=== button_debouncer_multi ===
==> src/rtl/button_debouncer_multi.sv <==
// -----------------------------------------------------------------------------
// button_debouncer_multi
//
// This module debounces NUM_BTNS asynchronous, bouncy push-buttons in the sysclk
// domain. Each channel has the following stages:
//   polarity fix -> 2-flop synchronizer -> stability counter -> clean level
// The clean level is followed by registered press/release strobes. An optional
// hold-to-repeat strobe can also be generated. All outputs are active-high
// "pressed", whatever the pin polarity.
//
// Ports:
//   sysclk       system clock
//   reset_n      asynchronous active-low reset; every register clears to idle
//   btn_raw      physical button pins (asynchronous, bouncy)
//   btn_clean    debounced pressed level
//   btn_press    one-cycle strobe, issued with a clean 0->1 change
//   btn_release  one-cycle strobe, issued with a clean 1->0 change
//   btn_repeat   one-cycle auto-repeat strobe while held (0 when REPEAT_EN=0)
//   any_pressed  registered OR of btn_clean (one cycle behind it)
// -----------------------------------------------------------------------------
module button_debouncer_multi #(
    parameter int NUM_BTNS      = 4,
    parameter int TIME_DELAY    = 500000,
    parameter int ACTIVE_LOW    = 0,
    parameter int REPEAT_EN     = 0,
    parameter int REPEAT_DELAY  = 25000000,
    parameter int REPEAT_PERIOD = 5000000
) (
    input  logic                sysclk,
    input  logic                reset_n,
    input  logic [NUM_BTNS-1:0] btn_raw,
    output logic [NUM_BTNS-1:0] btn_clean,
    output logic [NUM_BTNS-1:0] btn_press,
    output logic [NUM_BTNS-1:0] btn_release,
    output logic [NUM_BTNS-1:0] btn_repeat,
    output logic                any_pressed
);

    localparam int CW = $clog2(TIME_DELAY + 1);
    localparam logic [CW-1:0] CNT_MAX = CW'(TIME_DELAY - 1);

    localparam int RMAX = (REPEAT_DELAY > REPEAT_PERIOD) ? REPEAT_DELAY : REPEAT_PERIOD;
    localparam int RW   = $clog2(RMAX + 1);

    // Inverting before the synchronizer means reset (all zeros) always reads
    // as "not pressed", whatever the pin polarity.
    localparam logic [NUM_BTNS-1:0] POL = (ACTIVE_LOW != 0) ? '1 : '0;

    logic [NUM_BTNS-1:0] sync1;
    logic [NUM_BTNS-1:0] sync2;
    logic [NUM_BTNS-1:0] cand;
    logic [CW-1:0]       cnt [NUM_BTNS];
    logic [NUM_BTNS-1:0] rise;
    logic [NUM_BTNS-1:0] fall;

    // Two-flop synchronizer, one per channel.
    always_ff @(posedge sysclk or negedge reset_n) begin
        if (!reset_n) begin
            sync1 <= '0;
            sync2 <= '0;
        end else begin
            sync1 <= btn_raw ^ POL;
            sync2 <= sync1;
        end
    end

    // A candidate that has been stable long enough, and differs from the clean
    // level, commits this cycle. rise and fall are mutually exclusive.
    always_comb begin
        rise = '0;
        fall = '0;
        for (int i = 0; i < NUM_BTNS; i++) begin
            if ((sync2[i] == cand[i]) && (cnt[i] == CNT_MAX)) begin
                rise[i] = cand[i] & ~btn_clean[i];
                fall[i] = ~cand[i] & btn_clean[i];
            end
        end
    end

    // Stability counter: it restarts whenever the synchronized input moves
    // away from the candidate, and saturates at CNT_MAX.
    always_ff @(posedge sysclk or negedge reset_n) begin
        if (!reset_n) begin
            cand <= '0;
            for (int i = 0; i < NUM_BTNS; i++) begin
                cnt[i] <= '0;
            end
        end else begin
            for (int i = 0; i < NUM_BTNS; i++) begin
                if (sync2[i] != cand[i]) begin
                    cand[i] <= sync2[i];
                    cnt[i]  <= '0;
                end else if (cnt[i] != CNT_MAX) begin
                    cnt[i] <= cnt[i] + CW'(1);
                end
            end
        end
    end

    // The clean level and its strobes update on the same edge.
    always_ff @(posedge sysclk or negedge reset_n) begin
        if (!reset_n) begin
            btn_clean   <= '0;
            btn_press   <= '0;
            btn_release <= '0;
            any_pressed <= 1'b0;
        end else begin
            btn_clean   <= (btn_clean | rise) & ~fall;
            btn_press   <= rise;
            btn_release <= fall;
            any_pressed <= |btn_clean;
        end
    end

    generate
        if (REPEAT_EN != 0) begin : g_repeat
            localparam logic [RW-1:0] RD_MAX = RW'(REPEAT_DELAY - 1);
            localparam logic [RW-1:0] RP_MAX = RW'(REPEAT_PERIOD - 1);

            logic [RW-1:0]       rcnt [NUM_BTNS];
            // Set after the first repeat, so the shorter period then applies.
            logic [NUM_BTNS-1:0] rphase;

            // The counter is cleared on the press edge. Because the counter is
            // zero-based, a match with the limit lands exactly REPEAT_DELAY
            // (or REPEAT_PERIOD) cycles after the previous event. A release
            // edge clears the counter before it can match, which keeps the
            // release cycle free of repeats.
            always_ff @(posedge sysclk or negedge reset_n) begin
                if (!reset_n) begin
                    btn_repeat <= '0;
                    rphase     <= '0;
                    for (int i = 0; i < NUM_BTNS; i++) begin
                        rcnt[i] <= '0;
                    end
                end else begin
                    for (int i = 0; i < NUM_BTNS; i++) begin
                        btn_repeat[i] <= 1'b0;
                        if (rise[i] || fall[i] || !btn_clean[i]) begin
                            rcnt[i]   <= '0;
                            rphase[i] <= 1'b0;
                        end else if (rcnt[i] == (rphase[i] ? RP_MAX : RD_MAX)) begin
                            btn_repeat[i] <= 1'b1;
                            rcnt[i]       <= '0;
                            rphase[i]     <= 1'b1;
                        end else begin
                            rcnt[i] <= rcnt[i] + RW'(1);
                        end
                    end
                end
            end
        end else begin : g_no_repeat
            assign btn_repeat = '0;
        end
    endgenerate

endmodule

==> config.mk <==
export PLATFORM = sky130hd
export DESIGN_NAME = button_debouncer_multi
export DESIGN_NICKNAME = d
export VERILOG_FILES = /design/src/rtl/button_debouncer_multi.sv
export SDC_FILE = /design/constraint.sdc
export NUM_CORES = 1
export LEC_CHECK = 0
export ABC_AREA = 1
export CORE_UTILIZATION = 50
export DETAILED_ROUTE_END_ITERATION = 10
export PLACE_DENSITY_LB_ADDON = 0.12
export RECOVER_POWER = 25
export SETUP_SLACK_MARGIN = 0.4
export SLEW_MARGIN = 20
export SYNTH_ARGS = -nofsm -noshare
export SYNTH_HDL_FRONTEND = slang
export SYNTH_SLANG_ARGS = --single-unit
export TNS_END_PERCENT = 30
==> constraint.sdc <==
create_clock -name sysclk -period 1.5 [get_ports sysclk]
set_input_delay 0.3 -clock sysclk [delete_from_list [all_inputs] [get_ports sysclk]]
set_output_delay 0.3 -clock sysclk [all_outputs]
set_load 0.005 [all_outputs]
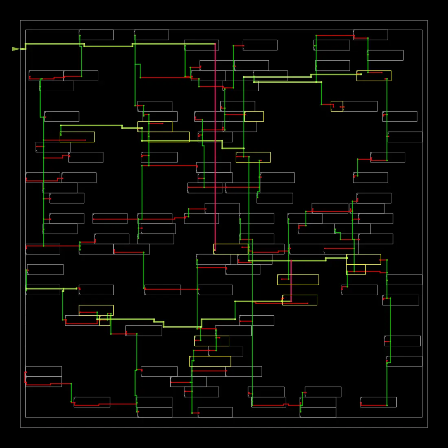
(button_debouncer_multi/clock_nets.png)
Sink Count: 101
CLK BUF: 11
CTS Buf Count: 9
final clock skew: 0.00601 ns

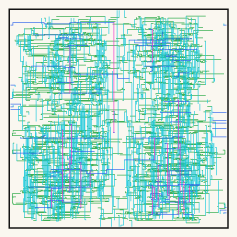
(button_debouncer_multi/layers.png)
(2 px per um)
Blue is M3, wire length 789 um. Green is M1, wire length 6,580 um. Magenta is M4, wire length 380 um. Cyan is M2, wire length 7,830 um.
Via Count: 5,365
drt wl/cell: 15.5 um
routed wire length: 15,600 um
Tot GR Track Use: 0.246

metal layers:
metal | up-vias | wire, um | GRT usage
met1 | 2572 | 6580 | 0.334
met2 | 148 | 7830 | 0.393
met3 | 44 | 788 | 0.0603
met4 | 0 | 380 | 0.0637
met5 | - | 0 | 0
li1 | 2601 | - | -
repair_timing:
item | 4_1_cts | 5_1_grt
pin swaps | 13 | 137
resized | 74 | 253
hold buffers | 1 | 0
buffers inserted | 14 | 30
hold endpoints to repair | 59 | 0
setup endpoints to repair | 101 | 101
flip-flops by register name, indices dropped and copies added (netlist names), named ones only:
name         count
sync2            4
cnt             76
btn_press        4
sync1            4
any_pressed      1
btn_release      4
cand             4
kinds of logic (layout without fill, tap and decap cells):
family	Yosys count	count (layout)	share of synthesized area
compound gates	24	24	0.0225
simple gates	519	519	0.411
other cells	1	4	0.000660
buf+inv	98	183	0.0680
fa+ha+maj	6	6	0.0132
flops	101	101	0.445
xor+xnor	26	26	0.0401
cell type report:
class	instances	area, sq um	share of cell area
clock buffers	11	253	0.0326
clock inverters	5	106	0.0137
inverters	86	343	0.0442
multi-input cells	579	3610	0.465
flip-flops and latches	101	2570	0.331
well taps	140	175	0.0226
repair buffers	81	708	0.0913
==> results.ini <==
[status]
outcome=completed

[critical_path]
crit_fanout=5
cp_slowest_cell=dfrtp_1
required_ns=1.74

[final_layout]
drive_gt1_frac=0.406
syn2layout_area_growth_pct=36.6
diodes=0
stdcell_area_sq_um=7760

[route]
first_pass_iters=4
viasPerCell=5.35
antenna_left=0
drc=0

[sta]
finalSetupViolCount=0
hold_viol_final=0
hold_slack_ns=0.361

[cts]
cts_max_path_buffers=2
clkSlewWorstSetupHoldPaths_ns=0.07
clk_latency_ns=0.35
h-tree-depth=3

[synth]
synth_cells=775
numSynthFlops=101
edf_count=0
yosys-stat-cells=775

[pwr]
clock_power_share=0.461
p_sw_w=0.00137
internal-power_w=0.00467
powerComb_w=0.000430
p_total_w=0.00604
p_seq_frac=0.468
p_comb_frac=0.071

[placement]
placed_cells=942
place.gp.congestion=0.893

[floorplan]
fp.dieW_um=109
core_sq_um=10900
io_pins=23


=== uart_rx ===
==> uart_rx/layers.png <==
(4 px per um)
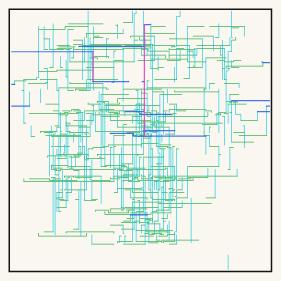
==> uart_rx/util_map.png <==
(6 px per um) The die is cut into 7 by 7 equal tiles; black is low, pale yellow is high, 0 to 100% covered.
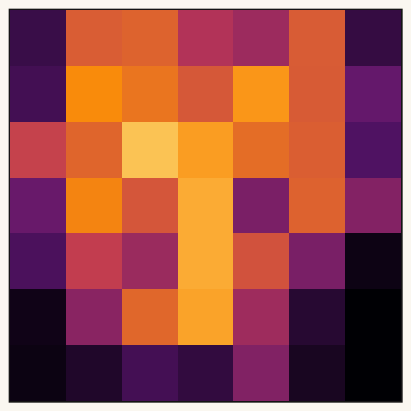
==> config.mk <==
export PLATFORM = sky130hd
export DESIGN_NAME = uart_rx
export DESIGN_NICKNAME = d
export VERILOG_FILES = /design/src/rtl/uart_pkg.sv /design/src/rtl/uart_sync.sv /design/src/rtl/uart_rx.sv
export SDC_FILE = /design/constraint.sdc
export NUM_CORES = 1
export LEC_CHECK = 0
export CORE_MARGIN = 2
export CORE_UTILIZATION = 45
export DETAILED_ROUTE_END_ITERATION = 16
export DONT_BUFFER_PORTS = 1
export PLACE_DENSITY = 0.59
export SYNTH_ARGS = -nofsm -noshare
export SYNTH_HDL_FRONTEND = slang
export SYNTH_SLANG_ARGS = --single-unit
==> constraint.sdc <==
create_clock -name clk -period 1.9 [get_ports clk]
set_input_delay 0.38 -clock clk [delete_from_list [all_inputs] [get_ports clk]]
set_output_delay 0.38 -clock clk [all_outputs]
set_load 0.01 [all_outputs]
==> src/rtl/uart_pkg.sv <==
// Shared UART definitions: the frame FSM state encoding and a parity helper
// used by both uart_tx and uart_rx.
package uart_pkg;

   typedef enum logic [2:0] {
      UART_IDLE,
      UART_START,
      UART_DATA,
      UART_PARITY,
      UART_STOP
   } uart_state;

   // Widest data word any frame format supports; narrower words are zero-extended.
   localparam int unsigned UART_MAX_DATA_BITS = 16;

   // Returns the parity bit a transmitter sends for data; odd=1 selects odd parity.
   // A receiver XORs this with the received parity bit to obtain the error flag.
   function automatic logic calc_parity(input logic [UART_MAX_DATA_BITS-1:0] data,
                                        input logic odd);
      return (^data) ^ odd;
   endfunction

endpackage

==> src/rtl/uart_sync.sv <==
// Multi-bit two-flop synchronizer for asynchronous inputs with a selectable
// reset value (1 suits idle-high serial lines).
module uart_sync #(
   parameter int unsigned WIDTH     = 1,
   parameter logic        RESET_VAL = 1'b1
) (
   input  logic             clk,
   input  logic             rst,
   input  logic [WIDTH-1:0] d,
   output logic [WIDTH-1:0] q
);

   logic [WIDTH-1:0] meta;

   always_ff @(posedge clk or posedge rst) begin
      if (rst) begin
         meta <= {WIDTH{RESET_VAL}};
         q    <= {WIDTH{RESET_VAL}};
      end else begin
         meta <= d;
         q    <= meta;
      end
   end

endmodule

==> src/rtl/uart_rx.sv <==
// UART receiver: oversamples rx at CLK_DIV clocks per bit, samples mid-bit,
// checks parity and stop bits and emits a one-cycle rx_data_valid per frame.
module uart_rx
   import uart_pkg::*;
#(
   parameter int unsigned DATA_BITS  = 8,
   parameter string       PARITY_BIT = "none",
   parameter int unsigned STOP_BITS  = 1,
   parameter int unsigned CLK_DIV    = 16
) (
   input  logic                 clk,
   input  logic                 rst,
   input  logic                 rx,
   output logic [DATA_BITS-1:0] rx_data,
   output logic                 rx_data_valid,
   output logic                 parity_error,
   output logic                 frame_error
);

   localparam int unsigned BAUD_W = $clog2(CLK_DIV);
   localparam int unsigned BIT_W  = $clog2(DATA_BITS + 1);

   localparam bit PAR_EN  = (PARITY_BIT != "none");
   localparam bit PAR_ODD = (PARITY_BIT == "odd");

   localparam logic [BAUD_W-1:0] BAUD_FULL = BAUD_W'(CLK_DIV - 1);
   localparam logic [BAUD_W-1:0] BAUD_HALF = BAUD_W'(CLK_DIV / 2 - 1);
   localparam logic [BIT_W-1:0]  DATA_LAST = BIT_W'(DATA_BITS - 1);
   localparam logic [BIT_W-1:0]  STOP_LAST = BIT_W'(STOP_BITS - 1);

   logic                 rx_s;
   logic                 rx_prev;
   uart_state            state;
   logic [BAUD_W-1:0]    baud_cnt;
   logic [BIT_W-1:0]     bit_cnt;
   logic [DATA_BITS-1:0] shreg;
   logic                 par_err;
   logic                 frm_err;

   uart_sync #(
      .WIDTH     (1),
      .RESET_VAL (1'b1)
   ) u_sync (
      .clk (clk),
      .rst (rst),
      .d   (rx),
      .q   (rx_s)
   );

   always_ff @(posedge clk or posedge rst) begin
      if (rst) begin
         state         <= UART_IDLE;
         rx_prev       <= 1'b1;
         baud_cnt      <= '0;
         bit_cnt       <= '0;
         shreg         <= '0;
         par_err       <= 1'b0;
         frm_err       <= 1'b0;
         rx_data       <= '0;
         rx_data_valid <= 1'b0;
         parity_error  <= 1'b0;
         frame_error   <= 1'b0;
      end else begin
         // rx_prev runs in every state so a line left low after a frame (break or
         // bad stop bit) cannot start a new frame until it has gone high again.
         rx_prev       <= rx_s;
         rx_data_valid <= 1'b0;
         unique case (state)
            UART_IDLE: begin
               if (rx_prev && !rx_s) begin
                  bit_cnt  <= '0;
                  baud_cnt <= BAUD_HALF;
                  state    <= UART_START;
               end
            end
            UART_START: begin
               if (baud_cnt != '0) begin
                  baud_cnt <= baud_cnt - BAUD_W'(1);
               end else if (rx_s) begin
                  state <= UART_IDLE;
               end else begin
                  baud_cnt <= BAUD_FULL;
                  bit_cnt  <= '0;
                  par_err  <= 1'b0;
                  frm_err  <= 1'b0;
                  state    <= UART_DATA;
               end
            end
            UART_DATA: begin
               if (baud_cnt != '0) begin
                  baud_cnt <= baud_cnt - BAUD_W'(1);
               end else begin
                  shreg    <= {rx_s, shreg[DATA_BITS-1:1]};
                  baud_cnt <= BAUD_FULL;
                  if (bit_cnt == DATA_LAST) begin
                     bit_cnt <= '0;
                     state   <= PAR_EN ? UART_PARITY : UART_STOP;
                  end else begin
                     bit_cnt <= bit_cnt + BIT_W'(1);
                  end
               end
            end
            UART_PARITY: begin
               if (baud_cnt != '0) begin
                  baud_cnt <= baud_cnt - BAUD_W'(1);
               end else begin
                  par_err  <= calc_parity(UART_MAX_DATA_BITS'(shreg), PAR_ODD) ^ rx_s;
                  baud_cnt <= BAUD_FULL;
                  bit_cnt  <= '0;
                  state    <= UART_STOP;
               end
            end
            UART_STOP: begin
               if (baud_cnt != '0) begin
                  baud_cnt <= baud_cnt - BAUD_W'(1);
               end else if (bit_cnt == STOP_LAST) begin
                  // Leave mid-stop-bit so an immediately following start edge is seen.
                  rx_data       <= shreg;
                  parity_error  <= PAR_EN && par_err;
                  frame_error   <= frm_err | ~rx_s;
                  rx_data_valid <= 1'b1;
                  bit_cnt       <= '0;
                  state         <= UART_IDLE;
               end else begin
                  frm_err  <= frm_err | ~rx_s;
                  bit_cnt  <= bit_cnt + BIT_W'(1);
                  baud_cnt <= BAUD_FULL;
               end
            end
            default: state <= UART_IDLE;
         endcase
      end
   end

endmodule
==> results.ini <==
[cts]
cts_tree=yes
cts_buffers=5
clkSlewWorstSetupHoldPaths_ns=0.07
cts_max_path_buffers=2

[synth]
synth_cells=141

[final_layout]
syn2layout_area_growth_pct=12.2
lay_top_count=dfrtp_1
combGateArea_sq_um=815
fin_nets=156
diodes=0

[status]
outcome=completed

[placement]
port_buffers=0

[route]
first_pass_iters=4
met3_length_um=116
first_iter_violations=45

[worst_hold_path]
min_path_type=in -> async

[critical_path]
arrival_ns=1.99

[floorplan]
fp_util=0.463

[global_routing]
antenna_found_initial=0

[sta]
fmax_mhz=551

Notes on uart_rx/layers.png above:
Green is M1, wire length 1,400 um. Cyan is M2, wire length 1,400 um. Magenta is M4, wire length 35.4 um. Blue is M3, wire length 116 um.
routed wire length: 2950 um
drt wl/cell: 14.8 um
Via Count: 1,083

Notes on uart_rx/util_map.png above:
4.1% of the tiles are nearly empty. The fullest tile reaches 87%. The densest ninth of the die: middle. 12% of the tiles are over 75% full.

[cell type report]
type / count / share of cell area
flip-flops and latches: 33 / 0.440
multi-input cells: 92 / 0.431
inverters: 10 / 0.0199
clock inverters: 3 / 0.00927
clock buffers: 5 / 0.0364
repair buffers: 8 / 0.0318
well taps: 48 / 0.0318
[registers in the layout, summed over array words and instances (netlist names)]
signal	flops
baud_cnt	4
bit_cnt	4
frame_error	1
frm_err	1
rx_data	8
rx_data_valid	1
rx_prev	1
shreg	8
state	3
u_sync.meta	1
u_sync.q	1
[power by group]
group          internal (W)  switching [W]  total (W)
clock network      0.000253       0.000271   0.000524
registers          0.000821       0.000201    0.00102
logic              0.000323       0.000256   0.000579
total               0.00140       0.000728    0.00212
[worst reg2reg max path, delay by kind of cell, from the launching register on]
family	cells	cell delay, ns
flops	1	0.41
fa+ha+maj	1	0.23
buf+inv	1	0.11
simple gates	2	0.51
compound gates	2	0.44
[final timing paths]
path,start,endpoint,cells after the start
max in group asynchronous,rst,rx_prev,2
min reg2reg,u_sync.meta,u_sync.q,0
max reg2reg,baud_cnt[0],bit_cnt[3],6
min,rst,u_sync.meta,1
max,baud_cnt[0],bit_cnt[3],6
min in group clk,rx,u_sync.meta,0

=== model2_sched ===
==> model2_sched/layers.png <==
(1 px per um)
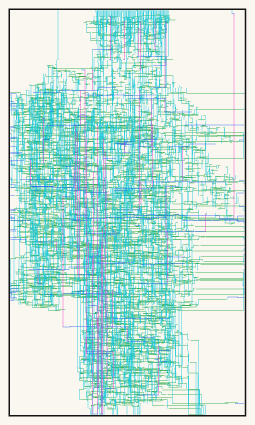
## src/rtl/model2_sched.sv

```systemverilog
// Issue scheduler for the model2 predictor: round-robins row streams, keeps per-lane
// reconstructed history, and carries a lane/point tag alongside the predictor latency.
module model2_sched #(
  parameter int W       = 32,
  parameter int LANES   = 4,
  parameter int LW      = 2,
  parameter int LAT     = 36,
  parameter int ROW_LEN = 64
) (
  input  logic          clk,
  input  logic          rst,
  input  logic          in_valid,
  input  logic [W-1:0]  in_data,
  output logic          in_ready,
  output logic [W-1:0]  m_proceed1,
  output logic [W-1:0]  m_proceed2,
  output logic [W-1:0]  m_proceed3,
  output logic [W-1:0]  m_data_in,
  output logic          res_valid,
  output logic [LW-1:0] res_lane,
  output logic          res_warm,
  output logic          res_last,
  input  logic          fb_valid,
  input  logic [LW-1:0] fb_lane,
  input  logic [W-1:0]  fb_data,
  output logic          err
);

  localparam int IW = $clog2(ROW_LEN);
  localparam int TW = LW + 3;
  localparam logic [IW-1:0] IDX_LAST  = IW'(ROW_LEN - 1);
  localparam logic [LW-1:0] LANE_LAST = LW'(LANES - 1);

  logic [LANES-1:0][W-1:0]  h1_q, h1_d, h2_q, h2_d, h3_q, h3_d;
  logic [LANES-1:0]         busy_q, busy_d, lastp_q, lastp_d;
  logic [LANES-1:0][IW-1:0] idx_q, idx_d;
  logic [LW-1:0]            cur_q, cur_d;
  logic [W-1:0]             mp1_q, mp1_d, mp2_q, mp2_d, mp3_q, mp3_d, mdi_q, mdi_d;
  // Tag layout: {valid, lane, warm, last}
  logic [LAT-1:0][TW-1:0]   tag_q, tag_d;
  logic [TW-1:0]            res_q;
  logic [TW-1:0]            tag_in_s;
  logic                     err_q, err_d;
  logic                     issue_s, warm_s, last_s;
  logic [IW-1:0]            cur_idx_s;

  assign cur_idx_s = idx_q[cur_q];
  assign issue_s   = in_valid && !busy_q[cur_q];
  assign warm_s    = cur_idx_s < IW'(3);
  assign last_s    = cur_idx_s == IDX_LAST;
  assign in_ready  = issue_s;

  // Next-state for lane history, issue bookkeeping and the tag shift register.
  always_comb begin
    h1_d    = h1_q;
    h2_d    = h2_q;
    h3_d    = h3_q;
    busy_d  = busy_q;
    lastp_d = lastp_q;
    idx_d   = idx_q;
    cur_d   = cur_q;
    mp1_d   = mp1_q;
    mp2_d   = mp2_q;
    mp3_d   = mp3_q;
    mdi_d   = mdi_q;
    err_d   = err_q;
    tag_in_s = '0;

    if (fb_valid) begin
      if (busy_q[fb_lane]) begin
        busy_d[fb_lane] = 1'b0;
        // A returning last point means the lane's next row starts from zero history.
        if (lastp_q[fb_lane]) begin
          h1_d[fb_lane]    = '0;
          h2_d[fb_lane]    = '0;
          h3_d[fb_lane]    = '0;
          lastp_d[fb_lane] = 1'b0;
        end else begin
          h1_d[fb_lane] = h2_q[fb_lane];
          h2_d[fb_lane] = h3_q[fb_lane];
          h3_d[fb_lane] = fb_data;
        end
      end else begin
        err_d = 1'b1;
      end
    end else begin
      err_d = err_q;
    end

    if (issue_s) begin
      mp1_d          = h1_q[cur_q];
      mp2_d          = h2_q[cur_q];
      mp3_d          = h3_q[cur_q];
      mdi_d          = in_data;
      busy_d[cur_q]  = 1'b1;
      lastp_d[cur_q] = last_s;
      idx_d[cur_q]   = last_s ? '0 : cur_idx_s + IW'(1);
      cur_d          = (cur_q == LANE_LAST) ? '0 : cur_q + LW'(1);
      tag_in_s       = {1'b1, cur_q, warm_s, last_s};
    end else begin
      tag_in_s = '0;
    end

    tag_d = {tag_q[LAT-2:0], tag_in_s};
  end

  // State registers; reset discards history, in-flight tags and the error flag.
  always_ff @(posedge clk or negedge rst) begin
    if (!rst) begin
      h1_q    <= '0;
      h2_q    <= '0;
      h3_q    <= '0;
      busy_q  <= '0;
      lastp_q <= '0;
      idx_q   <= '0;
      cur_q   <= '0;
      mp1_q   <= '0;
      mp2_q   <= '0;
      mp3_q   <= '0;
      mdi_q   <= '0;
      tag_q   <= '0;
      res_q   <= '0;
      err_q   <= 1'b0;
    end else begin
      h1_q    <= h1_d;
      h2_q    <= h2_d;
      h3_q    <= h3_d;
      busy_q  <= busy_d;
      lastp_q <= lastp_d;
      idx_q   <= idx_d;
      cur_q   <= cur_d;
      mp1_q   <= mp1_d;
      mp2_q   <= mp2_d;
      mp3_q   <= mp3_d;
      mdi_q   <= mdi_d;
      tag_q   <= tag_d;
      res_q   <= tag_q[LAT-1];
      err_q   <= err_d;
    end
  end

  assign m_proceed1 = mp1_q;
  assign m_proceed2 = mp2_q;
  assign m_proceed3 = mp3_q;
  assign m_data_in  = mdi_q;
  assign res_valid  = res_q[TW-1];
  assign res_lane   = res_q[TW-2 -: LW];
  assign res_warm   = res_q[1];
  assign res_last   = res_q[0];
  assign err        = err_q;

endmodule

```

## config.mk

```make
export PLATFORM = sky130hd
export DESIGN_NAME = model2_sched
export DESIGN_NICKNAME = d
export VERILOG_FILES = /design/src/rtl/model2_sched.sv
export SDC_FILE = /design/constraint.sdc
export NUM_CORES = 1
export LEC_CHECK = 0
export CAP_MARGIN = 10
export CORE_ASPECT_RATIO = 1.75
export CORE_MARGIN = 4
export CORE_UTILIZATION = 32
export DETAILED_ROUTE_END_ITERATION = 10
export PLACE_DENSITY = 0.58
export SETUP_SLACK_MARGIN = 0.5
export SKIP_CTS_REPAIR_TIMING = 1
export SLEW_MARGIN = 25
export SYNTH_ARGS = -nofsm -noshare
export SYNTH_HDL_FRONTEND = slang
export SYNTH_SLANG_ARGS = --single-unit
export TNS_END_PERCENT = 100
```

## constraint.sdc

```tcl
create_clock -name clk -period 3 [get_ports clk]
set_input_delay 0.45 -clock clk [delete_from_list [all_inputs] [get_ports clk]]
set_output_delay 0.45 -clock clk [all_outputs]
set_load 0.1 [all_outputs]
```

==> results.ini <==
[route]
via_count=18300
drt_wl_total_um=74200

[sta]
fin_tns_setup_ns=0
finalSetupViolCount=0
rsz0062_at_grt=true

[cts]
cts_buffers=70
cts.sinks=732
clkSlewWorstSetupHoldPaths_ns=0.07

[worst_hold_path]
hold_end=busy_q[3]

[global_routing]
grtUsageTotal=0.157
use_met1=0.203
grt_max_degree=132
grt_pass1_vias=19300

[critical_path]
worst-path-stages=4
worst-path-buf-inv=2
required_ns=2.55
crit_fanout=7
endpoint=in_ready

[floorplan]
die_y_um=405
dieArea_sq_um=95100
io_pins=205
floorplan.rows=145
nWellTaps=1176

[final_layout]
clk_share=0.0684
fin_cells=3820
nFillCells=8700
combGateArea_sq_um=9710
largestClassByArea=flip-flops and latches
flops=732

[synth]
yosys-stat-cells=2424
edf_count=0
ys_chip_area_sq_um=28800
top_area_frac=0.636
top_cell=nand2_1

[status]
outcome=completed

[pwr]
switching_share=0.419

About model2_sched/layers.png:
Green is M1, wire length 31.7 mm. Cyan is M2, wire length 36.8 mm. Magenta is M4, wire length 3,370 um. Blue is M3, wire length 2,330 um.

==> logic make-up (layout without fill, tap and decap cells) <==
logic type               after synthesis  count (layout)  synth area share
AND/OR/NAND/NOR                      907             907             0.121
flip-flops                           732             732             0.636
AND-OR/OR-AND                        416             416            0.0731
multiplexers                         192             192             0.140
buffers and inverters                170             389            0.0278
adder cells (fa/ha/maj)                5               5           0.00217
XOR/XNOR                               2               2          0.000608
other                                  0               1                 0
==> power groups by stage <==
stage,logic [W],clock network [W],registers (W)
CTS,0.0174,0.00947,0.0161
detailed placement,0.0173,0,0.0163
global route,0.0186,0.00983,0.0166
floorplan,0.00757,0,0.0209
global placement,0.0172,0,0.0161
finish,0.0172,0.00915,0.0160
==> state kept, by name (all words and copies together), names as in the netlist, 2 cells and up <==
register,count
m_proceed1,32
busy_q,4
m_proceed3,32
res_q,5
m_proceed2,32
h2_q,128
m_data_in,32
idx_q,24
tag_q,5
cur_q,2
h1_q,128
tag_d,175
h3_q,128
lastp_q,4
==> metal layers <==
metal  up-vias  routed length [um]
li1       8536                   -
met1      9312               31700
met2       321               36800
met3       115                2330
met4         0                3370
met5         -                   0

=== posit_mul_sched ===
**config.mk**
```make
export PLATFORM = sky130hd
export DESIGN_NAME = posit_mul_sched
export DESIGN_NICKNAME = d
export VERILOG_FILES = /design/src/rtl/posit_sched_pkg.sv /design/src/rtl/resp_fifo.sv /design/src/rtl/posit_mul_sched.sv
export SDC_FILE = /design/constraint.sdc
export NUM_CORES = 1
export LEC_CHECK = 0
export ABC_AREA = 1
export ABC_CLOCK_PERIOD_IN_PS = 2300
export CORE_UTILIZATION = 52
export CTS_BUF_LIST = sky130_fd_sc_hd__clkbuf_4
export CTS_CLUSTER_SIZE = 10
export DETAILED_ROUTE_END_ITERATION = 7
export MAX_ROUTING_LAYER = met4
export PLACE_DENSITY = 0.93
export SLEW_MARGIN = 10
export SYNTH_ARGS = -nofsm -noshare
export SYNTH_HDL_FRONTEND = slang
export SYNTH_SLANG_ARGS = --single-unit
```
**constraint.sdc**
```tcl
create_clock -name clk -period 2.3 [get_ports clk]
set_input_delay 0.23 -clock clk [delete_from_list [all_inputs] [get_ports clk]]
set_output_delay 0.23 -clock clk [all_outputs]
set_load 0.1 [all_outputs]
```
**src/rtl/posit_sched_pkg.sv**
```systemverilog
// Shared types and defaults for the posit multiplier scheduler.
// Holds the posit format, requester id type and tag bundle.
package posit_sched_pkg;

  localparam int POSIT_W    = 16;
  localparam int POSIT_ES   = 3;
  localparam int LAT_DEF    = 3;
  localparam int RDEPTH_DEF = 4;

  typedef logic [POSIT_W-1:0] posit_t;
  typedef logic rid_t;

  typedef struct packed {
    logic valid;
    rid_t id;
  } tag_t;

endpackage

```
**src/rtl/resp_fifo.sv**
```systemverilog
// First-word-fall-through response FIFO, one per requester.
// Head is visible combinationally; push and pop may coincide.
module resp_fifo
  import posit_sched_pkg::*;
#(
  parameter int DEPTH = RDEPTH_DEF
) (
  input  logic   clk,
  input  logic   rst,
  input  logic   push,
  input  posit_t din,
  input  logic   pop,
  output posit_t dout,
  output logic   empty
);

  localparam int AW = $clog2(DEPTH);
  localparam int CW = $clog2(DEPTH + 1);

  posit_t          mem [DEPTH];
  logic [AW-1:0]   wp;
  logic [AW-1:0]   rp;
  logic [CW-1:0]   cnt;
  logic            full;
  logic            wr;
  logic            rd;

  assign empty = (cnt == '0);
  assign full  = (cnt == CW'(DEPTH));
  assign rd    = pop && !empty;
  // A full FIFO still takes a push when the head leaves this cycle.
  assign wr    = push && (!full || rd);
  assign dout  = mem[rp];

  always_ff @(posedge clk) begin
    if (wr) begin
      mem[wp] <= din;
    end
  end

  always_ff @(posedge clk) begin
    if (rst) begin
      wp  <= '0;
      rp  <= '0;
      cnt <= '0;
    end else begin
      if (wr) begin
        wp <= wp + AW'(1);
      end
      if (rd) begin
        rp <= rp + AW'(1);
      end
      unique case ({wr, rd})
        2'b10:   cnt <= cnt + CW'(1);
        2'b01:   cnt <= cnt - CW'(1);
        default: cnt <= cnt;
      endcase
    end
  end

  overflow_a : assert property (
    @(posedge clk) disable iff (rst) !(push && full && !rd)
  );

endmodule

```
**src/rtl/posit_mul_sched.sv**
```systemverilog
// Two-requester scheduler for one shared fixed-latency posit multiplier.
// Credits bound in-flight work so each response FIFO cannot overflow.
module posit_mul_sched
  import posit_sched_pkg::*;
#(
  parameter int LAT    = LAT_DEF,
  parameter int RDEPTH = RDEPTH_DEF
) (
  input  logic   clk,
  input  logic   rst,
  input  logic   req0_valid,
  input  posit_t req0_a,
  input  posit_t req0_b,
  output logic   req0_ready,
  input  logic   req1_valid,
  input  posit_t req1_a,
  input  posit_t req1_b,
  output logic   req1_ready,
  output logic   mul_valid,
  output posit_t mul_a,
  output posit_t mul_b,
  input  posit_t mul_p,
  output logic   resp0_valid,
  output posit_t resp0_data,
  input  logic   resp0_ready,
  output logic   resp1_valid,
  output posit_t resp1_data,
  input  logic   resp1_ready,
  output logic   busy
);

  localparam int CW = $clog2(RDEPTH + 1);

  logic [CW-1:0] credit0;
  logic [CW-1:0] credit1;
  rid_t          last_grant;
  tag_t          tags [LAT];
  tag_t          tag_out;

  logic elig0;
  logic elig1;
  logic gnt0;
  logic gnt1;
  logic issue;
  rid_t gid;
  logic push0;
  logic push1;
  logic pop0;
  logic pop1;
  logic empty0;
  logic empty1;
  logic any_tag;

  assign elig0 = !rst && req0_valid && (credit0 != '0);
  assign elig1 = !rst && req1_valid && (credit1 != '0);

  always_comb begin
    gnt0 = 1'b0;
    gnt1 = 1'b0;
    unique case (1'b1)
      // On a tie, the side that did not win last time goes next.
      elig0 && elig1: begin
        gnt0 = last_grant;
        gnt1 = !last_grant;
      end
      elig0 && !elig1: gnt0 = 1'b1;
      !elig0 && elig1: gnt1 = 1'b1;
      default: ;
    endcase
  end

  assign req0_ready = gnt0;
  assign req1_ready = gnt1;
  assign issue      = gnt0 || gnt1;
  assign gid        = gnt1;

  always_comb begin
    mul_valid = issue;
    mul_a     = '0;
    mul_b     = '0;
    unique case (1'b1)
      gnt0: begin
        mul_a = req0_a;
        mul_b = req0_b;
      end
      gnt1: begin
        mul_a = req1_a;
        mul_b = req1_b;
      end
      default: ;
    endcase
  end

  always_ff @(posedge clk) begin
    if (rst) begin
      for (int k = 0; k < LAT; k++) begin
        tags[k] <= '0;
      end
    end else begin
      tags[0] <= '{valid: issue, id: gid};
      for (int k = 1; k < LAT; k++) begin
        tags[k] <= tags[k-1];
      end
    end
  end

  assign tag_out = tags[LAT-1];
  assign push0   = tag_out.valid && (tag_out.id == 1'b0);
  assign push1   = tag_out.valid && (tag_out.id == 1'b1);
  assign pop0    = resp0_valid && resp0_ready;
  assign pop1    = resp1_valid && resp1_ready;

  always_ff @(posedge clk) begin
    if (rst) begin
      credit0    <= CW'(RDEPTH);
      credit1    <= CW'(RDEPTH);
      last_grant <= 1'b1;
    end else begin
      unique case ({gnt0, pop0})
        2'b10:   credit0 <= credit0 - CW'(1);
        2'b01:   credit0 <= credit0 + CW'(1);
        default: credit0 <= credit0;
      endcase
      unique case ({gnt1, pop1})
        2'b10:   credit1 <= credit1 - CW'(1);
        2'b01:   credit1 <= credit1 + CW'(1);
        default: credit1 <= credit1;
      endcase
      if (issue) begin
        last_grant <= gid;
      end
    end
  end

  resp_fifo #(.DEPTH(RDEPTH)) u_fifo0 (
    .clk   (clk),
    .rst   (rst),
    .push  (push0),
    .din   (mul_p),
    .pop   (pop0),
    .dout  (resp0_data),
    .empty (empty0)
  );

  resp_fifo #(.DEPTH(RDEPTH)) u_fifo1 (
    .clk   (clk),
    .rst   (rst),
    .push  (push1),
    .din   (mul_p),
    .pop   (pop1),
    .dout  (resp1_data),
    .empty (empty1)
  );

  always_comb begin
    any_tag = 1'b0;
    for (int k = 0; k < LAT; k++) begin
      any_tag = any_tag || tags[k].valid;
    end
  end

  assign resp0_valid = !rst && !empty0;
  assign resp1_valid = !rst && !empty1;
  assign busy        = !rst && (any_tag || !empty0 || !empty1);

endmodule

```
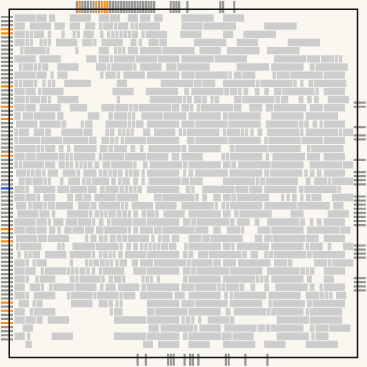
(posit_mul_sched/pinout.png)
(3 px per um) Pins as bars across the die edge, other pins in gray.
Orange is `req1_a`, pins 16, direction input, edge 11 left, 5 top. Blue is `req0_valid`, pins 1, direction input, edge left.
chip width: 116 um
die height: 116 um
IO buf count: 155

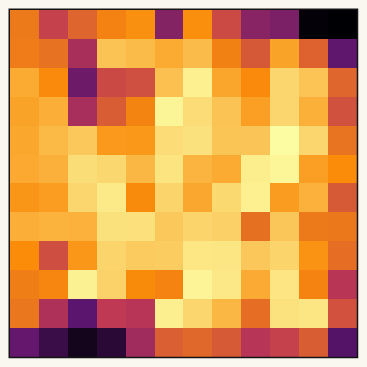
(posit_mul_sched/util_map.png)
(3 px per um) The die is cut into 12 by 12 equal tiles; black is low, pale yellow is high, 0 to 100% covered.
58% of the tiles are over 75% full. The fullest tile reaches 100%. The mean over all tiles is 73%. 1.4% of the tiles are nearly empty.
fp_density: 0.531
Core Area: 12,600 sq um
utilization after layout: 0.790

==> results.ini <==
[route]
first_pass_iters=4
drt-wirelength-per-cell_um=18.0
wl_met1_um=6000
drt_wl_total_um=17700

[critical_path]
path_class=reg -> out
arrival_ns=1.98
crit_top_cell=nand2_2

[synth]
yosys_warnings=0
synthSimpleGateAreaFrac=0.145
top_logic_kind=simple AND/OR/NAND/NOR gates
synth_cells=614

[status]
outcome=completed

[global_routing]
busiest_layer=met2
grt_pass1_vias=5645

[final_layout]
nClkBuffers=20

[pwr]
sequentialPower_w=0.00320
internal-power_w=0.00445

[sta]
tightest_slew_ns=0.381

tightest hold or removal path, delay by kind of cell, from the launching register on:
| family | cells | cell delay [ns] |
|---|---|---|
| buffers and inverters | 1 | 0.04 |
| DFF | 1 | 0.32 |
| and+or+nand+nor | 1 | 0.03 |
synthesized netlist by cell type (all sizes together):
master and n:
edfxtp 128, nand2 120, nor2 103, o21ai 76
inv 48, o22ai 32, dfxtp 31, clkbuf 18
a21oi 16, ha 11, nand3 11, buf 7
fa 4, nand4 2, xor2 2, a31oi 1
nor3 1, nor4 1, o21a 1, or2 1
flip-flops by register name, indices dropped and copies added, names as in the netlist, named ones only:
| signal | count |
|---|---|
| credit0 | 3 |
| credit1 | 3 |
| u_fifo1.mem | 64 |
| u_fifo0.cnt | 3 |
| last_grant | 1 |
| u_fifo0.wp | 2 |
| u_fifo1.cnt | 3 |
| u_fifo0.rp | 2 |
| u_fifo0.mem | 64 |
| u_fifo1.wp | 2 |
| tags | 6 |
| u_fifo1.rp | 2 |

=== dm_slot_allocator ===
## config.mk

```make
export PLATFORM = sky130hd
export DESIGN_NAME = dm_slot_allocator
export DESIGN_NICKNAME = d
export VERILOG_FILES = /design/src/rtl/dm_slot_allocator.sv
export SDC_FILE = /design/constraint.sdc
export NUM_CORES = 1
export LEC_CHECK = 0
export CAP_MARGIN = 25
export CORE_MARGIN = 4
export CORE_UTILIZATION = 47
export DETAILED_ROUTE_END_ITERATION = 6
export PLACE_DENSITY = 0.88
export SETUP_SLACK_MARGIN = 0.5
export SYNTH_ARGS = -nofsm -noshare
export SYNTH_HDL_FRONTEND = slang
export SYNTH_SLANG_ARGS = --single-unit
```

## constraint.sdc

```tcl
create_clock -name clock -period 8.7 [get_ports clock]
set_input_delay 1.74 -clock clock [delete_from_list [all_inputs] [get_ports clock]]
set_output_delay 1.74 -clock clock [all_outputs]
set_load 0.01 [all_outputs]
```

## src/rtl/dm_slot_allocator.sv

```systemverilog
// Bitmap slot allocator: lowest-free-index allocation with validated frees.
// One response per accepted alloc; illegal frees flag an error next cycle.
module dm_slot_allocator #(
    parameter int                NUM_SLOTS = 16,
    parameter int                ADDR_W    = 64,
    parameter logic [ADDR_W-1:0] BASE      = 1,
    parameter int                GRANULE   = 1
) (
    input  logic                         clock,
    input  logic                         reset_n,
    input  logic                         alloc_valid,
    output logic                         alloc_ready,
    output logic                         rsp_valid,
    output logic [ADDR_W-1:0]            rsp_addr,
    input  logic                         free_valid,
    input  logic [ADDR_W-1:0]            free_addr,
    output logic                         free_err,
    output logic [$clog2(NUM_SLOTS+1)-1:0] in_use,
    output logic                         full,
    output logic                         empty
);

    localparam int IDXW = $clog2(NUM_SLOTS);
    localparam int IW   = $clog2(NUM_SLOTS + 1);
    localparam int GSH  = $clog2(GRANULE);
    localparam logic [ADDR_W-1:0] GMASK = ADDR_W'(GRANULE - 1);
    localparam logic [ADDR_W-1:0] NSLOT = ADDR_W'(NUM_SLOTS);

    logic [NUM_SLOTS-1:0] bitmap;
    logic [NUM_SLOTS-1:0] set_mask;
    logic [NUM_SLOTS-1:0] clr_mask;
    logic [IW-1:0]        cnt;
    logic [IDXW-1:0]      alloc_idx;
    logic [IDXW-1:0]      free_idx;
    logic [ADDR_W-1:0]    diff;
    logic [ADDR_W-1:0]    slot_off;
    logic                 alloc_go;
    logic                 free_ok;
    logic                 free_go;
    logic                 free_bad;

    assign alloc_ready = ~&bitmap;
    assign alloc_go    = alloc_valid && alloc_ready;

    // Descending scan so the lowest clear index is the last write.
    always_comb begin
        alloc_idx = '0;
        for (int i = NUM_SLOTS - 1; i >= 0; i--) begin
            if (!bitmap[i]) alloc_idx = IDXW'(i);
        end
    end

    assign diff     = free_addr - BASE;
    assign slot_off = diff >> GSH;
    assign free_idx = slot_off[IDXW-1:0];

    // Range is checked before the bitmap bit is trusted.
    always_comb begin
        free_ok = 1'b0;
        if (free_addr >= BASE && (diff & GMASK) == '0 && slot_off < NSLOT)
            free_ok = bitmap[free_idx];
    end

    assign free_go  = free_valid && free_ok;
    assign free_bad = free_valid && !free_ok;

    always_comb begin
        set_mask = '0;
        clr_mask = '0;
        if (alloc_go) set_mask[alloc_idx] = 1'b1;
        if (free_go)  clr_mask[free_idx]  = 1'b1;
    end

    always_ff @(posedge clock or negedge reset_n) begin
        if (!reset_n) begin
            bitmap    <= '0;
            cnt       <= '0;
            rsp_valid <= 1'b0;
            rsp_addr  <= '0;
            free_err  <= 1'b0;
        end else begin
            bitmap    <= (bitmap | set_mask) & ~clr_mask;
            cnt       <= cnt + IW'(alloc_go) - IW'(free_go);
            rsp_valid <= alloc_go;
            free_err  <= free_bad;
            if (alloc_go)
                rsp_addr <= BASE + (ADDR_W'(alloc_idx) << GSH);
        end
    end

    assign in_use = cnt;
    assign full   = (cnt == IW'(NUM_SLOTS));
    assign empty  = (cnt == '0);

endmodule
```

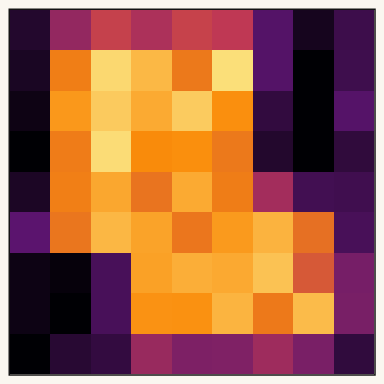
(dm_slot_allocator/util_map.png)
(4 px per um) The die is cut into 9 by 9 equal tiles; black is low, pale yellow is high, 0 to 100% covered.
The mean over all tiles is 47%. The emptiest ninth of the die: bottom left. 8.6% of the tiles are nearly empty. The fullest tile reaches 93%. 30% of the tiles are over 75% full.

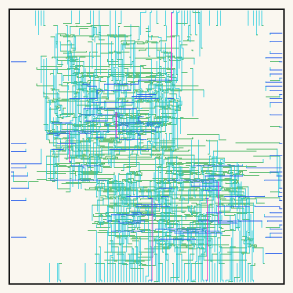
(dm_slot_allocator/layers.png)
(3 px per um)
Cyan is M2, wire length 4,580 um. Magenta is M4, wire length 109 um. Blue is M3, wire length 715 um. Green is M1, wire length 3,690 um.

==> results.ini <==
[pwr]
sequentialPower_w=0.000226
switching_share=0.450
p_seq_frac=0.270
powerDensity_nw_per_um2=211
p_sw_w=0.000376

[global_routing]
grtUsageTotal=0.210
global_route.usage.met3=0.0215

[final_layout]
diodes=0
comb_area_frac=0.556
combGateArea_sq_um=2200
multi_input_comb_cells=337
nFillCells=594

[route]
first_iter_violations=313
via_count=3209
dr_wl_met2_um=4580
drt-wirelength-per-cell_um=16.6
maxUsedRoutingLayer=met4
drc=0

[critical_path]
endpoint_kind=register
crit_fanout=10
rrSetupSlack_ns=5.39

[floorplan]
die_y_um=91.1
fp.dieW_um=91.1
io_pins=142

[status]
outcome=completed

[sta]
slew_violations=0
hold_slack_ns=0.490
slew_headroom=0.414

[cts]
cts.sinks=28

[synth]
numSynthFlops=28
top_area_cell=dfrtp_1
synth_seq_share=0.216

[placement]
hpwl_um=7450

## kinds of logic (layout without fill, tap and decap cells)
logic type,after synthesis,count (layout),synth area share
xor+xnor,16,16,0.0432
mux,6,6,0.0374
buf+inv,84,104,0.174
flops,28,28,0.216
fa+ha+maj,15,15,0.0602
compound gates,83,83,0.171
simple gates,158,158,0.298
other cells,1,59,0.00116
## worst max path at each step
| stage | cells past startpoint | slack, ns | endpoint |
|---|---|---|---|
| global placement | 19 | 2.17 | in_use[4] |
| finish | 19 | 2.12 | in_use[4] |
| floorplan | 20 | 3.15 | in_use[4] |
| global route | 19 | 1.71 | in_use[4] |
| detailed placement | 19 | 1.91 | in_use[4] |
| CTS | 19 | 2.16 | in_use[4] |
## sequential cells by signal, indices dropped and copies added, names as in the netlist
register and count:
rsp_valid 1, rsp_addr 5, in_use 5, free_err 1, bitmap 16
## metrics by stage
stage | worst slack (ns) | cells | cell area [sq um] | power (W)
global route | 1.71 | 549 | 3950 | 0.000900
global placement | 2.17 | 544 | 3880 | 0.000722
finish | 2.12 | 549 | 3950 | 0.000836
detailed placement | 1.91 | 544 | 3880 | 0.000744
floorplan | 3.15 | 449 | 3460 | 0.000574
CTS | 2.16 | 548 | 3940 | 0.000828

=== usart_rx ===
==> usart_rx/layers.png <==
(4 px per um)
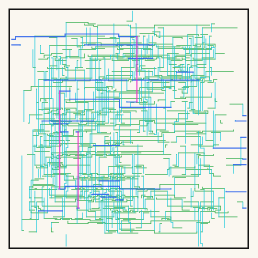
==> usart_rx/clock_nets.png <==
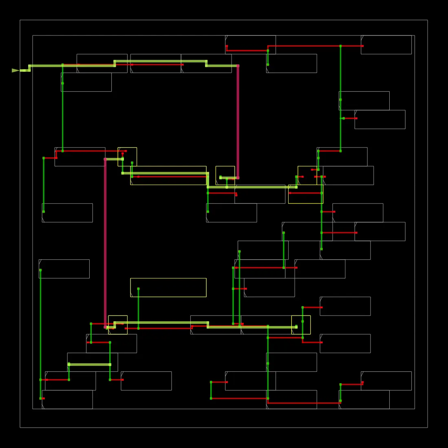
**config.mk**
```make
export PLATFORM = sky130hd
export DESIGN_NAME = usart_rx
export DESIGN_NICKNAME = d
export VERILOG_FILES = /design/src/rtl/usart_rx.sv
export SDC_FILE = /design/constraint.sdc
export NUM_CORES = 1
export LEC_CHECK = 0
export CAP_MARGIN = 20
export CORE_MARGIN = 1.5
export CORE_UTILIZATION = 60
export DETAILED_ROUTE_END_ITERATION = 6
export HOLD_SLACK_MARGIN = 0.1
export PLACE_DENSITY_LB_ADDON = 0.05
export REMOVE_ABC_BUFFERS = 1
export SLEW_MARGIN = 5
export SYNTH_ARGS = -nofsm -noshare
export SYNTH_HDL_FRONTEND = slang
export SYNTH_SLANG_ARGS = --single-unit
```
**constraint.sdc**
```tcl
create_clock -name clk -period 3.3 [get_ports clk]
set_clock_uncertainty 0.2 [all_clocks]
set_input_delay 0.66 -clock clk [delete_from_list [all_inputs] [get_ports clk]]
set_output_delay 0.66 -clock clk [all_outputs]
set_load 0.03 [all_outputs]
```
**src/rtl/usart_rx.sv**
```systemverilog
// USART receiver: 2-flop synchronised rx, mid-bit sampling, one-cycle valid/frame_err pulses.
// Optional even-parity bit and parity_err output when USART_RX_PARITY_EN is defined.
module usart_rx #(
  parameter int CLK_FREQ  = 100000000,
  parameter int BAUD_RATE = 115200,
  parameter int DATA_BIT  = 8
) (
  input  logic       clk,
  input  logic       reset,
  input  logic       rx,
  output logic [7:0] data,
  output logic       valid,
  output logic       frame_err,
`ifdef USART_RX_PARITY_EN
  output logic       parity_err,
`endif
  output logic       busy
);

  localparam int unsigned CLKS_PER_BIT = CLK_FREQ / BAUD_RATE;
  localparam int unsigned CNT_W        = $clog2(CLKS_PER_BIT) + 1;
  localparam logic [CNT_W-1:0] HALF_LAST = CNT_W'(CLKS_PER_BIT / 2 - 1);
  localparam logic [CNT_W-1:0] BIT_LAST  = CNT_W'(CLKS_PER_BIT - 1);
  localparam logic [3:0]       LAST_DATA = 4'(DATA_BIT - 1);

  localparam logic [2:0] IDLE      = 3'd0;
  localparam logic [2:0] START     = 3'd1;
  localparam logic [2:0] DATA      = 3'd2;
  localparam logic [2:0] STOP      = 3'd3;
  localparam logic [2:0] WAIT_HIGH = 3'd4;
`ifdef USART_RX_PARITY_EN
  localparam logic [2:0] PARITY    = 3'd5;
`endif

  logic             r_sync1;
  logic             r_sync2;
  logic [2:0]       r_state;
  logic [CNT_W-1:0] r_clk_cnt;
  logic [3:0]       r_bit_cnt;
  logic [7:0]       r_shift;
  logic [7:0]       r_data;
  logic             r_valid;
  logic             r_ferr;
`ifdef USART_RX_PARITY_EN
  logic             r_perr;
  logic             r_par_bit;
`endif
  logic             w_rx_s;

  assign w_rx_s = r_sync2;

  always_ff @(posedge clk) begin
    if (reset) begin
      r_sync1 <= 1'b1;
      r_sync2 <= 1'b1;
    end else begin
      r_sync1 <= rx;
      r_sync2 <= r_sync1;
    end
  end

  always_ff @(posedge clk) begin
    if (reset) begin
      r_state   <= IDLE;
      r_clk_cnt <= '0;
      r_bit_cnt <= '0;
      r_shift   <= '0;
      r_data    <= '0;
      r_valid   <= 1'b0;
      r_ferr    <= 1'b0;
`ifdef USART_RX_PARITY_EN
      r_perr    <= 1'b0;
      r_par_bit <= 1'b0;
`endif
    end else begin
      r_valid <= 1'b0;
      r_ferr  <= 1'b0;
`ifdef USART_RX_PARITY_EN
      r_perr  <= 1'b0;
`endif
      case (r_state)
        IDLE: begin
          r_clk_cnt <= '0;
          r_bit_cnt <= '0;
          if (!w_rx_s) r_state <= START;
        end
        START: begin
          if (r_clk_cnt == HALF_LAST) begin
            r_clk_cnt <= '0;
            if (w_rx_s) begin
              r_state <= IDLE;
            end else begin
              r_state   <= DATA;
              r_bit_cnt <= '0;
              r_shift   <= '0;
            end
          end else begin
            r_clk_cnt <= r_clk_cnt + 1'b1;
          end
        end
        DATA: begin
          if (r_clk_cnt == BIT_LAST) begin
            r_clk_cnt                 <= '0;
            r_shift[r_bit_cnt[2:0]]   <= w_rx_s;
            r_bit_cnt                 <= r_bit_cnt + 1'b1;
            if (r_bit_cnt == LAST_DATA) begin
`ifdef USART_RX_PARITY_EN
              r_state <= PARITY;
`else
              r_state <= STOP;
`endif
            end
          end else begin
            r_clk_cnt <= r_clk_cnt + 1'b1;
          end
        end
`ifdef USART_RX_PARITY_EN
        PARITY: begin
          if (r_clk_cnt == BIT_LAST) begin
            r_clk_cnt <= '0;
            r_par_bit <= w_rx_s;
            r_state   <= STOP;
          end else begin
            r_clk_cnt <= r_clk_cnt + 1'b1;
          end
        end
`endif
        STOP: begin
          if (r_clk_cnt == BIT_LAST) begin
            r_clk_cnt <= '0;
            if (!w_rx_s) begin
              r_ferr  <= 1'b1;
              r_state <= WAIT_HIGH;
            end else begin
              r_state <= IDLE;
`ifdef USART_RX_PARITY_EN
              // Unused upper shift bits are cleared, so a full-width XOR is the data parity.
              if ((^r_shift) != r_par_bit) begin
                r_perr <= 1'b1;
              end else begin
                r_valid <= 1'b1;
                r_data  <= r_shift;
              end
`else
              r_valid <= 1'b1;
              r_data  <= r_shift;
`endif
            end
          end else begin
            r_clk_cnt <= r_clk_cnt + 1'b1;
          end
        end
        WAIT_HIGH: begin
          if (w_rx_s) r_state <= IDLE;
        end
        default: r_state <= IDLE;
      endcase
    end
  end

  assign data      = r_data;
  assign valid     = r_valid;
  assign frame_err = r_ferr;
`ifdef USART_RX_PARITY_EN
  assign parity_err = r_perr;
`endif
  assign busy      = (r_state != IDLE);

endmodule

```
==> results.ini <==
[global_routing]
busiest_layer=met2
gr-usage-met2=0.380

[pwr]
p_sw_w=0.000177
internal-power_w=0.000727

[route]
wl_met1_um=1930

[synth]
async_reset_ff_frac=0
top_logic_kind=simple AND/OR/NAND/NOR gates
synth_cells=226

[critical_path]
cpPeakStageDelay_ns=0.66
crit_chain=nor2_1, nand2_1, clkdlybuf4s50_1

[final_layout]
lay_top_cells=dfxtp_1, nand2_1, nor2_1
fin_cells=278

[floorplan]
core_sq_um=3030

[placement]
place.gp.congestion=0.840

[sta]
fin_crit_sh=0.826

[status]
outcome=completed

[cts]
cts_setup_buffers=0

Notes on usart_rx/layers.png above:
Green is M1, wire length 1,930 um. Cyan is M2, wire length 1,760 um. Blue is M3, wire length 230 um. Magenta is M4, wire length 59.8 um.
routed wire length: 3990 um
drt wl/cell: 14.3 um
Tot GR Track Use: 0.257
Via Count: 1,680

Notes on usart_rx/clock_nets.png above:
CLK BUF: 6
clk latency late pin: 0.35 ns

==> cells in the mapped netlist, types with 3 or more instances <==
master / instances
nand4_1: 5
o311ai_0: 4
ha_1: 3
a21oi_1: 14
clkbuf_1: 11
dfxtp_1: 38
a31oi_1: 5
o2bb2ai_1: 3
nor2_1: 19
inv_1: 5
or2_2: 3
nand3_1: 14
mux2i_1: 9
nor3b_1: 4
nor3_1: 9
nor4_1: 3
o21ai_0: 8
nor2b_1: 5
nand2_1: 23
==> area by class of cell <==
type                       instances  area, sq um  share of cell area
clock buffer                       6         51.3              0.0238
clock inverter                     2         60.1              0.0279
inverter                           5         18.8             0.00872
multi-input combinational        168         1060               0.493
sequential                        38          761               0.353
tap                               44         55.1              0.0256
timing repair buffer              15          145              0.0674
==> power groups by stage <==
stage / Clock, W / Sequential, W / Combinational, W
2_1_floorplan: 0 / 0.000473 / 0.0000147
3_3_place_gp: 0 / 0.000474 / 0.0000270
3_5_place_dp: 0 / 0.000474 / 0.0000280
4_1_cts: 0.000421 / 0.000464 / 0.0000281
5_1_grt: 0.000442 / 0.000464 / 0.0000310
6_report: 0.000412 / 0.000464 / 0.0000281

=== legv8_instr_encoder_flat ===
`src/rtl/legv8_instr_encoder_if.sv`:
```
// Command, instruction-memory write and response bundle for legv8_instr_encoder.
// master = loader/test side that issues commands; slave = the encoder.
interface legv8_instr_encoder_if #(
  parameter int ADDR_W = 6
);
  logic              clr;
  logic              cmd_valid;
  logic              cmd_ready;
  logic [3:0]        cmd_op;
  logic [4:0]        cmd_rd;
  logic [4:0]        cmd_rn;
  logic [4:0]        cmd_rm;
  logic [25:0]       cmd_imm;
  logic              mem_we;
  logic [ADDR_W-1:0] mem_addr;
  logic [31:0]       mem_wdata;
  logic              mem_ack;
  logic [31:0]       mem_rdata;
  logic              rsp_valid;
  logic [1:0]        rsp_err;
  logic [ADDR_W:0]   wr_count;
  logic              full;

  modport master (
    output clr, cmd_valid, cmd_op, cmd_rd, cmd_rn, cmd_rm, cmd_imm, mem_ack, mem_rdata,
    input  cmd_ready, mem_we, mem_addr, mem_wdata, rsp_valid, rsp_err, wr_count, full
  );

  modport slave (
    input  clr, cmd_valid, cmd_op, cmd_rd, cmd_rn, cmd_rm, cmd_imm, mem_ack, mem_rdata,
    output cmd_ready, mem_we, mem_addr, mem_wdata, rsp_valid, rsp_err, wr_count, full
  );
endinterface

```
`src/rtl/legv8_instr_encoder.sv`:
```
// Encodes symbolic LEGv8 commands into 32-bit words and writes them to instruction memory at an auto-incrementing address;
// one command in flight, mem_we held until mem_ack; ENC_READBACK_EN adds a VERIFY readback cycle.
module legv8_instr_encoder #(
  parameter int ADDR_W    = 6,
  parameter int BASE_ADDR = 0
) (
  input  logic                  clk,
  input  logic                  rst,
  legv8_instr_encoder_if.slave  bus
);

`ifdef ENC_READBACK_EN
  typedef enum logic [2:0] {S_IDLE, S_ENC, S_WRITE, S_VERIFY, S_RESP} state_t;
`else
  typedef enum logic [1:0] {S_IDLE, S_ENC, S_WRITE, S_RESP} state_t;
`endif

  localparam logic [ADDR_W-1:0] BASE = ADDR_W'(BASE_ADDR);

  state_t            state_q, state_d;
  logic [ADDR_W-1:0] ptr_q, ptr_d;
  logic [ADDR_W:0]   cnt_q, cnt_d;
  logic              full_q, full_d;
  logic [3:0]        op_q, op_d;
  logic [4:0]        rd_q, rd_d, rn_q, rn_d, rm_q, rm_d;
  logic [25:0]       imm_q, imm_d;
  logic [31:0]       word_q, word_d;
  logic [1:0]        err_q, err_d;

  logic [31:0]       enc_word;
  logic              enc_legal;
  logic              enc_imm_ok;
  logic [1:0]        enc_err;

  // Signed ranges are checked by requiring the bits above the field to be a pure sign extension.
  always_comb begin
    enc_word   = '0;
    enc_legal  = 1'b1;
    enc_imm_ok = 1'b1;
    case (op_q)
      4'd0:  enc_word = {11'b10001011000, rm_q, 6'b0, rn_q, rd_q};
      4'd1:  enc_word = {11'b11001011000, rm_q, 6'b0, rn_q, rd_q};
      4'd2:  enc_word = {11'b10001010000, rm_q, 6'b0, rn_q, rd_q};
      4'd3:  enc_word = {11'b10101010000, rm_q, 6'b0, rn_q, rd_q};
      4'd4, 4'd5: begin
        enc_word   = {(op_q == 4'd4) ? 11'b11111000010 : 11'b11111000000,
                      imm_q[8:0], 2'b00, rn_q, rd_q};
        enc_imm_ok = (&imm_q[25:8]) || (~|imm_q[25:8]);
      end
      4'd6:  enc_word = {6'b000101, imm_q};
      4'd7, 4'd8: begin
        enc_word   = {(op_q == 4'd7) ? 8'b10110100 : 8'b10110101, imm_q[18:0], rd_q};
        enc_imm_ok = (&imm_q[25:18]) || (~|imm_q[25:18]);
      end
      4'd9:  enc_word = {10'b1001000100, imm_q[11:0], rn_q, rd_q};
      4'd10: enc_word = {10'b1101000100, imm_q[11:0], rn_q, rd_q};
      4'd11: enc_word = {10'b1001001000, imm_q[11:0], rn_q, rd_q};
      4'd12: enc_word = {10'b1011001000, imm_q[11:0], rn_q, rd_q};
      default: enc_legal = 1'b0;
    endcase
    if (op_q >= 4'd9 && op_q <= 4'd12) begin
      enc_imm_ok = ~|imm_q[25:12];
    end
    if (!enc_legal)       enc_err = 2'd1;
    else if (full_q)      enc_err = 2'd3;
    else if (!enc_imm_ok) enc_err = 2'd2;
    else                  enc_err = 2'd0;
  end

  always_comb begin
    state_d = state_q;
    ptr_d   = ptr_q;
    cnt_d   = cnt_q;
    full_d  = full_q;
    op_d    = op_q;
    rd_d    = rd_q;
    rn_d    = rn_q;
    rm_d    = rm_q;
    imm_d   = imm_q;
    word_d  = word_q;
    err_d   = err_q;
    case (state_q)
      S_IDLE: begin
        if (bus.clr) begin
          ptr_d  = BASE;
          cnt_d  = '0;
          full_d = 1'b0;
        end else if (bus.cmd_valid) begin
          op_d    = bus.cmd_op;
          rd_d    = bus.cmd_rd;
          rn_d    = bus.cmd_rn;
          rm_d    = bus.cmd_rm;
          imm_d   = bus.cmd_imm;
          state_d = S_ENC;
        end
      end
      S_ENC: begin
        word_d  = enc_word;
        err_d   = enc_err;
        state_d = (enc_err != 2'd0) ? S_RESP : S_WRITE;
      end
      S_WRITE: begin
        if (bus.mem_ack) begin
          // The pointer wraps to 0 naturally when the last word is written.
          ptr_d = ptr_q + 1'b1;
          cnt_d = cnt_q + 1'b1;
          if (&ptr_q) full_d = 1'b1;
`ifdef ENC_READBACK_EN
          state_d = S_VERIFY;
`else
          state_d = S_RESP;
`endif
        end
      end
`ifdef ENC_READBACK_EN
      S_VERIFY: begin
        if (bus.mem_rdata != word_q) err_d = 2'd3;
        state_d = S_RESP;
      end
`endif
      S_RESP:  state_d = S_IDLE;
      default: state_d = S_IDLE;
    endcase
  end

  always_ff @(posedge clk) begin
    if (rst) begin
      state_q <= S_IDLE;
      ptr_q   <= BASE;
      cnt_q   <= '0;
      full_q  <= 1'b0;
      op_q    <= '0;
      rd_q    <= '0;
      rn_q    <= '0;
      rm_q    <= '0;
      imm_q   <= '0;
      word_q  <= '0;
      err_q   <= '0;
    end else begin
      state_q <= state_d;
      ptr_q   <= ptr_d;
      cnt_q   <= cnt_d;
      full_q  <= full_d;
      op_q    <= op_d;
      rd_q    <= rd_d;
      rn_q    <= rn_d;
      rm_q    <= rm_d;
      imm_q   <= imm_d;
      word_q  <= word_d;
      err_q   <= err_d;
    end
  end

  assign bus.cmd_ready = (state_q == S_IDLE) && !bus.clr && !rst;
  assign bus.mem_we    = (state_q == S_WRITE);
  assign bus.mem_wdata = word_q;
  assign bus.rsp_valid = (state_q == S_RESP);
  assign bus.rsp_err   = err_q;
  assign bus.wr_count  = cnt_q;
  assign bus.full      = full_q;

`ifdef ENC_READBACK_EN
  // The pointer has already advanced in VERIFY, so step back to the word just written.
  assign bus.mem_addr = (state_q == S_VERIFY) ? ptr_q - 1'b1 : ptr_q;
`else
  logic unused_rdata;
  assign unused_rdata = ^bus.mem_rdata;
  assign bus.mem_addr = ptr_q;
`endif

endmodule

```
`src/flat_wrapper.sv`:
```
// flat-port wrapper written by rule: the top's interface ports become plain ports
module legv8_instr_encoder_flat 
#(
  parameter int ADDR_W    = 6,
  parameter int BASE_ADDR = 0
)
  (clk, rst, bus_clr, bus_cmd_valid, bus_cmd_op, bus_cmd_rd, bus_cmd_rn, bus_cmd_rm, bus_cmd_imm, bus_mem_ack, bus_mem_rdata, bus_cmd_ready, bus_mem_we, bus_mem_addr, bus_mem_wdata, bus_rsp_valid, bus_rsp_err, bus_wr_count, bus_full);
  legv8_instr_encoder_if #(.ADDR_W(ADDR_W)) bus_i ();
  input  logic clk;
  input  logic rst;
  input wire logic [$bits(bus_i.clr)-1:0] bus_clr;
  input wire logic [$bits(bus_i.cmd_valid)-1:0] bus_cmd_valid;
  input wire logic [$bits(bus_i.cmd_op)-1:0] bus_cmd_op;
  input wire logic [$bits(bus_i.cmd_rd)-1:0] bus_cmd_rd;
  input wire logic [$bits(bus_i.cmd_rn)-1:0] bus_cmd_rn;
  input wire logic [$bits(bus_i.cmd_rm)-1:0] bus_cmd_rm;
  input wire logic [$bits(bus_i.cmd_imm)-1:0] bus_cmd_imm;
  input wire logic [$bits(bus_i.mem_ack)-1:0] bus_mem_ack;
  input wire logic [$bits(bus_i.mem_rdata)-1:0] bus_mem_rdata;
  output wire logic [$bits(bus_i.cmd_ready)-1:0] bus_cmd_ready;
  output wire logic [$bits(bus_i.mem_we)-1:0] bus_mem_we;
  output wire logic [$bits(bus_i.mem_addr)-1:0] bus_mem_addr;
  output wire logic [$bits(bus_i.mem_wdata)-1:0] bus_mem_wdata;
  output wire logic [$bits(bus_i.rsp_valid)-1:0] bus_rsp_valid;
  output wire logic [$bits(bus_i.rsp_err)-1:0] bus_rsp_err;
  output wire logic [$bits(bus_i.wr_count)-1:0] bus_wr_count;
  output wire logic [$bits(bus_i.full)-1:0] bus_full;
  assign bus_i.clr = bus_clr;
  assign bus_i.cmd_valid = bus_cmd_valid;
  assign bus_i.cmd_op = bus_cmd_op;
  assign bus_i.cmd_rd = bus_cmd_rd;
  assign bus_i.cmd_rn = bus_cmd_rn;
  assign bus_i.cmd_rm = bus_cmd_rm;
  assign bus_i.cmd_imm = bus_cmd_imm;
  assign bus_i.mem_ack = bus_mem_ack;
  assign bus_i.mem_rdata = bus_mem_rdata;
  assign bus_cmd_ready = bus_i.cmd_ready;
  assign bus_mem_we = bus_i.mem_we;
  assign bus_mem_addr = bus_i.mem_addr;
  assign bus_mem_wdata = bus_i.mem_wdata;
  assign bus_rsp_valid = bus_i.rsp_valid;
  assign bus_rsp_err = bus_i.rsp_err;
  assign bus_wr_count = bus_i.wr_count;
  assign bus_full = bus_i.full;
  legv8_instr_encoder #(.ADDR_W(ADDR_W), .BASE_ADDR(BASE_ADDR)) u_core (.clk(clk), .rst(rst), .bus(bus_i));
endmodule
```
`config.mk`:
```
export PLATFORM = sky130hd
export DESIGN_NAME = legv8_instr_encoder_flat
export DESIGN_NICKNAME = d
export VERILOG_FILES = /design/src/rtl/legv8_instr_encoder_if.sv /design/src/rtl/legv8_instr_encoder.sv /design/src/flat_wrapper.sv
export SDC_FILE = /design/constraint.sdc
export NUM_CORES = 1
export LEC_CHECK = 0
export CORE_MARGIN = 4
export CORE_UTILIZATION = 50
export CTS_CLUSTER_DIAMETER = 50
export DETAILED_ROUTE_END_ITERATION = 8
export PLACE_DENSITY = 0.87
export SLEW_MARGIN = 20
export SYNTH_ARGS = -nofsm -noshare
export SYNTH_HDL_FRONTEND = slang
export SYNTH_SLANG_ARGS = --single-unit
```
`constraint.sdc`:
```
create_clock -name clk -period 3.9 [get_ports clk]
set_input_delay 0.78 -clock clk [delete_from_list [all_inputs] [get_ports clk]]
set_output_delay 0.78 -clock clk [all_outputs]
set_load 0.01 [all_outputs]
```
==> results.ini <==
[synth]
adder_share=0.0176
top_cells_by_count=nand2_1, dfxtp_1, a21oi_1
synth_seq_share=0.447
synth_cells=510
synth_cell_types=53

[critical_path]
path_class=in -> out
required_ns=3.12
arrival_ns=2.21

[worst_hold_path]
min_path_type=reg -> reg

[route]
first_pass_iters=8
wl_met1_um=4820
antenna_left=0

[status]
outcome=completed

[flow_run]
maxCapViolCount=0

[placement]
placed_cells=684
hpwl_um=8210

[sta]
rsz0062_at_grt=false
finalClockSkew_ns=0.0132

[floorplan]
die_y_um=100

[cts]
clkSlewWorstSetupHoldPaths_ns=0.08
clk_latency_ns=0.36
root_buffer=clkbuf_8

[final_layout]
nClkBuffers=10
n_all_inverters=13

## flip-flops by register name, summed over array words and instances, names as in the netlist
signal and count:
u_core.bus.full 1, u_core.bus.mem_addr 6, u_core.bus.mem_wdata 32, u_core.bus.rsp_err 2, u_core.bus.wr_count 7, u_core.imm_q 26
u_core.op_q 4, u_core.rd_q 5, u_core.rm_q 5, u_core.rn_q 5, u_core.state_q 2
## final timing paths
check	end	slack, ns	depth (start not counted)
hold / removal	u_core.rn_q[3]	0.46	2
hold reg to reg	u_core.rn_q[3]	0.46	2
setup / recovery	bus_cmd_ready	0.91	4
setup reg to reg	u_core.bus.mem_wdata[3]	1.21	6
## worst min-delay path: cells and delay by family, from the launching register on
family / cells / cell delay [ns]
compound gates: 1 / 0.05
flops: 1 / 0.32
simple gates: 1 / 0.05
## where the power goes
part           switching, W  internal, W  total (W)
Sequential        0.0000975      0.00106    0.00116
Combinational      0.000431     0.000321   0.000752
Clock              0.000338     0.000365   0.000703
Total              0.000867      0.00174    0.00261
## per-stage QoR
stage / hold WS, ns / instance area, sq um
after floorplan: 0.432 / 4260
after global placement: 0.441 / 5230
after detailed placement: 0.453 / 5230
after CTS: 0.464 / 5450
after global routing: 0.474 / 5450
final: 0.460 / 5450
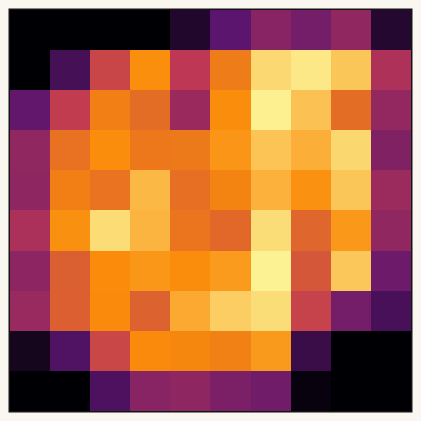
(legv8_instr_encoder_flat/util_map.png)
(4 px per um) The die is cut into 10 by 10 equal tiles; black is low, pale yellow is high, 0 to 100% covered.
The densest ninth of the die: middle. The fullest tile reaches 97%. 11% of the tiles are nearly empty. The emptiest ninth of the die: bottom right.
fp_density: 0.515
Core Area: 8260 sq um
utilization after layout: 0.660


=== button_input ===
==> button_input/util_map.png <==
(4 px per um) The die is cut into 8 by 8 equal tiles; black is low, pale yellow is high, 0 to 100% covered.
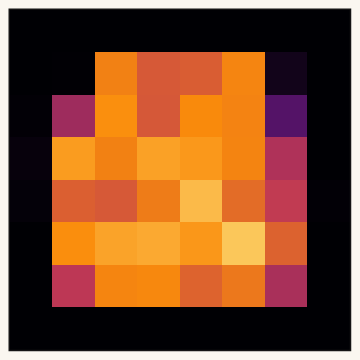
==> button_input/layers.png <==
(3 px per um)
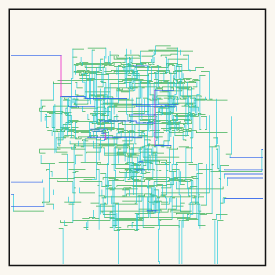
==> button_input/pinout.png <==
(4 px per um) Pins as bars across the die edge, other pins in gray.
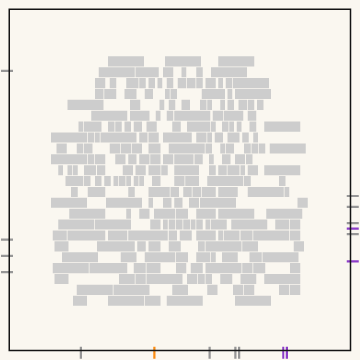
--- config.mk ---
export PLATFORM = sky130hd
export DESIGN_NAME = button_input
export DESIGN_NICKNAME = d
export VERILOG_FILES = /design/src/rtl/simon_pkg.sv /design/src/rtl/btn_sync.sv /design/src/rtl/button_input.sv
export SDC_FILE = /design/constraint.sdc
export NUM_CORES = 1
export LEC_CHECK = 0
export CAP_MARGIN = 30
export CORE_MARGIN = 10
export CORE_UTILIZATION = 52
export CTS_CLUSTER_DIAMETER = 50
export DETAILED_ROUTE_END_ITERATION = 8
export HOLD_SLACK_MARGIN = 0.08
export PLACE_DENSITY = 0.75
export RECOVER_POWER = 50
export SYNTH_ARGS = -nofsm -noshare
export SYNTH_HDL_FRONTEND = slang
export SYNTH_SLANG_ARGS = --single-unit
export TNS_END_PERCENT = 10
--- constraint.sdc ---
create_clock -name clk_50M -period 2.1 [get_ports clk_50M]
set_input_delay 0.315 -clock clk_50M [delete_from_list [all_inputs] [get_ports clk_50M]]
set_output_delay 0.315 -clock clk_50M [all_outputs]
set_load 0.1 [all_outputs]
--- src/rtl/simon_pkg.sv ---
// Shared types and constants for the Simon game input path: FSM encoding,
// one-hot button codes and the default debounce length.
package simon_pkg;

  typedef enum logic [1:0] {
    ST_IDLE     = 2'd0,
    ST_DEBOUNCE = 2'd1,
    ST_HELD     = 2'd2,
    ST_RELEASE  = 2'd3
  } state_t;

  localparam logic [3:0] BTN0 = 4'b0001;
  localparam logic [3:0] BTN1 = 4'b0010;
  localparam logic [3:0] BTN2 = 4'b0100;
  localparam logic [3:0] BTN3 = 4'b1000;

  // 20 ms at 50 MHz
  localparam int DEBOUNCE_CYCLES_DEFAULT = 1_000_000;

  function automatic logic is_one_hot(input logic [3:0] v);
    return (v != 4'd0) && ((v & (v - 4'd1)) == 4'd0);
  endfunction

endpackage

--- src/rtl/btn_sync.sv ---
// Two-flop synchronizer bringing the raw push buttons into the clk_50M domain.
module btn_sync (
  input  logic       clk_50M,
  input  logic       reset,
  input  logic [3:0] d,
  output logic [3:0] q
);

  logic [3:0] meta;

  always_ff @(posedge clk_50M or posedge reset) begin
    if (reset) begin
      meta <= '0;
      q    <= '0;
    end else begin
      meta <= d;
      q    <= meta;
    end
  end

endmodule

--- src/rtl/button_input.sv ---
// Debounces the four game buttons, emitting one press pulse per accepted
// single-button press and rejecting simultaneous multi-button presses.
//
//   state       | meaning
//   ST_IDLE     | waiting for an enabled, non-zero button sample
//   ST_DEBOUNCE | sample must stay stable for DEBOUNCE_CYCLES
//   ST_HELD     | accepted button held, shown on display_bits
//   ST_RELEASE  | buttons must read zero for DEBOUNCE_CYCLES
module button_input
  import simon_pkg::*;
#(
  parameter int DEBOUNCE_CYCLES = DEBOUNCE_CYCLES_DEFAULT
) (
  input  logic       clk_50M,
  input  logic       reset,
  input  logic [3:0] btn,
  input  logic       enable,
  output logic [3:0] press_code,
  output logic       press_valid,
  output logic [3:0] display_bits,
  output logic       multi_err
);

  localparam int CW = (DEBOUNCE_CYCLES > 1) ? $clog2(DEBOUNCE_CYCLES) : 1;
  localparam logic [CW-1:0] TC = CW'(DEBOUNCE_CYCLES - 1);

  state_t          state, state_next;
  logic [CW-1:0]   count, count_next;
  logic [3:0]      sample, sample_next;
  logic [3:0]      code_next, disp_next;
  logic            pv_next, err_next;
  logic [3:0]      sync;

  btn_sync u_sync (
    .clk_50M (clk_50M),
    .reset   (reset),
    .d       (btn),
    .q       (sync)
  );

  always_comb begin
    state_next  = state;
    count_next  = count;
    sample_next = sample;
    code_next   = press_code;
    pv_next     = 1'b0;
    err_next    = 1'b0;
    case (state)
      ST_IDLE: begin
        if (enable && (sync != 4'd0)) begin
          sample_next = sync;
          count_next  = '0;
          state_next  = ST_DEBOUNCE;
        end
      end
      ST_DEBOUNCE: begin
        if ((sync != sample) || !enable) begin
          state_next = ST_IDLE;
        end else if (count == TC) begin
          count_next = '0;
          if (is_one_hot(sample)) begin
            code_next  = sample;
            pv_next    = 1'b1;
            state_next = ST_HELD;
          end else begin
            err_next   = 1'b1;
            state_next = ST_RELEASE;
          end
        end else begin
          count_next = count + CW'(1);
        end
      end
      ST_HELD: begin
        // extra buttons are ignored; only a full release leaves HELD
        if (sync == 4'd0) begin
          count_next = '0;
          state_next = ST_RELEASE;
        end
      end
      ST_RELEASE: begin
        if (sync != 4'd0) begin
          count_next = '0;
        end else if (count == TC) begin
          state_next = ST_IDLE;
        end else begin
          count_next = count + CW'(1);
        end
      end
      default: state_next = ST_IDLE;
    endcase
    disp_next = (state_next == ST_HELD) ? code_next : 4'd0;
  end

  always_ff @(posedge clk_50M or posedge reset) begin
    if (reset) begin
      state        <= ST_IDLE;
      count        <= '0;
      sample       <= '0;
      press_code   <= '0;
      press_valid  <= 1'b0;
      display_bits <= '0;
      multi_err    <= 1'b0;
    end else begin
      state        <= state_next;
      count        <= count_next;
      sample       <= sample_next;
      press_code   <= code_next;
      press_valid  <= pv_next;
      display_bits <= disp_next;
      multi_err    <= err_next;
    end
  end

endmodule

==> results.ini <==
[critical_path]
endpoint=press_code[1]
crit_chain=xor2_1, nor4_4, nand4b_1, nand2b_4, nor2_4, mux2_1
arrival_ns=2.20
reg2reg_to=press_code[1]
endpoint_kind=register
start_kind=register

[synth]
synth_cells=211
synth_seq_share=0.502
fp_nets=219

[final_layout]
clk_share=0.0371
lay_top_count=dfrtp_1
stdcell_area_sq_um=2630

[route]
viasPerCell=5.92
antenna_left=0

[sta]
hold_slack_ns=0.351
slew_headroom=0.283

[cts]
clkSlewWorstSetupHoldPaths_ns=0.09

[status]
outcome=completed

[flow_run]
maxCapViolCount=0

[pwr]
p_comb_frac=0.332
clock_power_share=0.233
p_leak_nw=1.16

[global_routing]
grt_max_degree=45

[worst_hold_path]
hold_end=u_sync.q[1]

Notes on button_input/util_map.png above:
45% of the tiles are nearly empty. The mean over all tiles is 36%. The fullest tile reaches 88%. The densest ninth of the die: middle. 16% of the tiles are over 75% full.
utilization after layout: 0.653
fp_density: 0.544
Core Area: 4030 sq um

Notes on button_input/layers.png above:
Cyan is M2, wire length 2,100 um. Green is M1, wire length 2,170 um. Blue is M3, wire length 239 um. Magenta is M4, wire length 34.0 um.
routed wire length: 4540 um
drt wl/cell: 15.4 um
Via Count: 1,741
Tot GR Track Use: 0.130

Notes on button_input/pinout.png above:
Orange is `enable`, pins 1, direction input, edge bottom. Purple is `display_bits`, pins 4, direction output, edge 2 right, 2 bottom.
die height: 84.9 um
chip width: 84.9 um
IO buf count: 16

power by group through the flow:
stage / clock (W) / sequential, W / combinational [W]
floorplan: 0 / 0.00100 / 0.000553
global placement: 0 / 0.00105 / 0.000751
detailed placement: 0 / 0.00106 / 0.000759
CTS: 0.000576 / 0.00104 / 0.000769
global route: 0.000608 / 0.00106 / 0.000876
finish: 0.000559 / 0.00105 / 0.000799
layer usage:
layer	part of all wire	GRT usage	vias up	routed length (um)
met4	0.0075	0.0449	0	34
met5	0	0	-	0
met1	0.48	0.164	847	2170
met3	0.052	0.0411	7	238
li1	-	-	846	-
met2	0.46	0.206	41	2100
kinds of logic after synthesis:
logic type | after synthesis | share of synthesized area
adder cells (fa/ha/maj) | 1 | 0.00571
XOR/XNOR | 5 | 0.0200
flip-flops | 44 | 0.502
AND/OR/NAND/NOR | 68 | 0.177
AND-OR/OR-AND | 69 | 0.224
multiplexers | 8 | 0.0411
buffers and inverters | 16 | 0.0297
worst max-delay path: cells and delay by family, from the launching register on:
family | cells | cell delay (ns)
mux | 1 | 0.34
flops | 1 | 0.45
simple gates | 4 | 0.91
xor+xnor | 1 | 0.20
timing repair:
action,in CTS,in global routing
hold buffers,0,0
setup endpoints to repair,0,16
gates resized,0,10

=== refresh_cmd_arbiter ===
==> refresh_cmd_arbiter/clock_nets.png <==
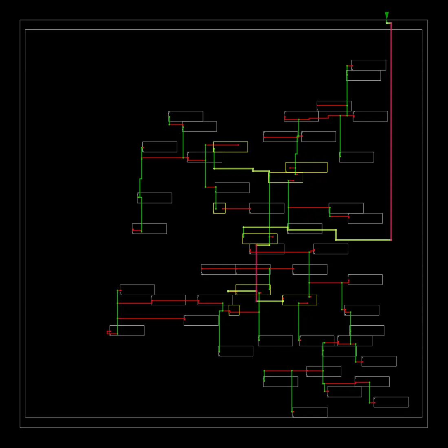
==> refresh_cmd_arbiter/pinout.png <==
(3 px per um) Pins as bars across the die edge, other pins in gray.
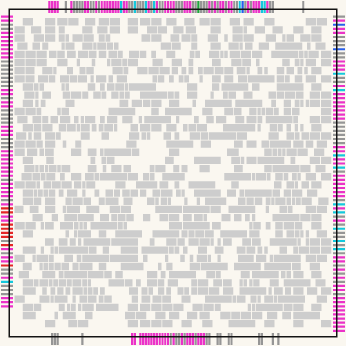
$ cat src/rtl/refresh_cmd_arbiter.sv
// rtl/refresh_cmd_arbiter.sv - refresh/bank-machine command slot arbiter with one registered output stage
module refresh_cmd_arbiter #(
  parameter int NBANK = 8,
  parameter int AW    = 17,
  parameter int BAW   = 3
) (
  input  logic                 sys_clk,
  input  logic                 sys_rst,
  input  logic                 ref_cmd_valid,
  output logic                 ref_cmd_ready,
  input  logic                 ref_cmd_last,
  input  logic [AW-1:0]        ref_cmd_payload_a,
  input  logic [BAW-1:0]       ref_cmd_payload_ba,
  input  logic                 ref_cmd_payload_cas,
  input  logic                 ref_cmd_payload_ras,
  input  logic                 ref_cmd_payload_we,
  input  logic [NBANK-1:0]     bm_cmd_valid,
  output logic [NBANK-1:0]     bm_cmd_ready,
  input  logic [NBANK*AW-1:0]  bm_cmd_payload_a,
  input  logic [NBANK*BAW-1:0] bm_cmd_payload_ba,
  input  logic [NBANK-1:0]     bm_cmd_payload_cas,
  input  logic [NBANK-1:0]     bm_cmd_payload_ras,
  input  logic [NBANK-1:0]     bm_cmd_payload_we,
  output logic                 out_valid,
  input  logic                 out_ready,
  output logic [AW-1:0]        out_payload_a,
  output logic [BAW-1:0]       out_payload_ba,
  output logic                 out_payload_cas,
  output logic                 out_payload_ras,
  output logic                 out_payload_we,
  output logic                 refresh_active,
  output logic [15:0]          ref_count
);

  localparam int PW = $clog2(NBANK);

  typedef enum logic {NORMAL = 1'b0, REFRESH = 1'b1} state_t;

  state_t          state;
  logic [PW-1:0]   ptr;
  logic [PW-1:0]   win;
  logic [PW-1:0]   nxt_ptr;
  logic            found;
  logic            load;
  logic            ref_acc;
  logic            bm_acc;
  logic            is_ref_cmd;
  logic [AW-1:0]   sel_a;
  logic [BAW-1:0]  sel_ba;
  logic            sel_cas;
  logic            sel_ras;
  logic            sel_we;

  // Slot ownership: refresher claims the slot whenever it is valid or mid-sequence
  always_comb begin
    load           = !out_valid | out_ready;
    refresh_active = (state == REFRESH) | ref_cmd_valid;
    ref_cmd_ready  = ref_cmd_valid & load;
    ref_acc        = ref_cmd_ready;
    is_ref_cmd     = ref_cmd_payload_cas & ref_cmd_payload_ras & !ref_cmd_payload_we;
  end

  // Round-robin pick: banks at or above ptr beat banks below it, lowest index first in each half
  always_comb begin
    found = 1'b0;
    win   = '0;
    for (int i = NBANK - 1; i >= 0; i--) begin
      if (bm_cmd_valid[i] && (PW'(i) < ptr)) begin
        found = 1'b1;
        win   = PW'(i);
      end
    end
    for (int i = NBANK - 1; i >= 0; i--) begin
      if (bm_cmd_valid[i] && (PW'(i) >= ptr)) begin
        found = 1'b1;
        win   = PW'(i);
      end
    end
  end

  // Grant the winning bank and mux its payload
  always_comb begin
    bm_acc       = found & !refresh_active & load;
    bm_cmd_ready = '0;
    if (bm_acc) bm_cmd_ready[win] = 1'b1;
    nxt_ptr = (win == PW'(NBANK - 1)) ? '0 : win + PW'(1);
    sel_a   = '0;
    sel_ba  = '0;
    sel_cas = 1'b0;
    sel_ras = 1'b0;
    sel_we  = 1'b0;
    for (int i = 0; i < NBANK; i++) begin
      if (win == PW'(i)) begin
        sel_a   = bm_cmd_payload_a[i*AW +: AW];
        sel_ba  = bm_cmd_payload_ba[i*BAW +: BAW];
        sel_cas = bm_cmd_payload_cas[i];
        sel_ras = bm_cmd_payload_ras[i];
        sel_we  = bm_cmd_payload_we[i];
      end
    end
  end

  // Arbitration state: refresh lock FSM, round-robin pointer and REF counter
  always_ff @(posedge sys_clk or posedge sys_rst) begin
    if (sys_rst) begin
      state     <= NORMAL;
      ptr       <= '0;
      ref_count <= '0;
    end else begin
      if (state == NORMAL) begin
        if (ref_cmd_valid && !(ref_acc && ref_cmd_last)) state <= REFRESH;
      end else begin
        if (ref_acc && ref_cmd_last) state <= NORMAL;
      end
      if (bm_acc) ptr <= nxt_ptr;
      if (ref_acc && is_ref_cmd) ref_count <= ref_count + 16'd1;
    end
  end

  // Output stage: capture the accepted command, drop valid once it is taken downstream
  always_ff @(posedge sys_clk or posedge sys_rst) begin
    if (sys_rst) begin
      out_valid       <= 1'b0;
      out_payload_a   <= '0;
      out_payload_ba  <= '0;
      out_payload_cas <= 1'b0;
      out_payload_ras <= 1'b0;
      out_payload_we  <= 1'b0;
    end else if (ref_acc) begin
      out_valid       <= 1'b1;
      out_payload_a   <= ref_cmd_payload_a;
      out_payload_ba  <= ref_cmd_payload_ba;
      out_payload_cas <= ref_cmd_payload_cas;
      out_payload_ras <= ref_cmd_payload_ras;
      out_payload_we  <= ref_cmd_payload_we;
    end else if (bm_acc) begin
      out_valid       <= 1'b1;
      out_payload_a   <= sel_a;
      out_payload_ba  <= sel_ba;
      out_payload_cas <= sel_cas;
      out_payload_ras <= sel_ras;
      out_payload_we  <= sel_we;
    end else if (out_ready) begin
      out_valid <= 1'b0;
    end
  end

endmodule
$ cat config.mk
export PLATFORM = sky130hd
export DESIGN_NAME = refresh_cmd_arbiter
export DESIGN_NICKNAME = d
export VERILOG_FILES = /design/src/rtl/refresh_cmd_arbiter.sv
export SDC_FILE = /design/constraint.sdc
export NUM_CORES = 1
export LEC_CHECK = 0
export CAP_MARGIN = 25
export CORE_MARGIN = 1
export CORE_UTILIZATION = 38
export CTS_CLUSTER_DIAMETER = 60
export DETAILED_ROUTE_END_ITERATION = 6
export PLACE_DENSITY_LB_ADDON = 0.08
export SETUP_SLACK_MARGIN = 0.4
export SLEW_MARGIN = 20
export SYNTH_ARGS = -nofsm -noshare
export SYNTH_HDL_FRONTEND = slang
export SYNTH_SLANG_ARGS = --single-unit
$ cat constraint.sdc
create_clock -name sys_clk -period 4.7 [get_ports sys_clk]
set_input_delay 0.94 -clock sys_clk [delete_from_list [all_inputs] [get_ports sys_clk]]
set_output_delay 0.94 -clock sys_clk [all_outputs]
set_load 0.01 [all_outputs]
==> results.ini <==
[status]
outcome=completed

[global_routing]
grt_pass1_vias=5241
grt_pass1_wl_um=27300

[flow_run]
tool_warnings=32

[final_layout]
fin_util=0.680
lay_top_cells=clkdlybuf4s50_1, a21oi_1, nand2_1

[synth]
synth_seq_share=0.255
ys_chip_area_sq_um=4320
yosys_warnings=0
ys_sh_aoi=0.378
edf_count=0
async_reset_ff_frac=1.00
synthXorXnorAreaFrac=0.0304

[cts]
clk_latency_ns=0.29
cts_tree=yes
h-tree-depth=2

[critical_path]
reg2reg_to=out_payload_a[12]
rrSetupSlack_ns=0.87
r2r_cells=13
path_class=in -> out
arrival_ns=3.24

[pwr]
sequentialPower_w=0.000575

[floorplan]
dieArea_sq_um=11800
fp.dieW_um=109
core_sq_um=10900

[sta]
hold_viol_final=0

[worst_hold_path]
whs_path_depth=1

## Picture notes: refresh_cmd_arbiter/clock_nets.png
CTS Buf Count: 5
final clock skew: 0.00595 ns

## Picture notes: refresh_cmd_arbiter/pinout.png
Green is `ref_cmd_payload_we`, pins 1, direction input, edge top. Magenta is `bm_cmd_payload_a`, pins 136, direction input, edge 41 right, 37 left, 37 top, 21 bottom. Red is `bm_cmd_ready`, pins 8, direction output, edge left. Cyan is `ref_cmd_payload_a`, pins 17, direction input, edge 9 right, 7 top, 1 left. Blue is `out_payload_ba`, pins 3, direction output, edge 2 right, 1 top.

==> per-layer routing <==
| metal | vias to the layer above | GRT usage | part of all wire |
|---|---|---|---|
| met5 | - | 0 | 0 |
| met4 | 0 | 0.0927 | 0.024 |
| met3 | 31 | 0.0628 | 0.094 |
| met2 | 296 | 0.519 | 0.49 |
| met1 | 2640 | 0.370 | 0.39 |
| li1 | 2633 | - | - |
==> sequential cells by signal, indices dropped and copies added (netlist names), 3 cells and up <==
| signal | cells |
|---|---|
| out_payload_a | 17 |
| ref_count | 16 |
| out_payload_ba | 3 |
| ptr | 3 |
==> final cells by class <==
class                   count  area, sq um
clock buffers               5          125
clock inverters             3         46.3
fillers                   929         3500
inverters                  28          105
multi-input cells         441         2990
flip-flops and latches     44         1100
well taps                 140          175
repair buffers            291         2900
==> critical path, cell delays in order <==
cell and delay, ns:
clkdlybuf4s50_1 0.57, o21ai_0 0.43, a31o_2 0.26, nand2_2 0.11, inv_2 0.14, nand3_1 0.11, nor2_1 0.13, clkdlybuf4s50_1 0.55

=== control_unit_fsm_flat ===
**config.mk**
```make
export PLATFORM = sky130hd
export DESIGN_NAME = control_unit_fsm_flat
export DESIGN_NICKNAME = d
export VERILOG_FILES = /design/src/rtl/control_unit_fsm_if.sv /design/src/rtl/control_unit_fsm.sv /design/src/flat_wrapper.sv
export SDC_FILE = /design/constraint.sdc
export NUM_CORES = 1
export LEC_CHECK = 0
export ABC_CLOCK_PERIOD_IN_PS = 2600
export CORE_UTILIZATION = 45
export DETAILED_ROUTE_END_ITERATION = 16
export GPL_ROUTABILITY_DRIVEN = 0
export GPL_TIMING_DRIVEN = 1
export PLACE_DENSITY = 0.83
export SYNTH_ARGS = -nofsm -noshare
export SYNTH_HDL_FRONTEND = slang
export SYNTH_SLANG_ARGS = --single-unit
```
**constraint.sdc**
```tcl
create_clock -name Clk -period 2.6 [get_ports Clk]
set_input_delay 0.52 -clock Clk [delete_from_list [all_inputs] [get_ports Clk]]
set_output_delay 0.52 -clock Clk [all_outputs]
set_load 0.05 [all_outputs]
```
**src/rtl/control_unit_fsm_if.sv**
```systemverilog
// Control-unit bundle: encoder/condition/memory inputs and datapath strobes.
interface control_unit_fsm_if;
   logic [5:0] EncState;
   logic       CondTrue;
   logic       MOC;
   logic [5:0] State;
   logic       MARLd;
   logic       MDRLd;
   logic       IRLd;
   logic       PCLd;
   logic       RFLd;
   logic       FlagLd;
   logic       MemEn;
   logic       MemRW;
   logic       IllegalOp;
   logic       MemErr;

   // Control unit side.
   modport master (
      input  EncState, CondTrue, MOC,
      output State, MARLd, MDRLd, IRLd, PCLd, RFLd, FlagLd,
             MemEn, MemRW, IllegalOp, MemErr
   );

   // Datapath / encoder side.
   modport slave (
      output EncState, CondTrue, MOC,
      input  State, MARLd, MDRLd, IRLd, PCLd, RFLd, FlagLd,
             MemEn, MemRW, IllegalOp, MemErr
   );
endinterface

```
**src/rtl/control_unit_fsm.sv**
```systemverilog
// Hardwired RISC control unit: fetch, decode, execute-state dispatch,
// per-state datapath strobes, and a bounded memory-wait timeout.
module control_unit_fsm #(
   parameter int unsigned MOC_TIMEOUT = 15
) (
   input  logic               Clk,
   input  logic               Reset,
   control_unit_fsm_if.master bus
);

   localparam int unsigned STATE_W = 6;
   localparam int unsigned CNT_W   = 6;
   localparam logic [CNT_W-1:0] CNT_LAST = CNT_W'(MOC_TIMEOUT - 1);

   typedef enum logic [STATE_W-1:0] {
      S_IDLE     = 6'd0,
      S_FETCH1   = 6'd1,
      S_FETCH2   = 6'd2,
      S_FETCH3   = 6'd3,
      S_DECODE   = 6'd4,
      S_ADD_RR   = 6'd10,
      S_ADD_SH   = 6'd11,
      S_ADD_IMM  = 6'd12,
      S_CMP      = 6'd13,
      S_MOV      = 6'd14,
      S_LDR_ADDR = 6'd20,
      S_LDR_WAIT = 6'd21,
      S_LDR_WB   = 6'd22,
      S_STR_ADDR = 6'd25,
      S_STR_DATA = 6'd26,
      S_STR_WAIT = 6'd27,
      S_BRANCH   = 6'd30
   } state_e;

   state_e           state_q, state_d;
   logic [CNT_W-1:0] wait_cnt_q, wait_cnt_d;
   logic             mem_err_q, mem_err_d;
   logic             enc_legal;
   logic             in_wait;
   state_e           wait_done_st;

   // Which encoder outputs name a real execute state.
   always_comb begin
      enc_legal = 1'b0;
      case (bus.EncState)
         6'd10, 6'd11, 6'd12, 6'd13, 6'd14,
         6'd20, 6'd25, 6'd30: enc_legal = 1'b1;
         default:             enc_legal = 1'b0;
      endcase
   end

   // State, wait counter and sticky memory-error registers.
   always_ff @(posedge Clk) begin
      if (Reset) begin
         state_q    <= S_IDLE;
         wait_cnt_q <= '0;
         mem_err_q  <= 1'b0;
      end else begin
         state_q    <= state_d;
         wait_cnt_q <= wait_cnt_d;
         mem_err_q  <= mem_err_d;
      end
   end

   // Next-state, wait-timeout and per-state strobe decode.
   always_comb begin
      state_d       = state_q;
      wait_cnt_d    = '0;
      mem_err_d     = mem_err_q;
      in_wait       = 1'b0;
      wait_done_st  = S_IDLE;
      bus.MARLd     = 1'b0;
      bus.MDRLd     = 1'b0;
      bus.IRLd      = 1'b0;
      bus.PCLd      = 1'b0;
      bus.RFLd      = 1'b0;
      bus.FlagLd    = 1'b0;
      bus.MemEn     = 1'b0;
      bus.MemRW     = 1'b0;
      bus.IllegalOp = 1'b0;

      case (state_q)
         S_IDLE: state_d = S_FETCH1;
         S_FETCH1: begin
            bus.MARLd = 1'b1;
            state_d   = S_FETCH2;
         end
         S_FETCH2: begin
            bus.PCLd  = 1'b1;
            bus.MemEn = 1'b1;
            bus.MemRW = 1'b1;
            state_d   = S_FETCH3;
         end
         S_FETCH3: begin
            bus.MemEn    = 1'b1;
            bus.MemRW    = 1'b1;
            bus.IRLd     = bus.MOC;
            in_wait      = 1'b1;
            wait_done_st = S_DECODE;
         end
         S_DECODE: begin
            // A false condition or an unknown encoding both drop the instruction.
            if (!bus.CondTrue) begin
               state_d = S_FETCH1;
            end else if (enc_legal) begin
               state_d = state_e'(bus.EncState);
            end else begin
               bus.IllegalOp = 1'b1;
               state_d       = S_FETCH1;
            end
         end
         S_ADD_RR, S_ADD_SH, S_ADD_IMM: begin
            bus.RFLd   = 1'b1;
            bus.FlagLd = 1'b1;
            state_d    = S_FETCH1;
         end
         S_CMP: begin
            bus.FlagLd = 1'b1;
            state_d    = S_FETCH1;
         end
         S_MOV: begin
            bus.RFLd = 1'b1;
            state_d  = S_FETCH1;
         end
         S_LDR_ADDR: begin
            bus.MARLd = 1'b1;
            state_d   = S_LDR_WAIT;
         end
         S_LDR_WAIT: begin
            bus.MemEn    = 1'b1;
            bus.MemRW    = 1'b1;
            bus.MDRLd    = bus.MOC;
            in_wait      = 1'b1;
            wait_done_st = S_LDR_WB;
         end
         S_LDR_WB: begin
            bus.RFLd = 1'b1;
            state_d  = S_FETCH1;
         end
         S_STR_ADDR: begin
            bus.MARLd = 1'b1;
            state_d   = S_STR_DATA;
         end
         S_STR_DATA: begin
            bus.MDRLd = 1'b1;
            state_d   = S_STR_WAIT;
         end
         S_STR_WAIT: begin
            bus.MemEn    = 1'b1;
            bus.MemRW    = 1'b0;
            in_wait      = 1'b1;
            wait_done_st = S_FETCH1;
         end
         S_BRANCH: begin
            bus.PCLd = 1'b1;
            state_d  = S_FETCH1;
         end
         default: state_d = S_IDLE;
      endcase

      // Memory wait: MOC completes; otherwise count, aborting at the limit.
      if (in_wait) begin
         if (bus.MOC) begin
            state_d = wait_done_st;
         end else if (wait_cnt_q == CNT_LAST) begin
            state_d   = S_IDLE;
            mem_err_d = 1'b1;
         end else begin
            wait_cnt_d = wait_cnt_q + 1'b1;
         end
      end
   end

   assign bus.State  = state_q;
   assign bus.MemErr = mem_err_q;

endmodule

```
**src/flat_wrapper.sv**
```systemverilog
// flat-port wrapper written by rule: the top's interface ports become plain ports
module control_unit_fsm_flat 
#(
   parameter int unsigned MOC_TIMEOUT = 15
)
  (Clk, Reset, bus_EncState, bus_CondTrue, bus_MOC, bus_State, bus_MARLd, bus_MDRLd, bus_IRLd, bus_PCLd, bus_RFLd, bus_FlagLd, bus_MemEn, bus_MemRW, bus_IllegalOp, bus_MemErr);
  control_unit_fsm_if bus_i ();
  input  logic Clk;
  input  logic Reset;
  input wire logic [$bits(bus_i.EncState)-1:0] bus_EncState;
  input wire logic [$bits(bus_i.CondTrue)-1:0] bus_CondTrue;
  input wire logic [$bits(bus_i.MOC)-1:0] bus_MOC;
  output wire logic [$bits(bus_i.State)-1:0] bus_State;
  output wire logic [$bits(bus_i.MARLd)-1:0] bus_MARLd;
  output wire logic [$bits(bus_i.MDRLd)-1:0] bus_MDRLd;
  output wire logic [$bits(bus_i.IRLd)-1:0] bus_IRLd;
  output wire logic [$bits(bus_i.PCLd)-1:0] bus_PCLd;
  output wire logic [$bits(bus_i.RFLd)-1:0] bus_RFLd;
  output wire logic [$bits(bus_i.FlagLd)-1:0] bus_FlagLd;
  output wire logic [$bits(bus_i.MemEn)-1:0] bus_MemEn;
  output wire logic [$bits(bus_i.MemRW)-1:0] bus_MemRW;
  output wire logic [$bits(bus_i.IllegalOp)-1:0] bus_IllegalOp;
  output wire logic [$bits(bus_i.MemErr)-1:0] bus_MemErr;
  assign bus_i.EncState = bus_EncState;
  assign bus_i.CondTrue = bus_CondTrue;
  assign bus_i.MOC = bus_MOC;
  assign bus_State = bus_i.State;
  assign bus_MARLd = bus_i.MARLd;
  assign bus_MDRLd = bus_i.MDRLd;
  assign bus_IRLd = bus_i.IRLd;
  assign bus_PCLd = bus_i.PCLd;
  assign bus_RFLd = bus_i.RFLd;
  assign bus_FlagLd = bus_i.FlagLd;
  assign bus_MemEn = bus_i.MemEn;
  assign bus_MemRW = bus_i.MemRW;
  assign bus_IllegalOp = bus_i.IllegalOp;
  assign bus_MemErr = bus_i.MemErr;
  control_unit_fsm #(.MOC_TIMEOUT(MOC_TIMEOUT)) u_core (.Clk(Clk), .Reset(Reset), .bus(bus_i));
endmodule
```
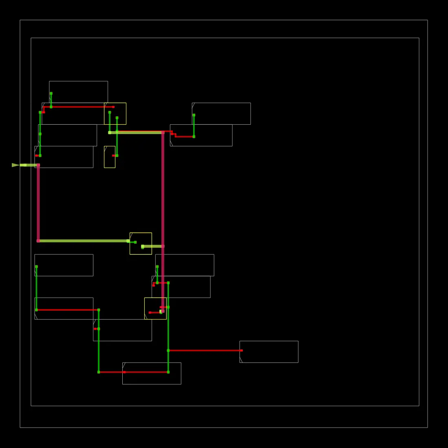
(control_unit_fsm_flat/clock_nets.png)
final clock skew: 0.00104 ns
CTS Buf Count: 3
flop count: 13
clk latency late pin: 0.28 ns

==> results.ini <==
[global_routing]
busiest_layer=met2
grtUsageTotal=0.223
grt_pass1_wl_um=4480
use_met1=0.304
grt_max_degree=23
gr-usage-met2=0.360

[final_layout]
nFillCells=208
lay_top_cells=nor2_1, clkdlybuf4s50_1, dfxtp_1
n_all_inverters=4
fin_cells=185
buffers=29
multi_input_comb_cells=107

[critical_path]
rrSetupSlack_ns=0.75
path_class=reg -> out
endpoint_kind=output port

[cts]
cts_tree=yes
cts_setup_buffers=0

[sta]
rsz0062_at_grt=false
hold_slack_ns=0.470

[synth]
top_cell=nor2_1
syn_avg_cell_area_sq_um=8.19
topCellsByArea=dfxtp_1, nor2_1, buf_6, nand2_1, a21oi_1
async_reset_ff_frac=0
top_cells_by_count=nor2_1, dfxtp_1, nand2_1
synth_cell_types=54

[status]
outcome=completed

[flow_run]
maxCapViolCount=0

[floorplan]
fp.dieW_um=51.2
die_y_um=51.2

[route]
via_count=1117

[worst_hold_path]
min_path_type=reg -> reg

[pwr]
clk-power_w=0.000123

[worst min path at each step]
stage                            to                 start  slack [ns]  cells after the start
2_1_floorplan  u_core.wait_cnt_q[0]  u_core.wait_cnt_q[0]        0.43                      1
3_3_place_gp   u_core.wait_cnt_q[0]  u_core.wait_cnt_q[0]        0.44                      1
6_report       u_core.wait_cnt_q[0]  u_core.wait_cnt_q[0]        0.47                      1
3_5_place_dp   u_core.wait_cnt_q[0]  u_core.wait_cnt_q[0]        0.46                      1
4_1_cts        u_core.wait_cnt_q[0]  u_core.wait_cnt_q[0]        0.47                      1
5_1_grt           u_core.bus.MemErr     u_core.bus.MemErr        0.51                      2
[logic make-up (layout without fill, tap and decap cells)]
kind of cell | Yosys count | after routing | synth area share
DFF | 13 | 13 | 0.239
buffers and inverters | 13 | 37 | 0.0918
AOI/OAI and AO/OA | 34 | 34 | 0.246
other | 1 | 1 | 0.00344
and+or+nand+nor | 63 | 63 | 0.339
adders and majority gates | 2 | 2 | 0.0230
muxes | 2 | 2 | 0.0184
xor gates and xnor gates | 5 | 5 | 0.0402
[metal layers]
metal  routed length [um]  vias to the layer above
li1                     -                      545
met1                 1170                      508
met2                 1300                       57
met3                  175                        7
met4                   34                        0
met5                    0                        -

=== max_pool_strobe_rx ===
===== config.mk =====
export PLATFORM = sky130hd
export DESIGN_NAME = max_pool_strobe_rx
export DESIGN_NICKNAME = d
export VERILOG_FILES = /design/src/rtl/max_pool_strobe_rx.sv
export SDC_FILE = /design/constraint.sdc
export NUM_CORES = 1
export LEC_CHECK = 0
export CAP_MARGIN = 20
export CORE_ASPECT_RATIO = 1.75
export CORE_MARGIN = 2
export CORE_UTILIZATION = 40
export DETAILED_ROUTE_END_ITERATION = 7
export GPL_ROUTABILITY_DRIVEN = 0
export HOLD_SLACK_MARGIN = 0.05
export PLACE_DENSITY = 0.63
export SLEW_MARGIN = 15
export SYNTH_ARGS = -nofsm -noshare
export SYNTH_HDL_FRONTEND = slang
export SYNTH_SLANG_ARGS = --single-unit
export TNS_END_PERCENT = 1

===== constraint.sdc =====
create_clock -name clock_in -period 6.9 [get_ports clock_in]
set_clock_uncertainty 0.05 [all_clocks]
set_input_delay 1.725 -clock clock_in [delete_from_list [all_inputs] [get_ports clock_in]]
set_output_delay 1.725 -clock clock_in [all_outputs]
set_load 0.02 [all_outputs]

===== src/rtl/max_pool_strobe_rx.sv =====
`default_nettype none
// ============================================================================
// Module   : max_pool_strobe_rx
// Brief    : Signed max-pooling of strobe-qualified pixels with a valid/ready
//            result register, overflow flag and strobe period monitor.
// Revision : 1.0 - initial release
// ============================================================================
module max_pool_strobe_rx #(
    parameter int DATA_W  = 8,
    parameter int POOL    = 4,
    parameter int DIVISOR = 6
) (
    input  logic                          clock_in,
    input  logic                          reset_n,
    input  logic                          strobe_in,
    input  logic                          clear_in,
    input  logic [DATA_W-1:0]             pixel_in,
    output logic [DATA_W-1:0]             max_out,
    output logic                          max_valid,
    input  logic                          max_ready,
    output logic                          overflow,
    output logic                          period_err,
    output logic [$clog2(POOL+1)-1:0]     window_cnt
);

    localparam int                CNT_W     = $clog2(POOL + 1);
    localparam logic [CNT_W-1:0]  C_LAST    = CNT_W'(POOL - 1);
    localparam logic [CNT_W-1:0]  C_ONE     = CNT_W'(1);
    localparam logic [7:0]        C_PER_MAX = 8'd255;
    localparam logic [7:0]        C_DIVISOR = 8'(DIVISOR);

    typedef enum logic [0:0] {
        S_IDLE = 1'b0,
        S_ACC  = 1'b1
    } state_t;

    state_t                    state_q;
    logic                      strobe_q;
    logic signed [DATA_W-1:0]  acc_q;
    logic [CNT_W-1:0]          cnt_q;
    logic [DATA_W-1:0]         max_q;
    logic                      valid_q;
    logic                      overflow_q;
    logic [7:0]                period_q;
    logic                      seen_q;
    logic                      period_err_q;

    logic                      w_rise;
    logic                      w_done;
    logic signed [DATA_W-1:0]  w_pix;
    logic signed [DATA_W-1:0]  acc_d;

    assign w_rise = strobe_in & ~strobe_q;
    assign w_pix  = $signed(pixel_in);
    // IDLE starts a fresh window; strict '>' leaves acc untouched on ties.
    assign acc_d  = ((state_q == S_IDLE) || (w_pix > acc_q)) ? w_pix : acc_q;
    assign w_done = w_rise && (state_q == S_ACC) && (cnt_q == C_LAST);

    always_ff @(posedge clock_in or negedge reset_n) begin
        if (!reset_n) begin
            strobe_q <= 1'b0;
        end else begin
            strobe_q <= strobe_in;
        end
    end

    always_ff @(posedge clock_in or negedge reset_n) begin
        if (!reset_n) begin
            state_q <= S_IDLE;
            acc_q   <= '0;
            cnt_q   <= '0;
        end else if (clear_in) begin
            state_q <= S_IDLE;
            acc_q   <= '0;
            cnt_q   <= '0;
        end else if (w_rise) begin
            acc_q <= acc_d;
            case (state_q)
                S_IDLE: begin
                    cnt_q   <= C_ONE;
                    state_q <= S_ACC;
                end
                S_ACC: begin
                    if (w_done) begin
                        cnt_q   <= '0;
                        state_q <= S_IDLE;
                    end else begin
                        cnt_q <= cnt_q + C_ONE;
                    end
                end
                default: begin
                    cnt_q   <= '0;
                    state_q <= S_IDLE;
                end
            endcase
        end
    end

    // Result register: a completion may replace a result only as it is accepted.
    always_ff @(posedge clock_in or negedge reset_n) begin
        if (!reset_n) begin
            max_q      <= '0;
            valid_q    <= 1'b0;
            overflow_q <= 1'b0;
        end else if (clear_in) begin
            valid_q    <= 1'b0;
            overflow_q <= 1'b0;
        end else if (w_done) begin
            if (!valid_q || max_ready) begin
                max_q   <= acc_d;
                valid_q <= 1'b1;
            end else begin
                overflow_q <= 1'b1;
            end
        end else if (valid_q && max_ready) begin
            valid_q <= 1'b0;
        end
    end

    always_ff @(posedge clock_in or negedge reset_n) begin
        if (!reset_n) begin
            period_q     <= '0;
            seen_q       <= 1'b0;
            period_err_q <= 1'b0;
        end else if (clear_in) begin
            period_q     <= '0;
            seen_q       <= 1'b0;
            period_err_q <= 1'b0;
        end else if (w_rise) begin
            period_q <= 8'd1;
            seen_q   <= 1'b1;
            if (seen_q && (period_q != C_DIVISOR)) begin
                period_err_q <= 1'b1;
            end
        end else if (period_q != C_PER_MAX) begin
            period_q <= period_q + 8'd1;
        end
    end

    assign max_out    = max_q;
    assign max_valid  = valid_q;
    assign overflow   = overflow_q;
    assign period_err = period_err_q;
    assign window_cnt = cnt_q;

endmodule
`default_nettype wire


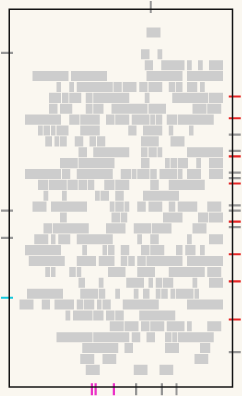
(max_pool_strobe_rx/pinout.png)
(4 px per um) Pins as bars across the die edge, other pins in gray.
Magenta is `window_cnt`, pins 3, direction output, edge bottom. Cyan is `strobe_in`, pins 1, direction input, edge left. Red is `max_out`, pins 8, direction output, edge right.
All pins by edge: 16 right, 6 bottom, 4 left, 1 top.

==> results.ini <==
[synth]
synth_cells=191
synth_cell_types=35
adder_share=0.0743
top_area_frac=0.446

[critical_path]
crit_chain=clkdlybuf4s50_1, ha_1, nand4_1, a21oi_1, a311oi_1, nor3b_1, or3_1, mux2i_1
crit_fanout=8

[pwr]
p_total_w=0.000428
clk-power_w=0.000161
clock_power_share=0.375

[floorplan]
io_pins=27

[global_routing]
gr-usage-met2=0.285
antenna_found_initial=0

[route]
drc=0
drt_wl_total_um=3710
first_iter_violations=33

[status]
outcome=completed

[placement]
hpwl_um=2700
place_ws_ns=2.66

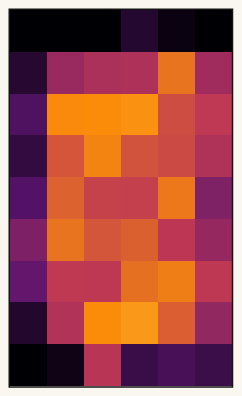
(max_pool_strobe_rx/util_map.png)
(4 px per um) The die is cut into 6 by 9 equal tiles; black is low, pale yellow is high, 0 to 100% covered.
5.6% of the tiles are over 75% full. The mean over all tiles is 42%. 9.3% of the tiles are nearly empty.
fp_density: 0.417
utilization after layout: 0.506

## worst paths after layout
check | start | endpoint | slack (ns) | depth (start not counted)
worst max register to register | acc_q[6] | acc_q[6] | 4.50 | 8
worst min-delay path | max_out[5] | max_out[5] | 0.44 | 2
min in group asynchronous | reset_n | max_out[5] | 1.80 | 2
max in group asynchronous | reset_n | window_cnt[2] | 4.69 | 2
worst min register to register | max_out[5] | max_out[5] | 0.44 | 2
worst max-delay path | pixel_in[6] | acc_q[6] | 2.97 | 8
## area by class of cell
cell class / instances / area (sq um) / area share
Multi-Input combinational cell: 138 / 935 / 0.415
Sequential cell: 33 / 826 / 0.367
Timing Repair Buffer: 28 / 275 / 0.122
Clock buffer: 7 / 96.3 / 0.0428
Tap cell: 51 / 63.8 / 0.0284
Inverter: 13 / 48.8 / 0.0217
Clock inverter: 1 / 5.00 / 0.00222
## worst register-to-register path, stage by stage, from the launching register on
cell	delay, ns
dfrtp_1	0.38
inv_1	0.05
ha_1	0.30
nand4_1	0.17
a21oi_1	0.06
a311oi_1	0.44
nor3b_1	0.09
or3_1	0.54
mux2i_1	0.19

=== load_store_unit ===
==> load_store_unit/pinout.png <==
(2 px per um) Pins as bars across the die edge, other pins in gray.
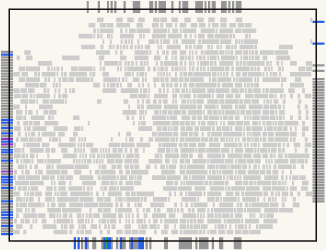
===== src/rtl/lsu_pkg.sv =====
// Shared definitions for the load/store unit: funct3 codes, byte-lane offsets,
// FSM encoding and request legality helpers.
package lsu_pkg;

   localparam logic [2:0] F3_B  = 3'b000;
   localparam logic [2:0] F3_H  = 3'b001;
   localparam logic [2:0] F3_W  = 3'b010;
   localparam logic [2:0] F3_BU = 3'b100;
   localparam logic [2:0] F3_HU = 3'b101;

   localparam logic [1:0] LANE_0 = 2'd0;
   localparam logic [1:0] LANE_1 = 2'd1;
   localparam logic [1:0] LANE_2 = 2'd2;
   localparam logic [1:0] LANE_3 = 2'd3;

   typedef enum logic [2:0] {
      ST_IDLE,
      ST_LOAD,
      ST_RMW_READ,
      ST_WRITE,
      ST_RESP
   } lsu_state_t;

   // Unsigned variants only exist for loads.
   function automatic logic f3_legal(input logic is_store, input logic [2:0] f3);
      logic ok;
      case (f3)
         F3_B, F3_H, F3_W: ok = 1'b1;
         F3_BU, F3_HU:     ok = !is_store;
         default:          ok = 1'b0;
      endcase
      return ok;
   endfunction

   function automatic logic f3_aligned(input logic [2:0] f3, input logic [1:0] offset);
      logic ok;
      case (f3)
         F3_H, F3_HU: ok = (offset[0] == 1'b0);
         F3_W:        ok = (offset == LANE_0);
         default:     ok = 1'b1;
      endcase
      return ok;
   endfunction

endpackage


===== src/rtl/lsu_align.sv =====
// Combinational lane handling: load extract/extend and sub-word store merge.
module lsu_align
   import lsu_pkg::*;
#(
   parameter int WIDTH = 32
) (
   input  logic [WIDTH-1:0] ld_word,
   input  logic [1:0]       ld_offset,
   input  logic [2:0]       ld_funct3,
   output logic [WIDTH-1:0] ld_data,
   input  logic [WIDTH-1:0] st_old,
   input  logic [WIDTH-1:0] st_new,
   input  logic [1:0]       st_offset,
   input  logic [2:0]       st_funct3,
   output logic [WIDTH-1:0] st_word
);

   logic [15:0]      ld_lane;
   logic [WIDTH-1:0] st_mask;
   logic [WIDTH-1:0] st_ins;

   assign ld_lane = 16'(ld_word >> {ld_offset, 3'b000});

   // Pick the addressed lane and sign- or zero-extend it to the full width.
   always_comb begin
      ld_data = '0;
      case (ld_funct3)
         F3_B:    ld_data = {{(WIDTH-8){ld_lane[7]}}, ld_lane[7:0]};
         F3_BU:   ld_data = {{(WIDTH-8){1'b0}}, ld_lane[7:0]};
         F3_H:    ld_data = {{(WIDTH-16){ld_lane[15]}}, ld_lane};
         F3_HU:   ld_data = {{(WIDTH-16){1'b0}}, ld_lane};
         F3_W:    ld_data = ld_word;
         default: ld_data = '0;
      endcase
   end

   // Replace only the addressed byte/halfword lane; a word store replaces everything.
   always_comb begin
      st_mask = '1;
      st_ins  = st_new;
      case (st_funct3)
         F3_B: begin
            st_mask = WIDTH'(8'hFF) << {st_offset, 3'b000};
            st_ins  = WIDTH'(st_new[7:0]) << {st_offset, 3'b000};
         end
         F3_H: begin
            st_mask = WIDTH'(16'hFFFF) << {st_offset, 3'b000};
            st_ins  = WIDTH'(st_new[15:0]) << {st_offset, 3'b000};
         end
         default: begin
            st_mask = '1;
            st_ins  = st_new;
         end
      endcase
      st_word = (st_old & ~st_mask) | (st_ins & st_mask);
   end

endmodule


===== src/rtl/load_store_unit.sv =====
// Load/store unit: accepts one request at a time, sequences the data memory
// strobes and returns the extended load data or an error response.
//
// state       | meaning
// ------------+-----------------------------------------------------------
// ST_IDLE     | ready for a request; illegal requests go straight to RESP
// ST_LOAD     | read strobe for a load, word captured and extended
// ST_RMW_READ | read strobe fetching the old word for a sub-word store
// ST_WRITE    | write strobe with the (merged) store word
// ST_RESP     | response held until resp_ready
module load_store_unit
   import lsu_pkg::*;
#(
   parameter int WIDTH = 32,
   parameter int DEPTH = 32
) (
   input  logic             clk,
   input  logic             rst,
   input  logic             req_valid,
   output logic             req_ready,
   input  logic             req_store,
   input  logic [2:0]       req_funct3,
   input  logic [WIDTH-1:0] req_addr,
   input  logic [WIDTH-1:0] req_wdata,
   output logic             resp_valid,
   input  logic             resp_ready,
   output logic [WIDTH-1:0] resp_rdata,
   output logic             resp_err,
   output logic [WIDTH-1:0] mem_addr,
   output logic             mem_read_en,
   output logic             mem_write_en,
   output logic [WIDTH-1:0] mem_wdata,
   input  logic [WIDTH-1:0] mem_rdata
);

   lsu_state_t       state_q, state_d;
   logic [WIDTH-1:0] addr_q;
   logic [WIDTH-1:0] wdata_q;
   logic [WIDTH-1:0] old_q;
   logic [2:0]       f3_q;
   logic             store_q;

   logic             req_in_range;
   logic             req_err;
   logic [WIDTH-1:0] word_idx;
   logic [WIDTH-1:0] ld_data;
   logic [WIDTH-1:0] st_word;

   assign req_in_range = ({2'b00, req_addr[WIDTH-1:2]} < WIDTH'(DEPTH));
   assign req_err      = !f3_legal(req_store, req_funct3)
                       || !f3_aligned(req_funct3, req_addr[1:0])
                       || !req_in_range;
   assign word_idx     = {2'b00, addr_q[WIDTH-1:2]};

   lsu_align #(.WIDTH(WIDTH)) u_align (
      .ld_word   (mem_rdata),
      .ld_offset (addr_q[1:0]),
      .ld_funct3 (f3_q),
      .ld_data   (ld_data),
      .st_old    (old_q),
      .st_new    (wdata_q),
      .st_offset (addr_q[1:0]),
      .st_funct3 (f3_q),
      .st_word   (st_word)
   );

   // State register.
   always_ff @(posedge clk) begin
      if (rst) state_q <= ST_IDLE;
      else     state_q <= state_d;
   end

   // Next-state and strobe decode; strobes are gated by rst so a transaction
   // caught by reset never reaches the memory.
   always_comb begin
      state_d      = state_q;
      req_ready    = 1'b0;
      resp_valid   = 1'b0;
      mem_read_en  = 1'b0;
      mem_write_en = 1'b0;
      mem_addr     = '0;
      mem_wdata    = '0;
      case (state_q)
         ST_IDLE: begin
            req_ready = 1'b1;
            if (req_valid) begin
               if (req_err)              state_d = ST_RESP;
               else if (!req_store)      state_d = ST_LOAD;
               else if (req_funct3 == F3_W) state_d = ST_WRITE;
               else                      state_d = ST_RMW_READ;
            end
         end
         ST_LOAD: begin
            mem_read_en = !rst;
            mem_addr    = word_idx;
            state_d     = ST_RESP;
         end
         ST_RMW_READ: begin
            mem_read_en = !rst;
            mem_addr    = word_idx;
            state_d     = ST_WRITE;
         end
         ST_WRITE: begin
            mem_write_en = !rst;
            mem_addr     = word_idx;
            mem_wdata    = st_word;
            state_d      = ST_RESP;
         end
         ST_RESP: begin
            resp_valid = 1'b1;
            if (resp_ready) state_d = ST_IDLE;
         end
         default: state_d = ST_IDLE;
      endcase
   end

   // Request capture, RMW old-word capture and response registers.
   always_ff @(posedge clk) begin
      if (rst) begin
         addr_q     <= '0;
         wdata_q    <= '0;
         old_q      <= '0;
         f3_q       <= '0;
         store_q    <= 1'b0;
         resp_rdata <= '0;
         resp_err   <= 1'b0;
      end else begin
         case (state_q)
            ST_IDLE: begin
               if (req_valid) begin
                  addr_q     <= req_addr;
                  wdata_q    <= req_wdata;
                  f3_q       <= req_funct3;
                  store_q    <= req_store;
                  resp_err   <= req_err;
                  resp_rdata <= '0;
               end
            end
            ST_LOAD:     resp_rdata <= store_q ? '0 : ld_data;
            ST_RMW_READ: old_q      <= mem_rdata;
            ST_WRITE:    resp_rdata <= '0;
            ST_RESP: begin
               if (resp_ready) begin
                  resp_err   <= 1'b0;
                  resp_rdata <= '0;
               end
            end
            default: ;
         endcase
      end
   end

endmodule


===== config.mk =====
export PLATFORM = sky130hd
export DESIGN_NAME = load_store_unit
export DESIGN_NICKNAME = d
export VERILOG_FILES = /design/src/rtl/lsu_pkg.sv /design/src/rtl/lsu_align.sv /design/src/rtl/load_store_unit.sv
export SDC_FILE = /design/constraint.sdc
export NUM_CORES = 1
export LEC_CHECK = 0
export ABC_AREA = 1
export CORE_ASPECT_RATIO = 0.75
export CORE_UTILIZATION = 40
export CTS_CLUSTER_SIZE = 12
export DETAILED_ROUTE_END_ITERATION = 8
export GPL_ROUTABILITY_DRIVEN = 0
export PLACE_DENSITY = 0.76
export SLEW_MARGIN = 10
export SYNTH_ARGS = -nofsm -noshare
export SYNTH_HDL_FRONTEND = slang
export SYNTH_SLANG_ARGS = --single-unit

===== constraint.sdc =====
create_clock -name clk -period 2 [get_ports clk]
set_clock_uncertainty 0.15 [all_clocks]
set_input_delay 0.3 -clock clk [delete_from_list [all_inputs] [get_ports clk]]
set_output_delay 0.3 -clock clk [all_outputs]
set_load 0.005 [all_outputs]

==> results.ini <==
[sta]
hold_slack_ns=0.277
layout_min_cycle_time_ns=2.43
worst_slack_ns=-0.432
fmax_mhz=411
finalSetupViolCount=44

[pwr]
switching_share=0.290
sequentialPower_w=0.00294
internal-power_w=0.00584

[status]
outcome=finished with violations
violations=DRC, setup timing

[final_layout]
nFillCells=1247
lay_top_count=nand2_1
nClkBuffers=18
comb_area_frac=0.378
fin_nets=1371
clk_share=0.0582

[critical_path]
arrival_ns=1.98
cpLargestDelayFamily=buffers and inverters
r2r_cells=7
cp_slowest_cell=dfxtp_4
start_kind=register

[route]
first_iter_violations=842
via_count=8371
drc=2

[synth]
synth_cells=1006
top_area_frac=0.399
edf_count=0
yosys_warnings=0
ys_chip_area_sq_um=6820
syn_area_sq_um=6820

[floorplan]
nWellTaps=210

[cts]
cts.sinks=136
clk_latency_ns=0.43
h-tree-depth=4
post_cts_resized=460

[global_routing]
grt_pass1_vias=7813
grt_max_degree=103

## Picture notes: load_store_unit/pinout.png
Blue is `mem_addr`, pins 32, direction output, edge 19 left, 11 bottom, 2 right. Green is `resp_ready`, pins 1, direction input, edge bottom. Purple is `req_funct3`, pins 3, direction input, edge left.
All pins by edge: 68 left, 50 right, 49 bottom, 38 top.
die height: 115 um
chip width: 153 um
IO buf count: 202

## layer usage
| layer | wire [um] | global-route usage | vias up | share of wire |
|---|---|---|---|---|
| met5 | 10 | 0 | - | 0.00036 |
| met4 | 1440 | 0.123 | 2 | 0.051 |
| met3 | 3050 | 0.102 | 148 | 0.11 |
| met2 | 12400 | 0.488 | 581 | 0.44 |
| met1 | 11200 | 0.374 | 3804 | 0.40 |
| li1 | - | - | 3836 | - |
## final timing paths
kind,to
worst max-delay path,mem_wdata[5]
worst min-delay path,wdata_q[21]
worst max register to register,old_q[21]
worst min register to register,resp_rdata[0]
## per-stage QoR
stage / setup slack [ns] / total power [W] / setup TNS [ns]
2_1_floorplan: 0.229 / 0.00375 / 0
3_3_place_gp: -0.348 / 0.00434 / -6.64
3_5_place_dp: -0.354 / 0.00436 / -7.48
4_1_cts: -0.308 / 0.00803 / -8.89
5_1_grt: -0.458 / 0.00851 / -12.33
6_report: -0.432 / 0.00823 / -9.57
## cells by family after synthesis
| logic type | count (synthesis) | synth area share |
|---|---|---|
| AND-OR/OR-AND | 260 | 0.231 |
| buffers and inverters | 158 | 0.106 |
| flip-flops | 136 | 0.399 |
| other | 1 | 0.000550 |
| AND/OR/NAND/NOR | 451 | 0.263 |


## Gallery

Cell classes on the final placement.
image #1
(6 px per um)
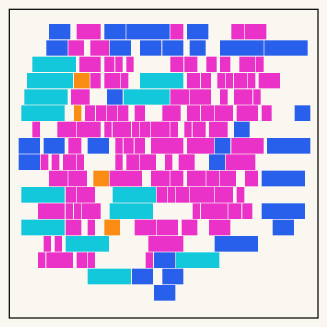
image #2
(4 px per um)
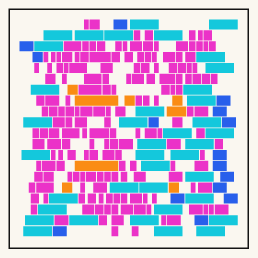
image #3
(2 px per um)
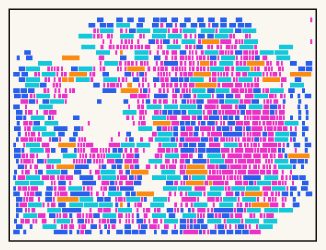
image #4
(4 px per um)
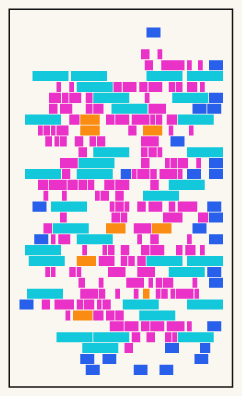
image #5
(3 px per um)
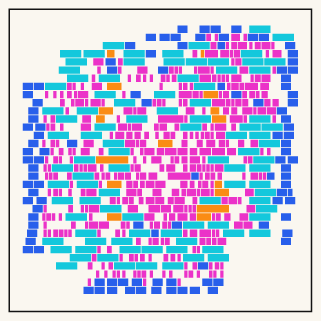
image #6
(3 px per um)
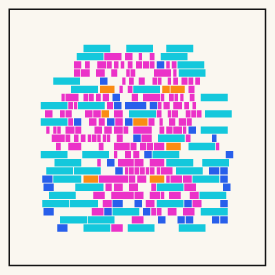
For max_pool_strobe_rx, see image #4.
For load_store_unit, see image #3.
For control_unit_fsm_flat, see image #1.
For usart_rx, see image #2.
For legv8_instr_encoder_flat, see image #5.
For button_input, see image #6.

Key to image #2:
Blue is remaining buffers and delay cells, cells 15. Orange is clock drivers and dummy loads, cells 8. Magenta is remaining logic cells, cells 173. Cyan is registers, cells 38.


==> gallery <==
I/O pins on the die edge.
picture 1
(4 px per um) Pins as bars across the die edge, other pins in gray.
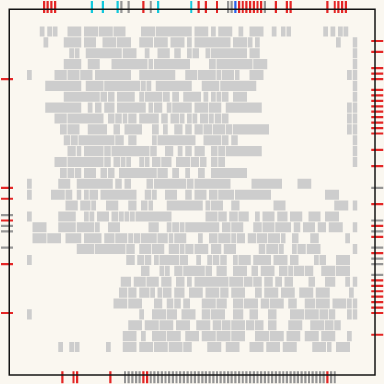
picture 2
(8 px per um) Pins as bars across the die edge, other pins in gray.
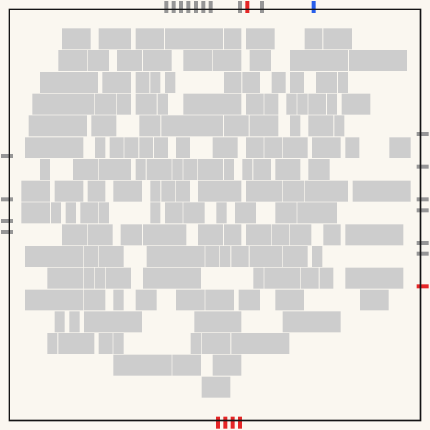
picture 3
(3 px per um) Pins as bars across the die edge, other pins in gray.
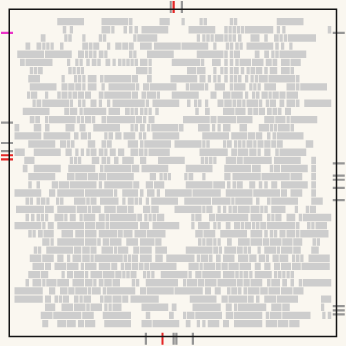
picture 4
(1 px per um) Pins as bars across the die edge, other pins in gray.
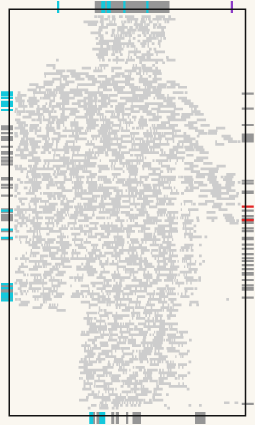
picture 5
(4 px per um) Pins as bars across the die edge, other pins in gray.
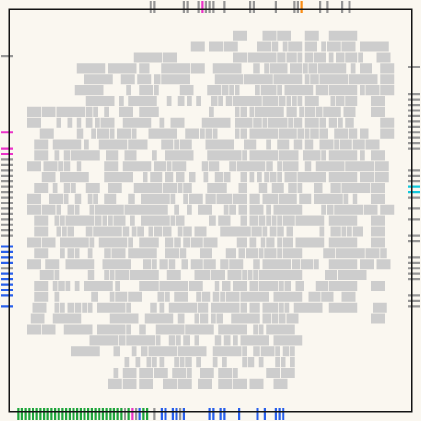
picture 6
(6 px per um) Pins as bars across the die edge, other pins in gray.
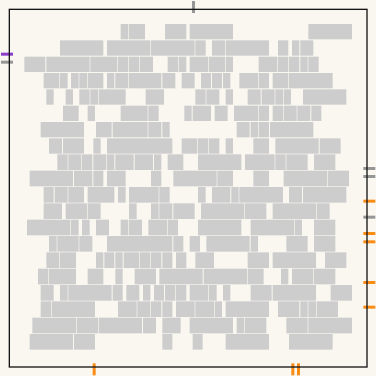
| from | picture |
|---|---|
| dm_slot_allocator | picture 1 |
| model2_sched | picture 4 |
| control_unit_fsm_flat | picture 2 |
| usart_rx | picture 6 |
| button_debouncer_multi | picture 3 |
| legv8_instr_encoder_flat | picture 5 |
The one with the largest die is picture 4.
The one with the most pins is picture 4.

Power and IR drop assume default switching activity.
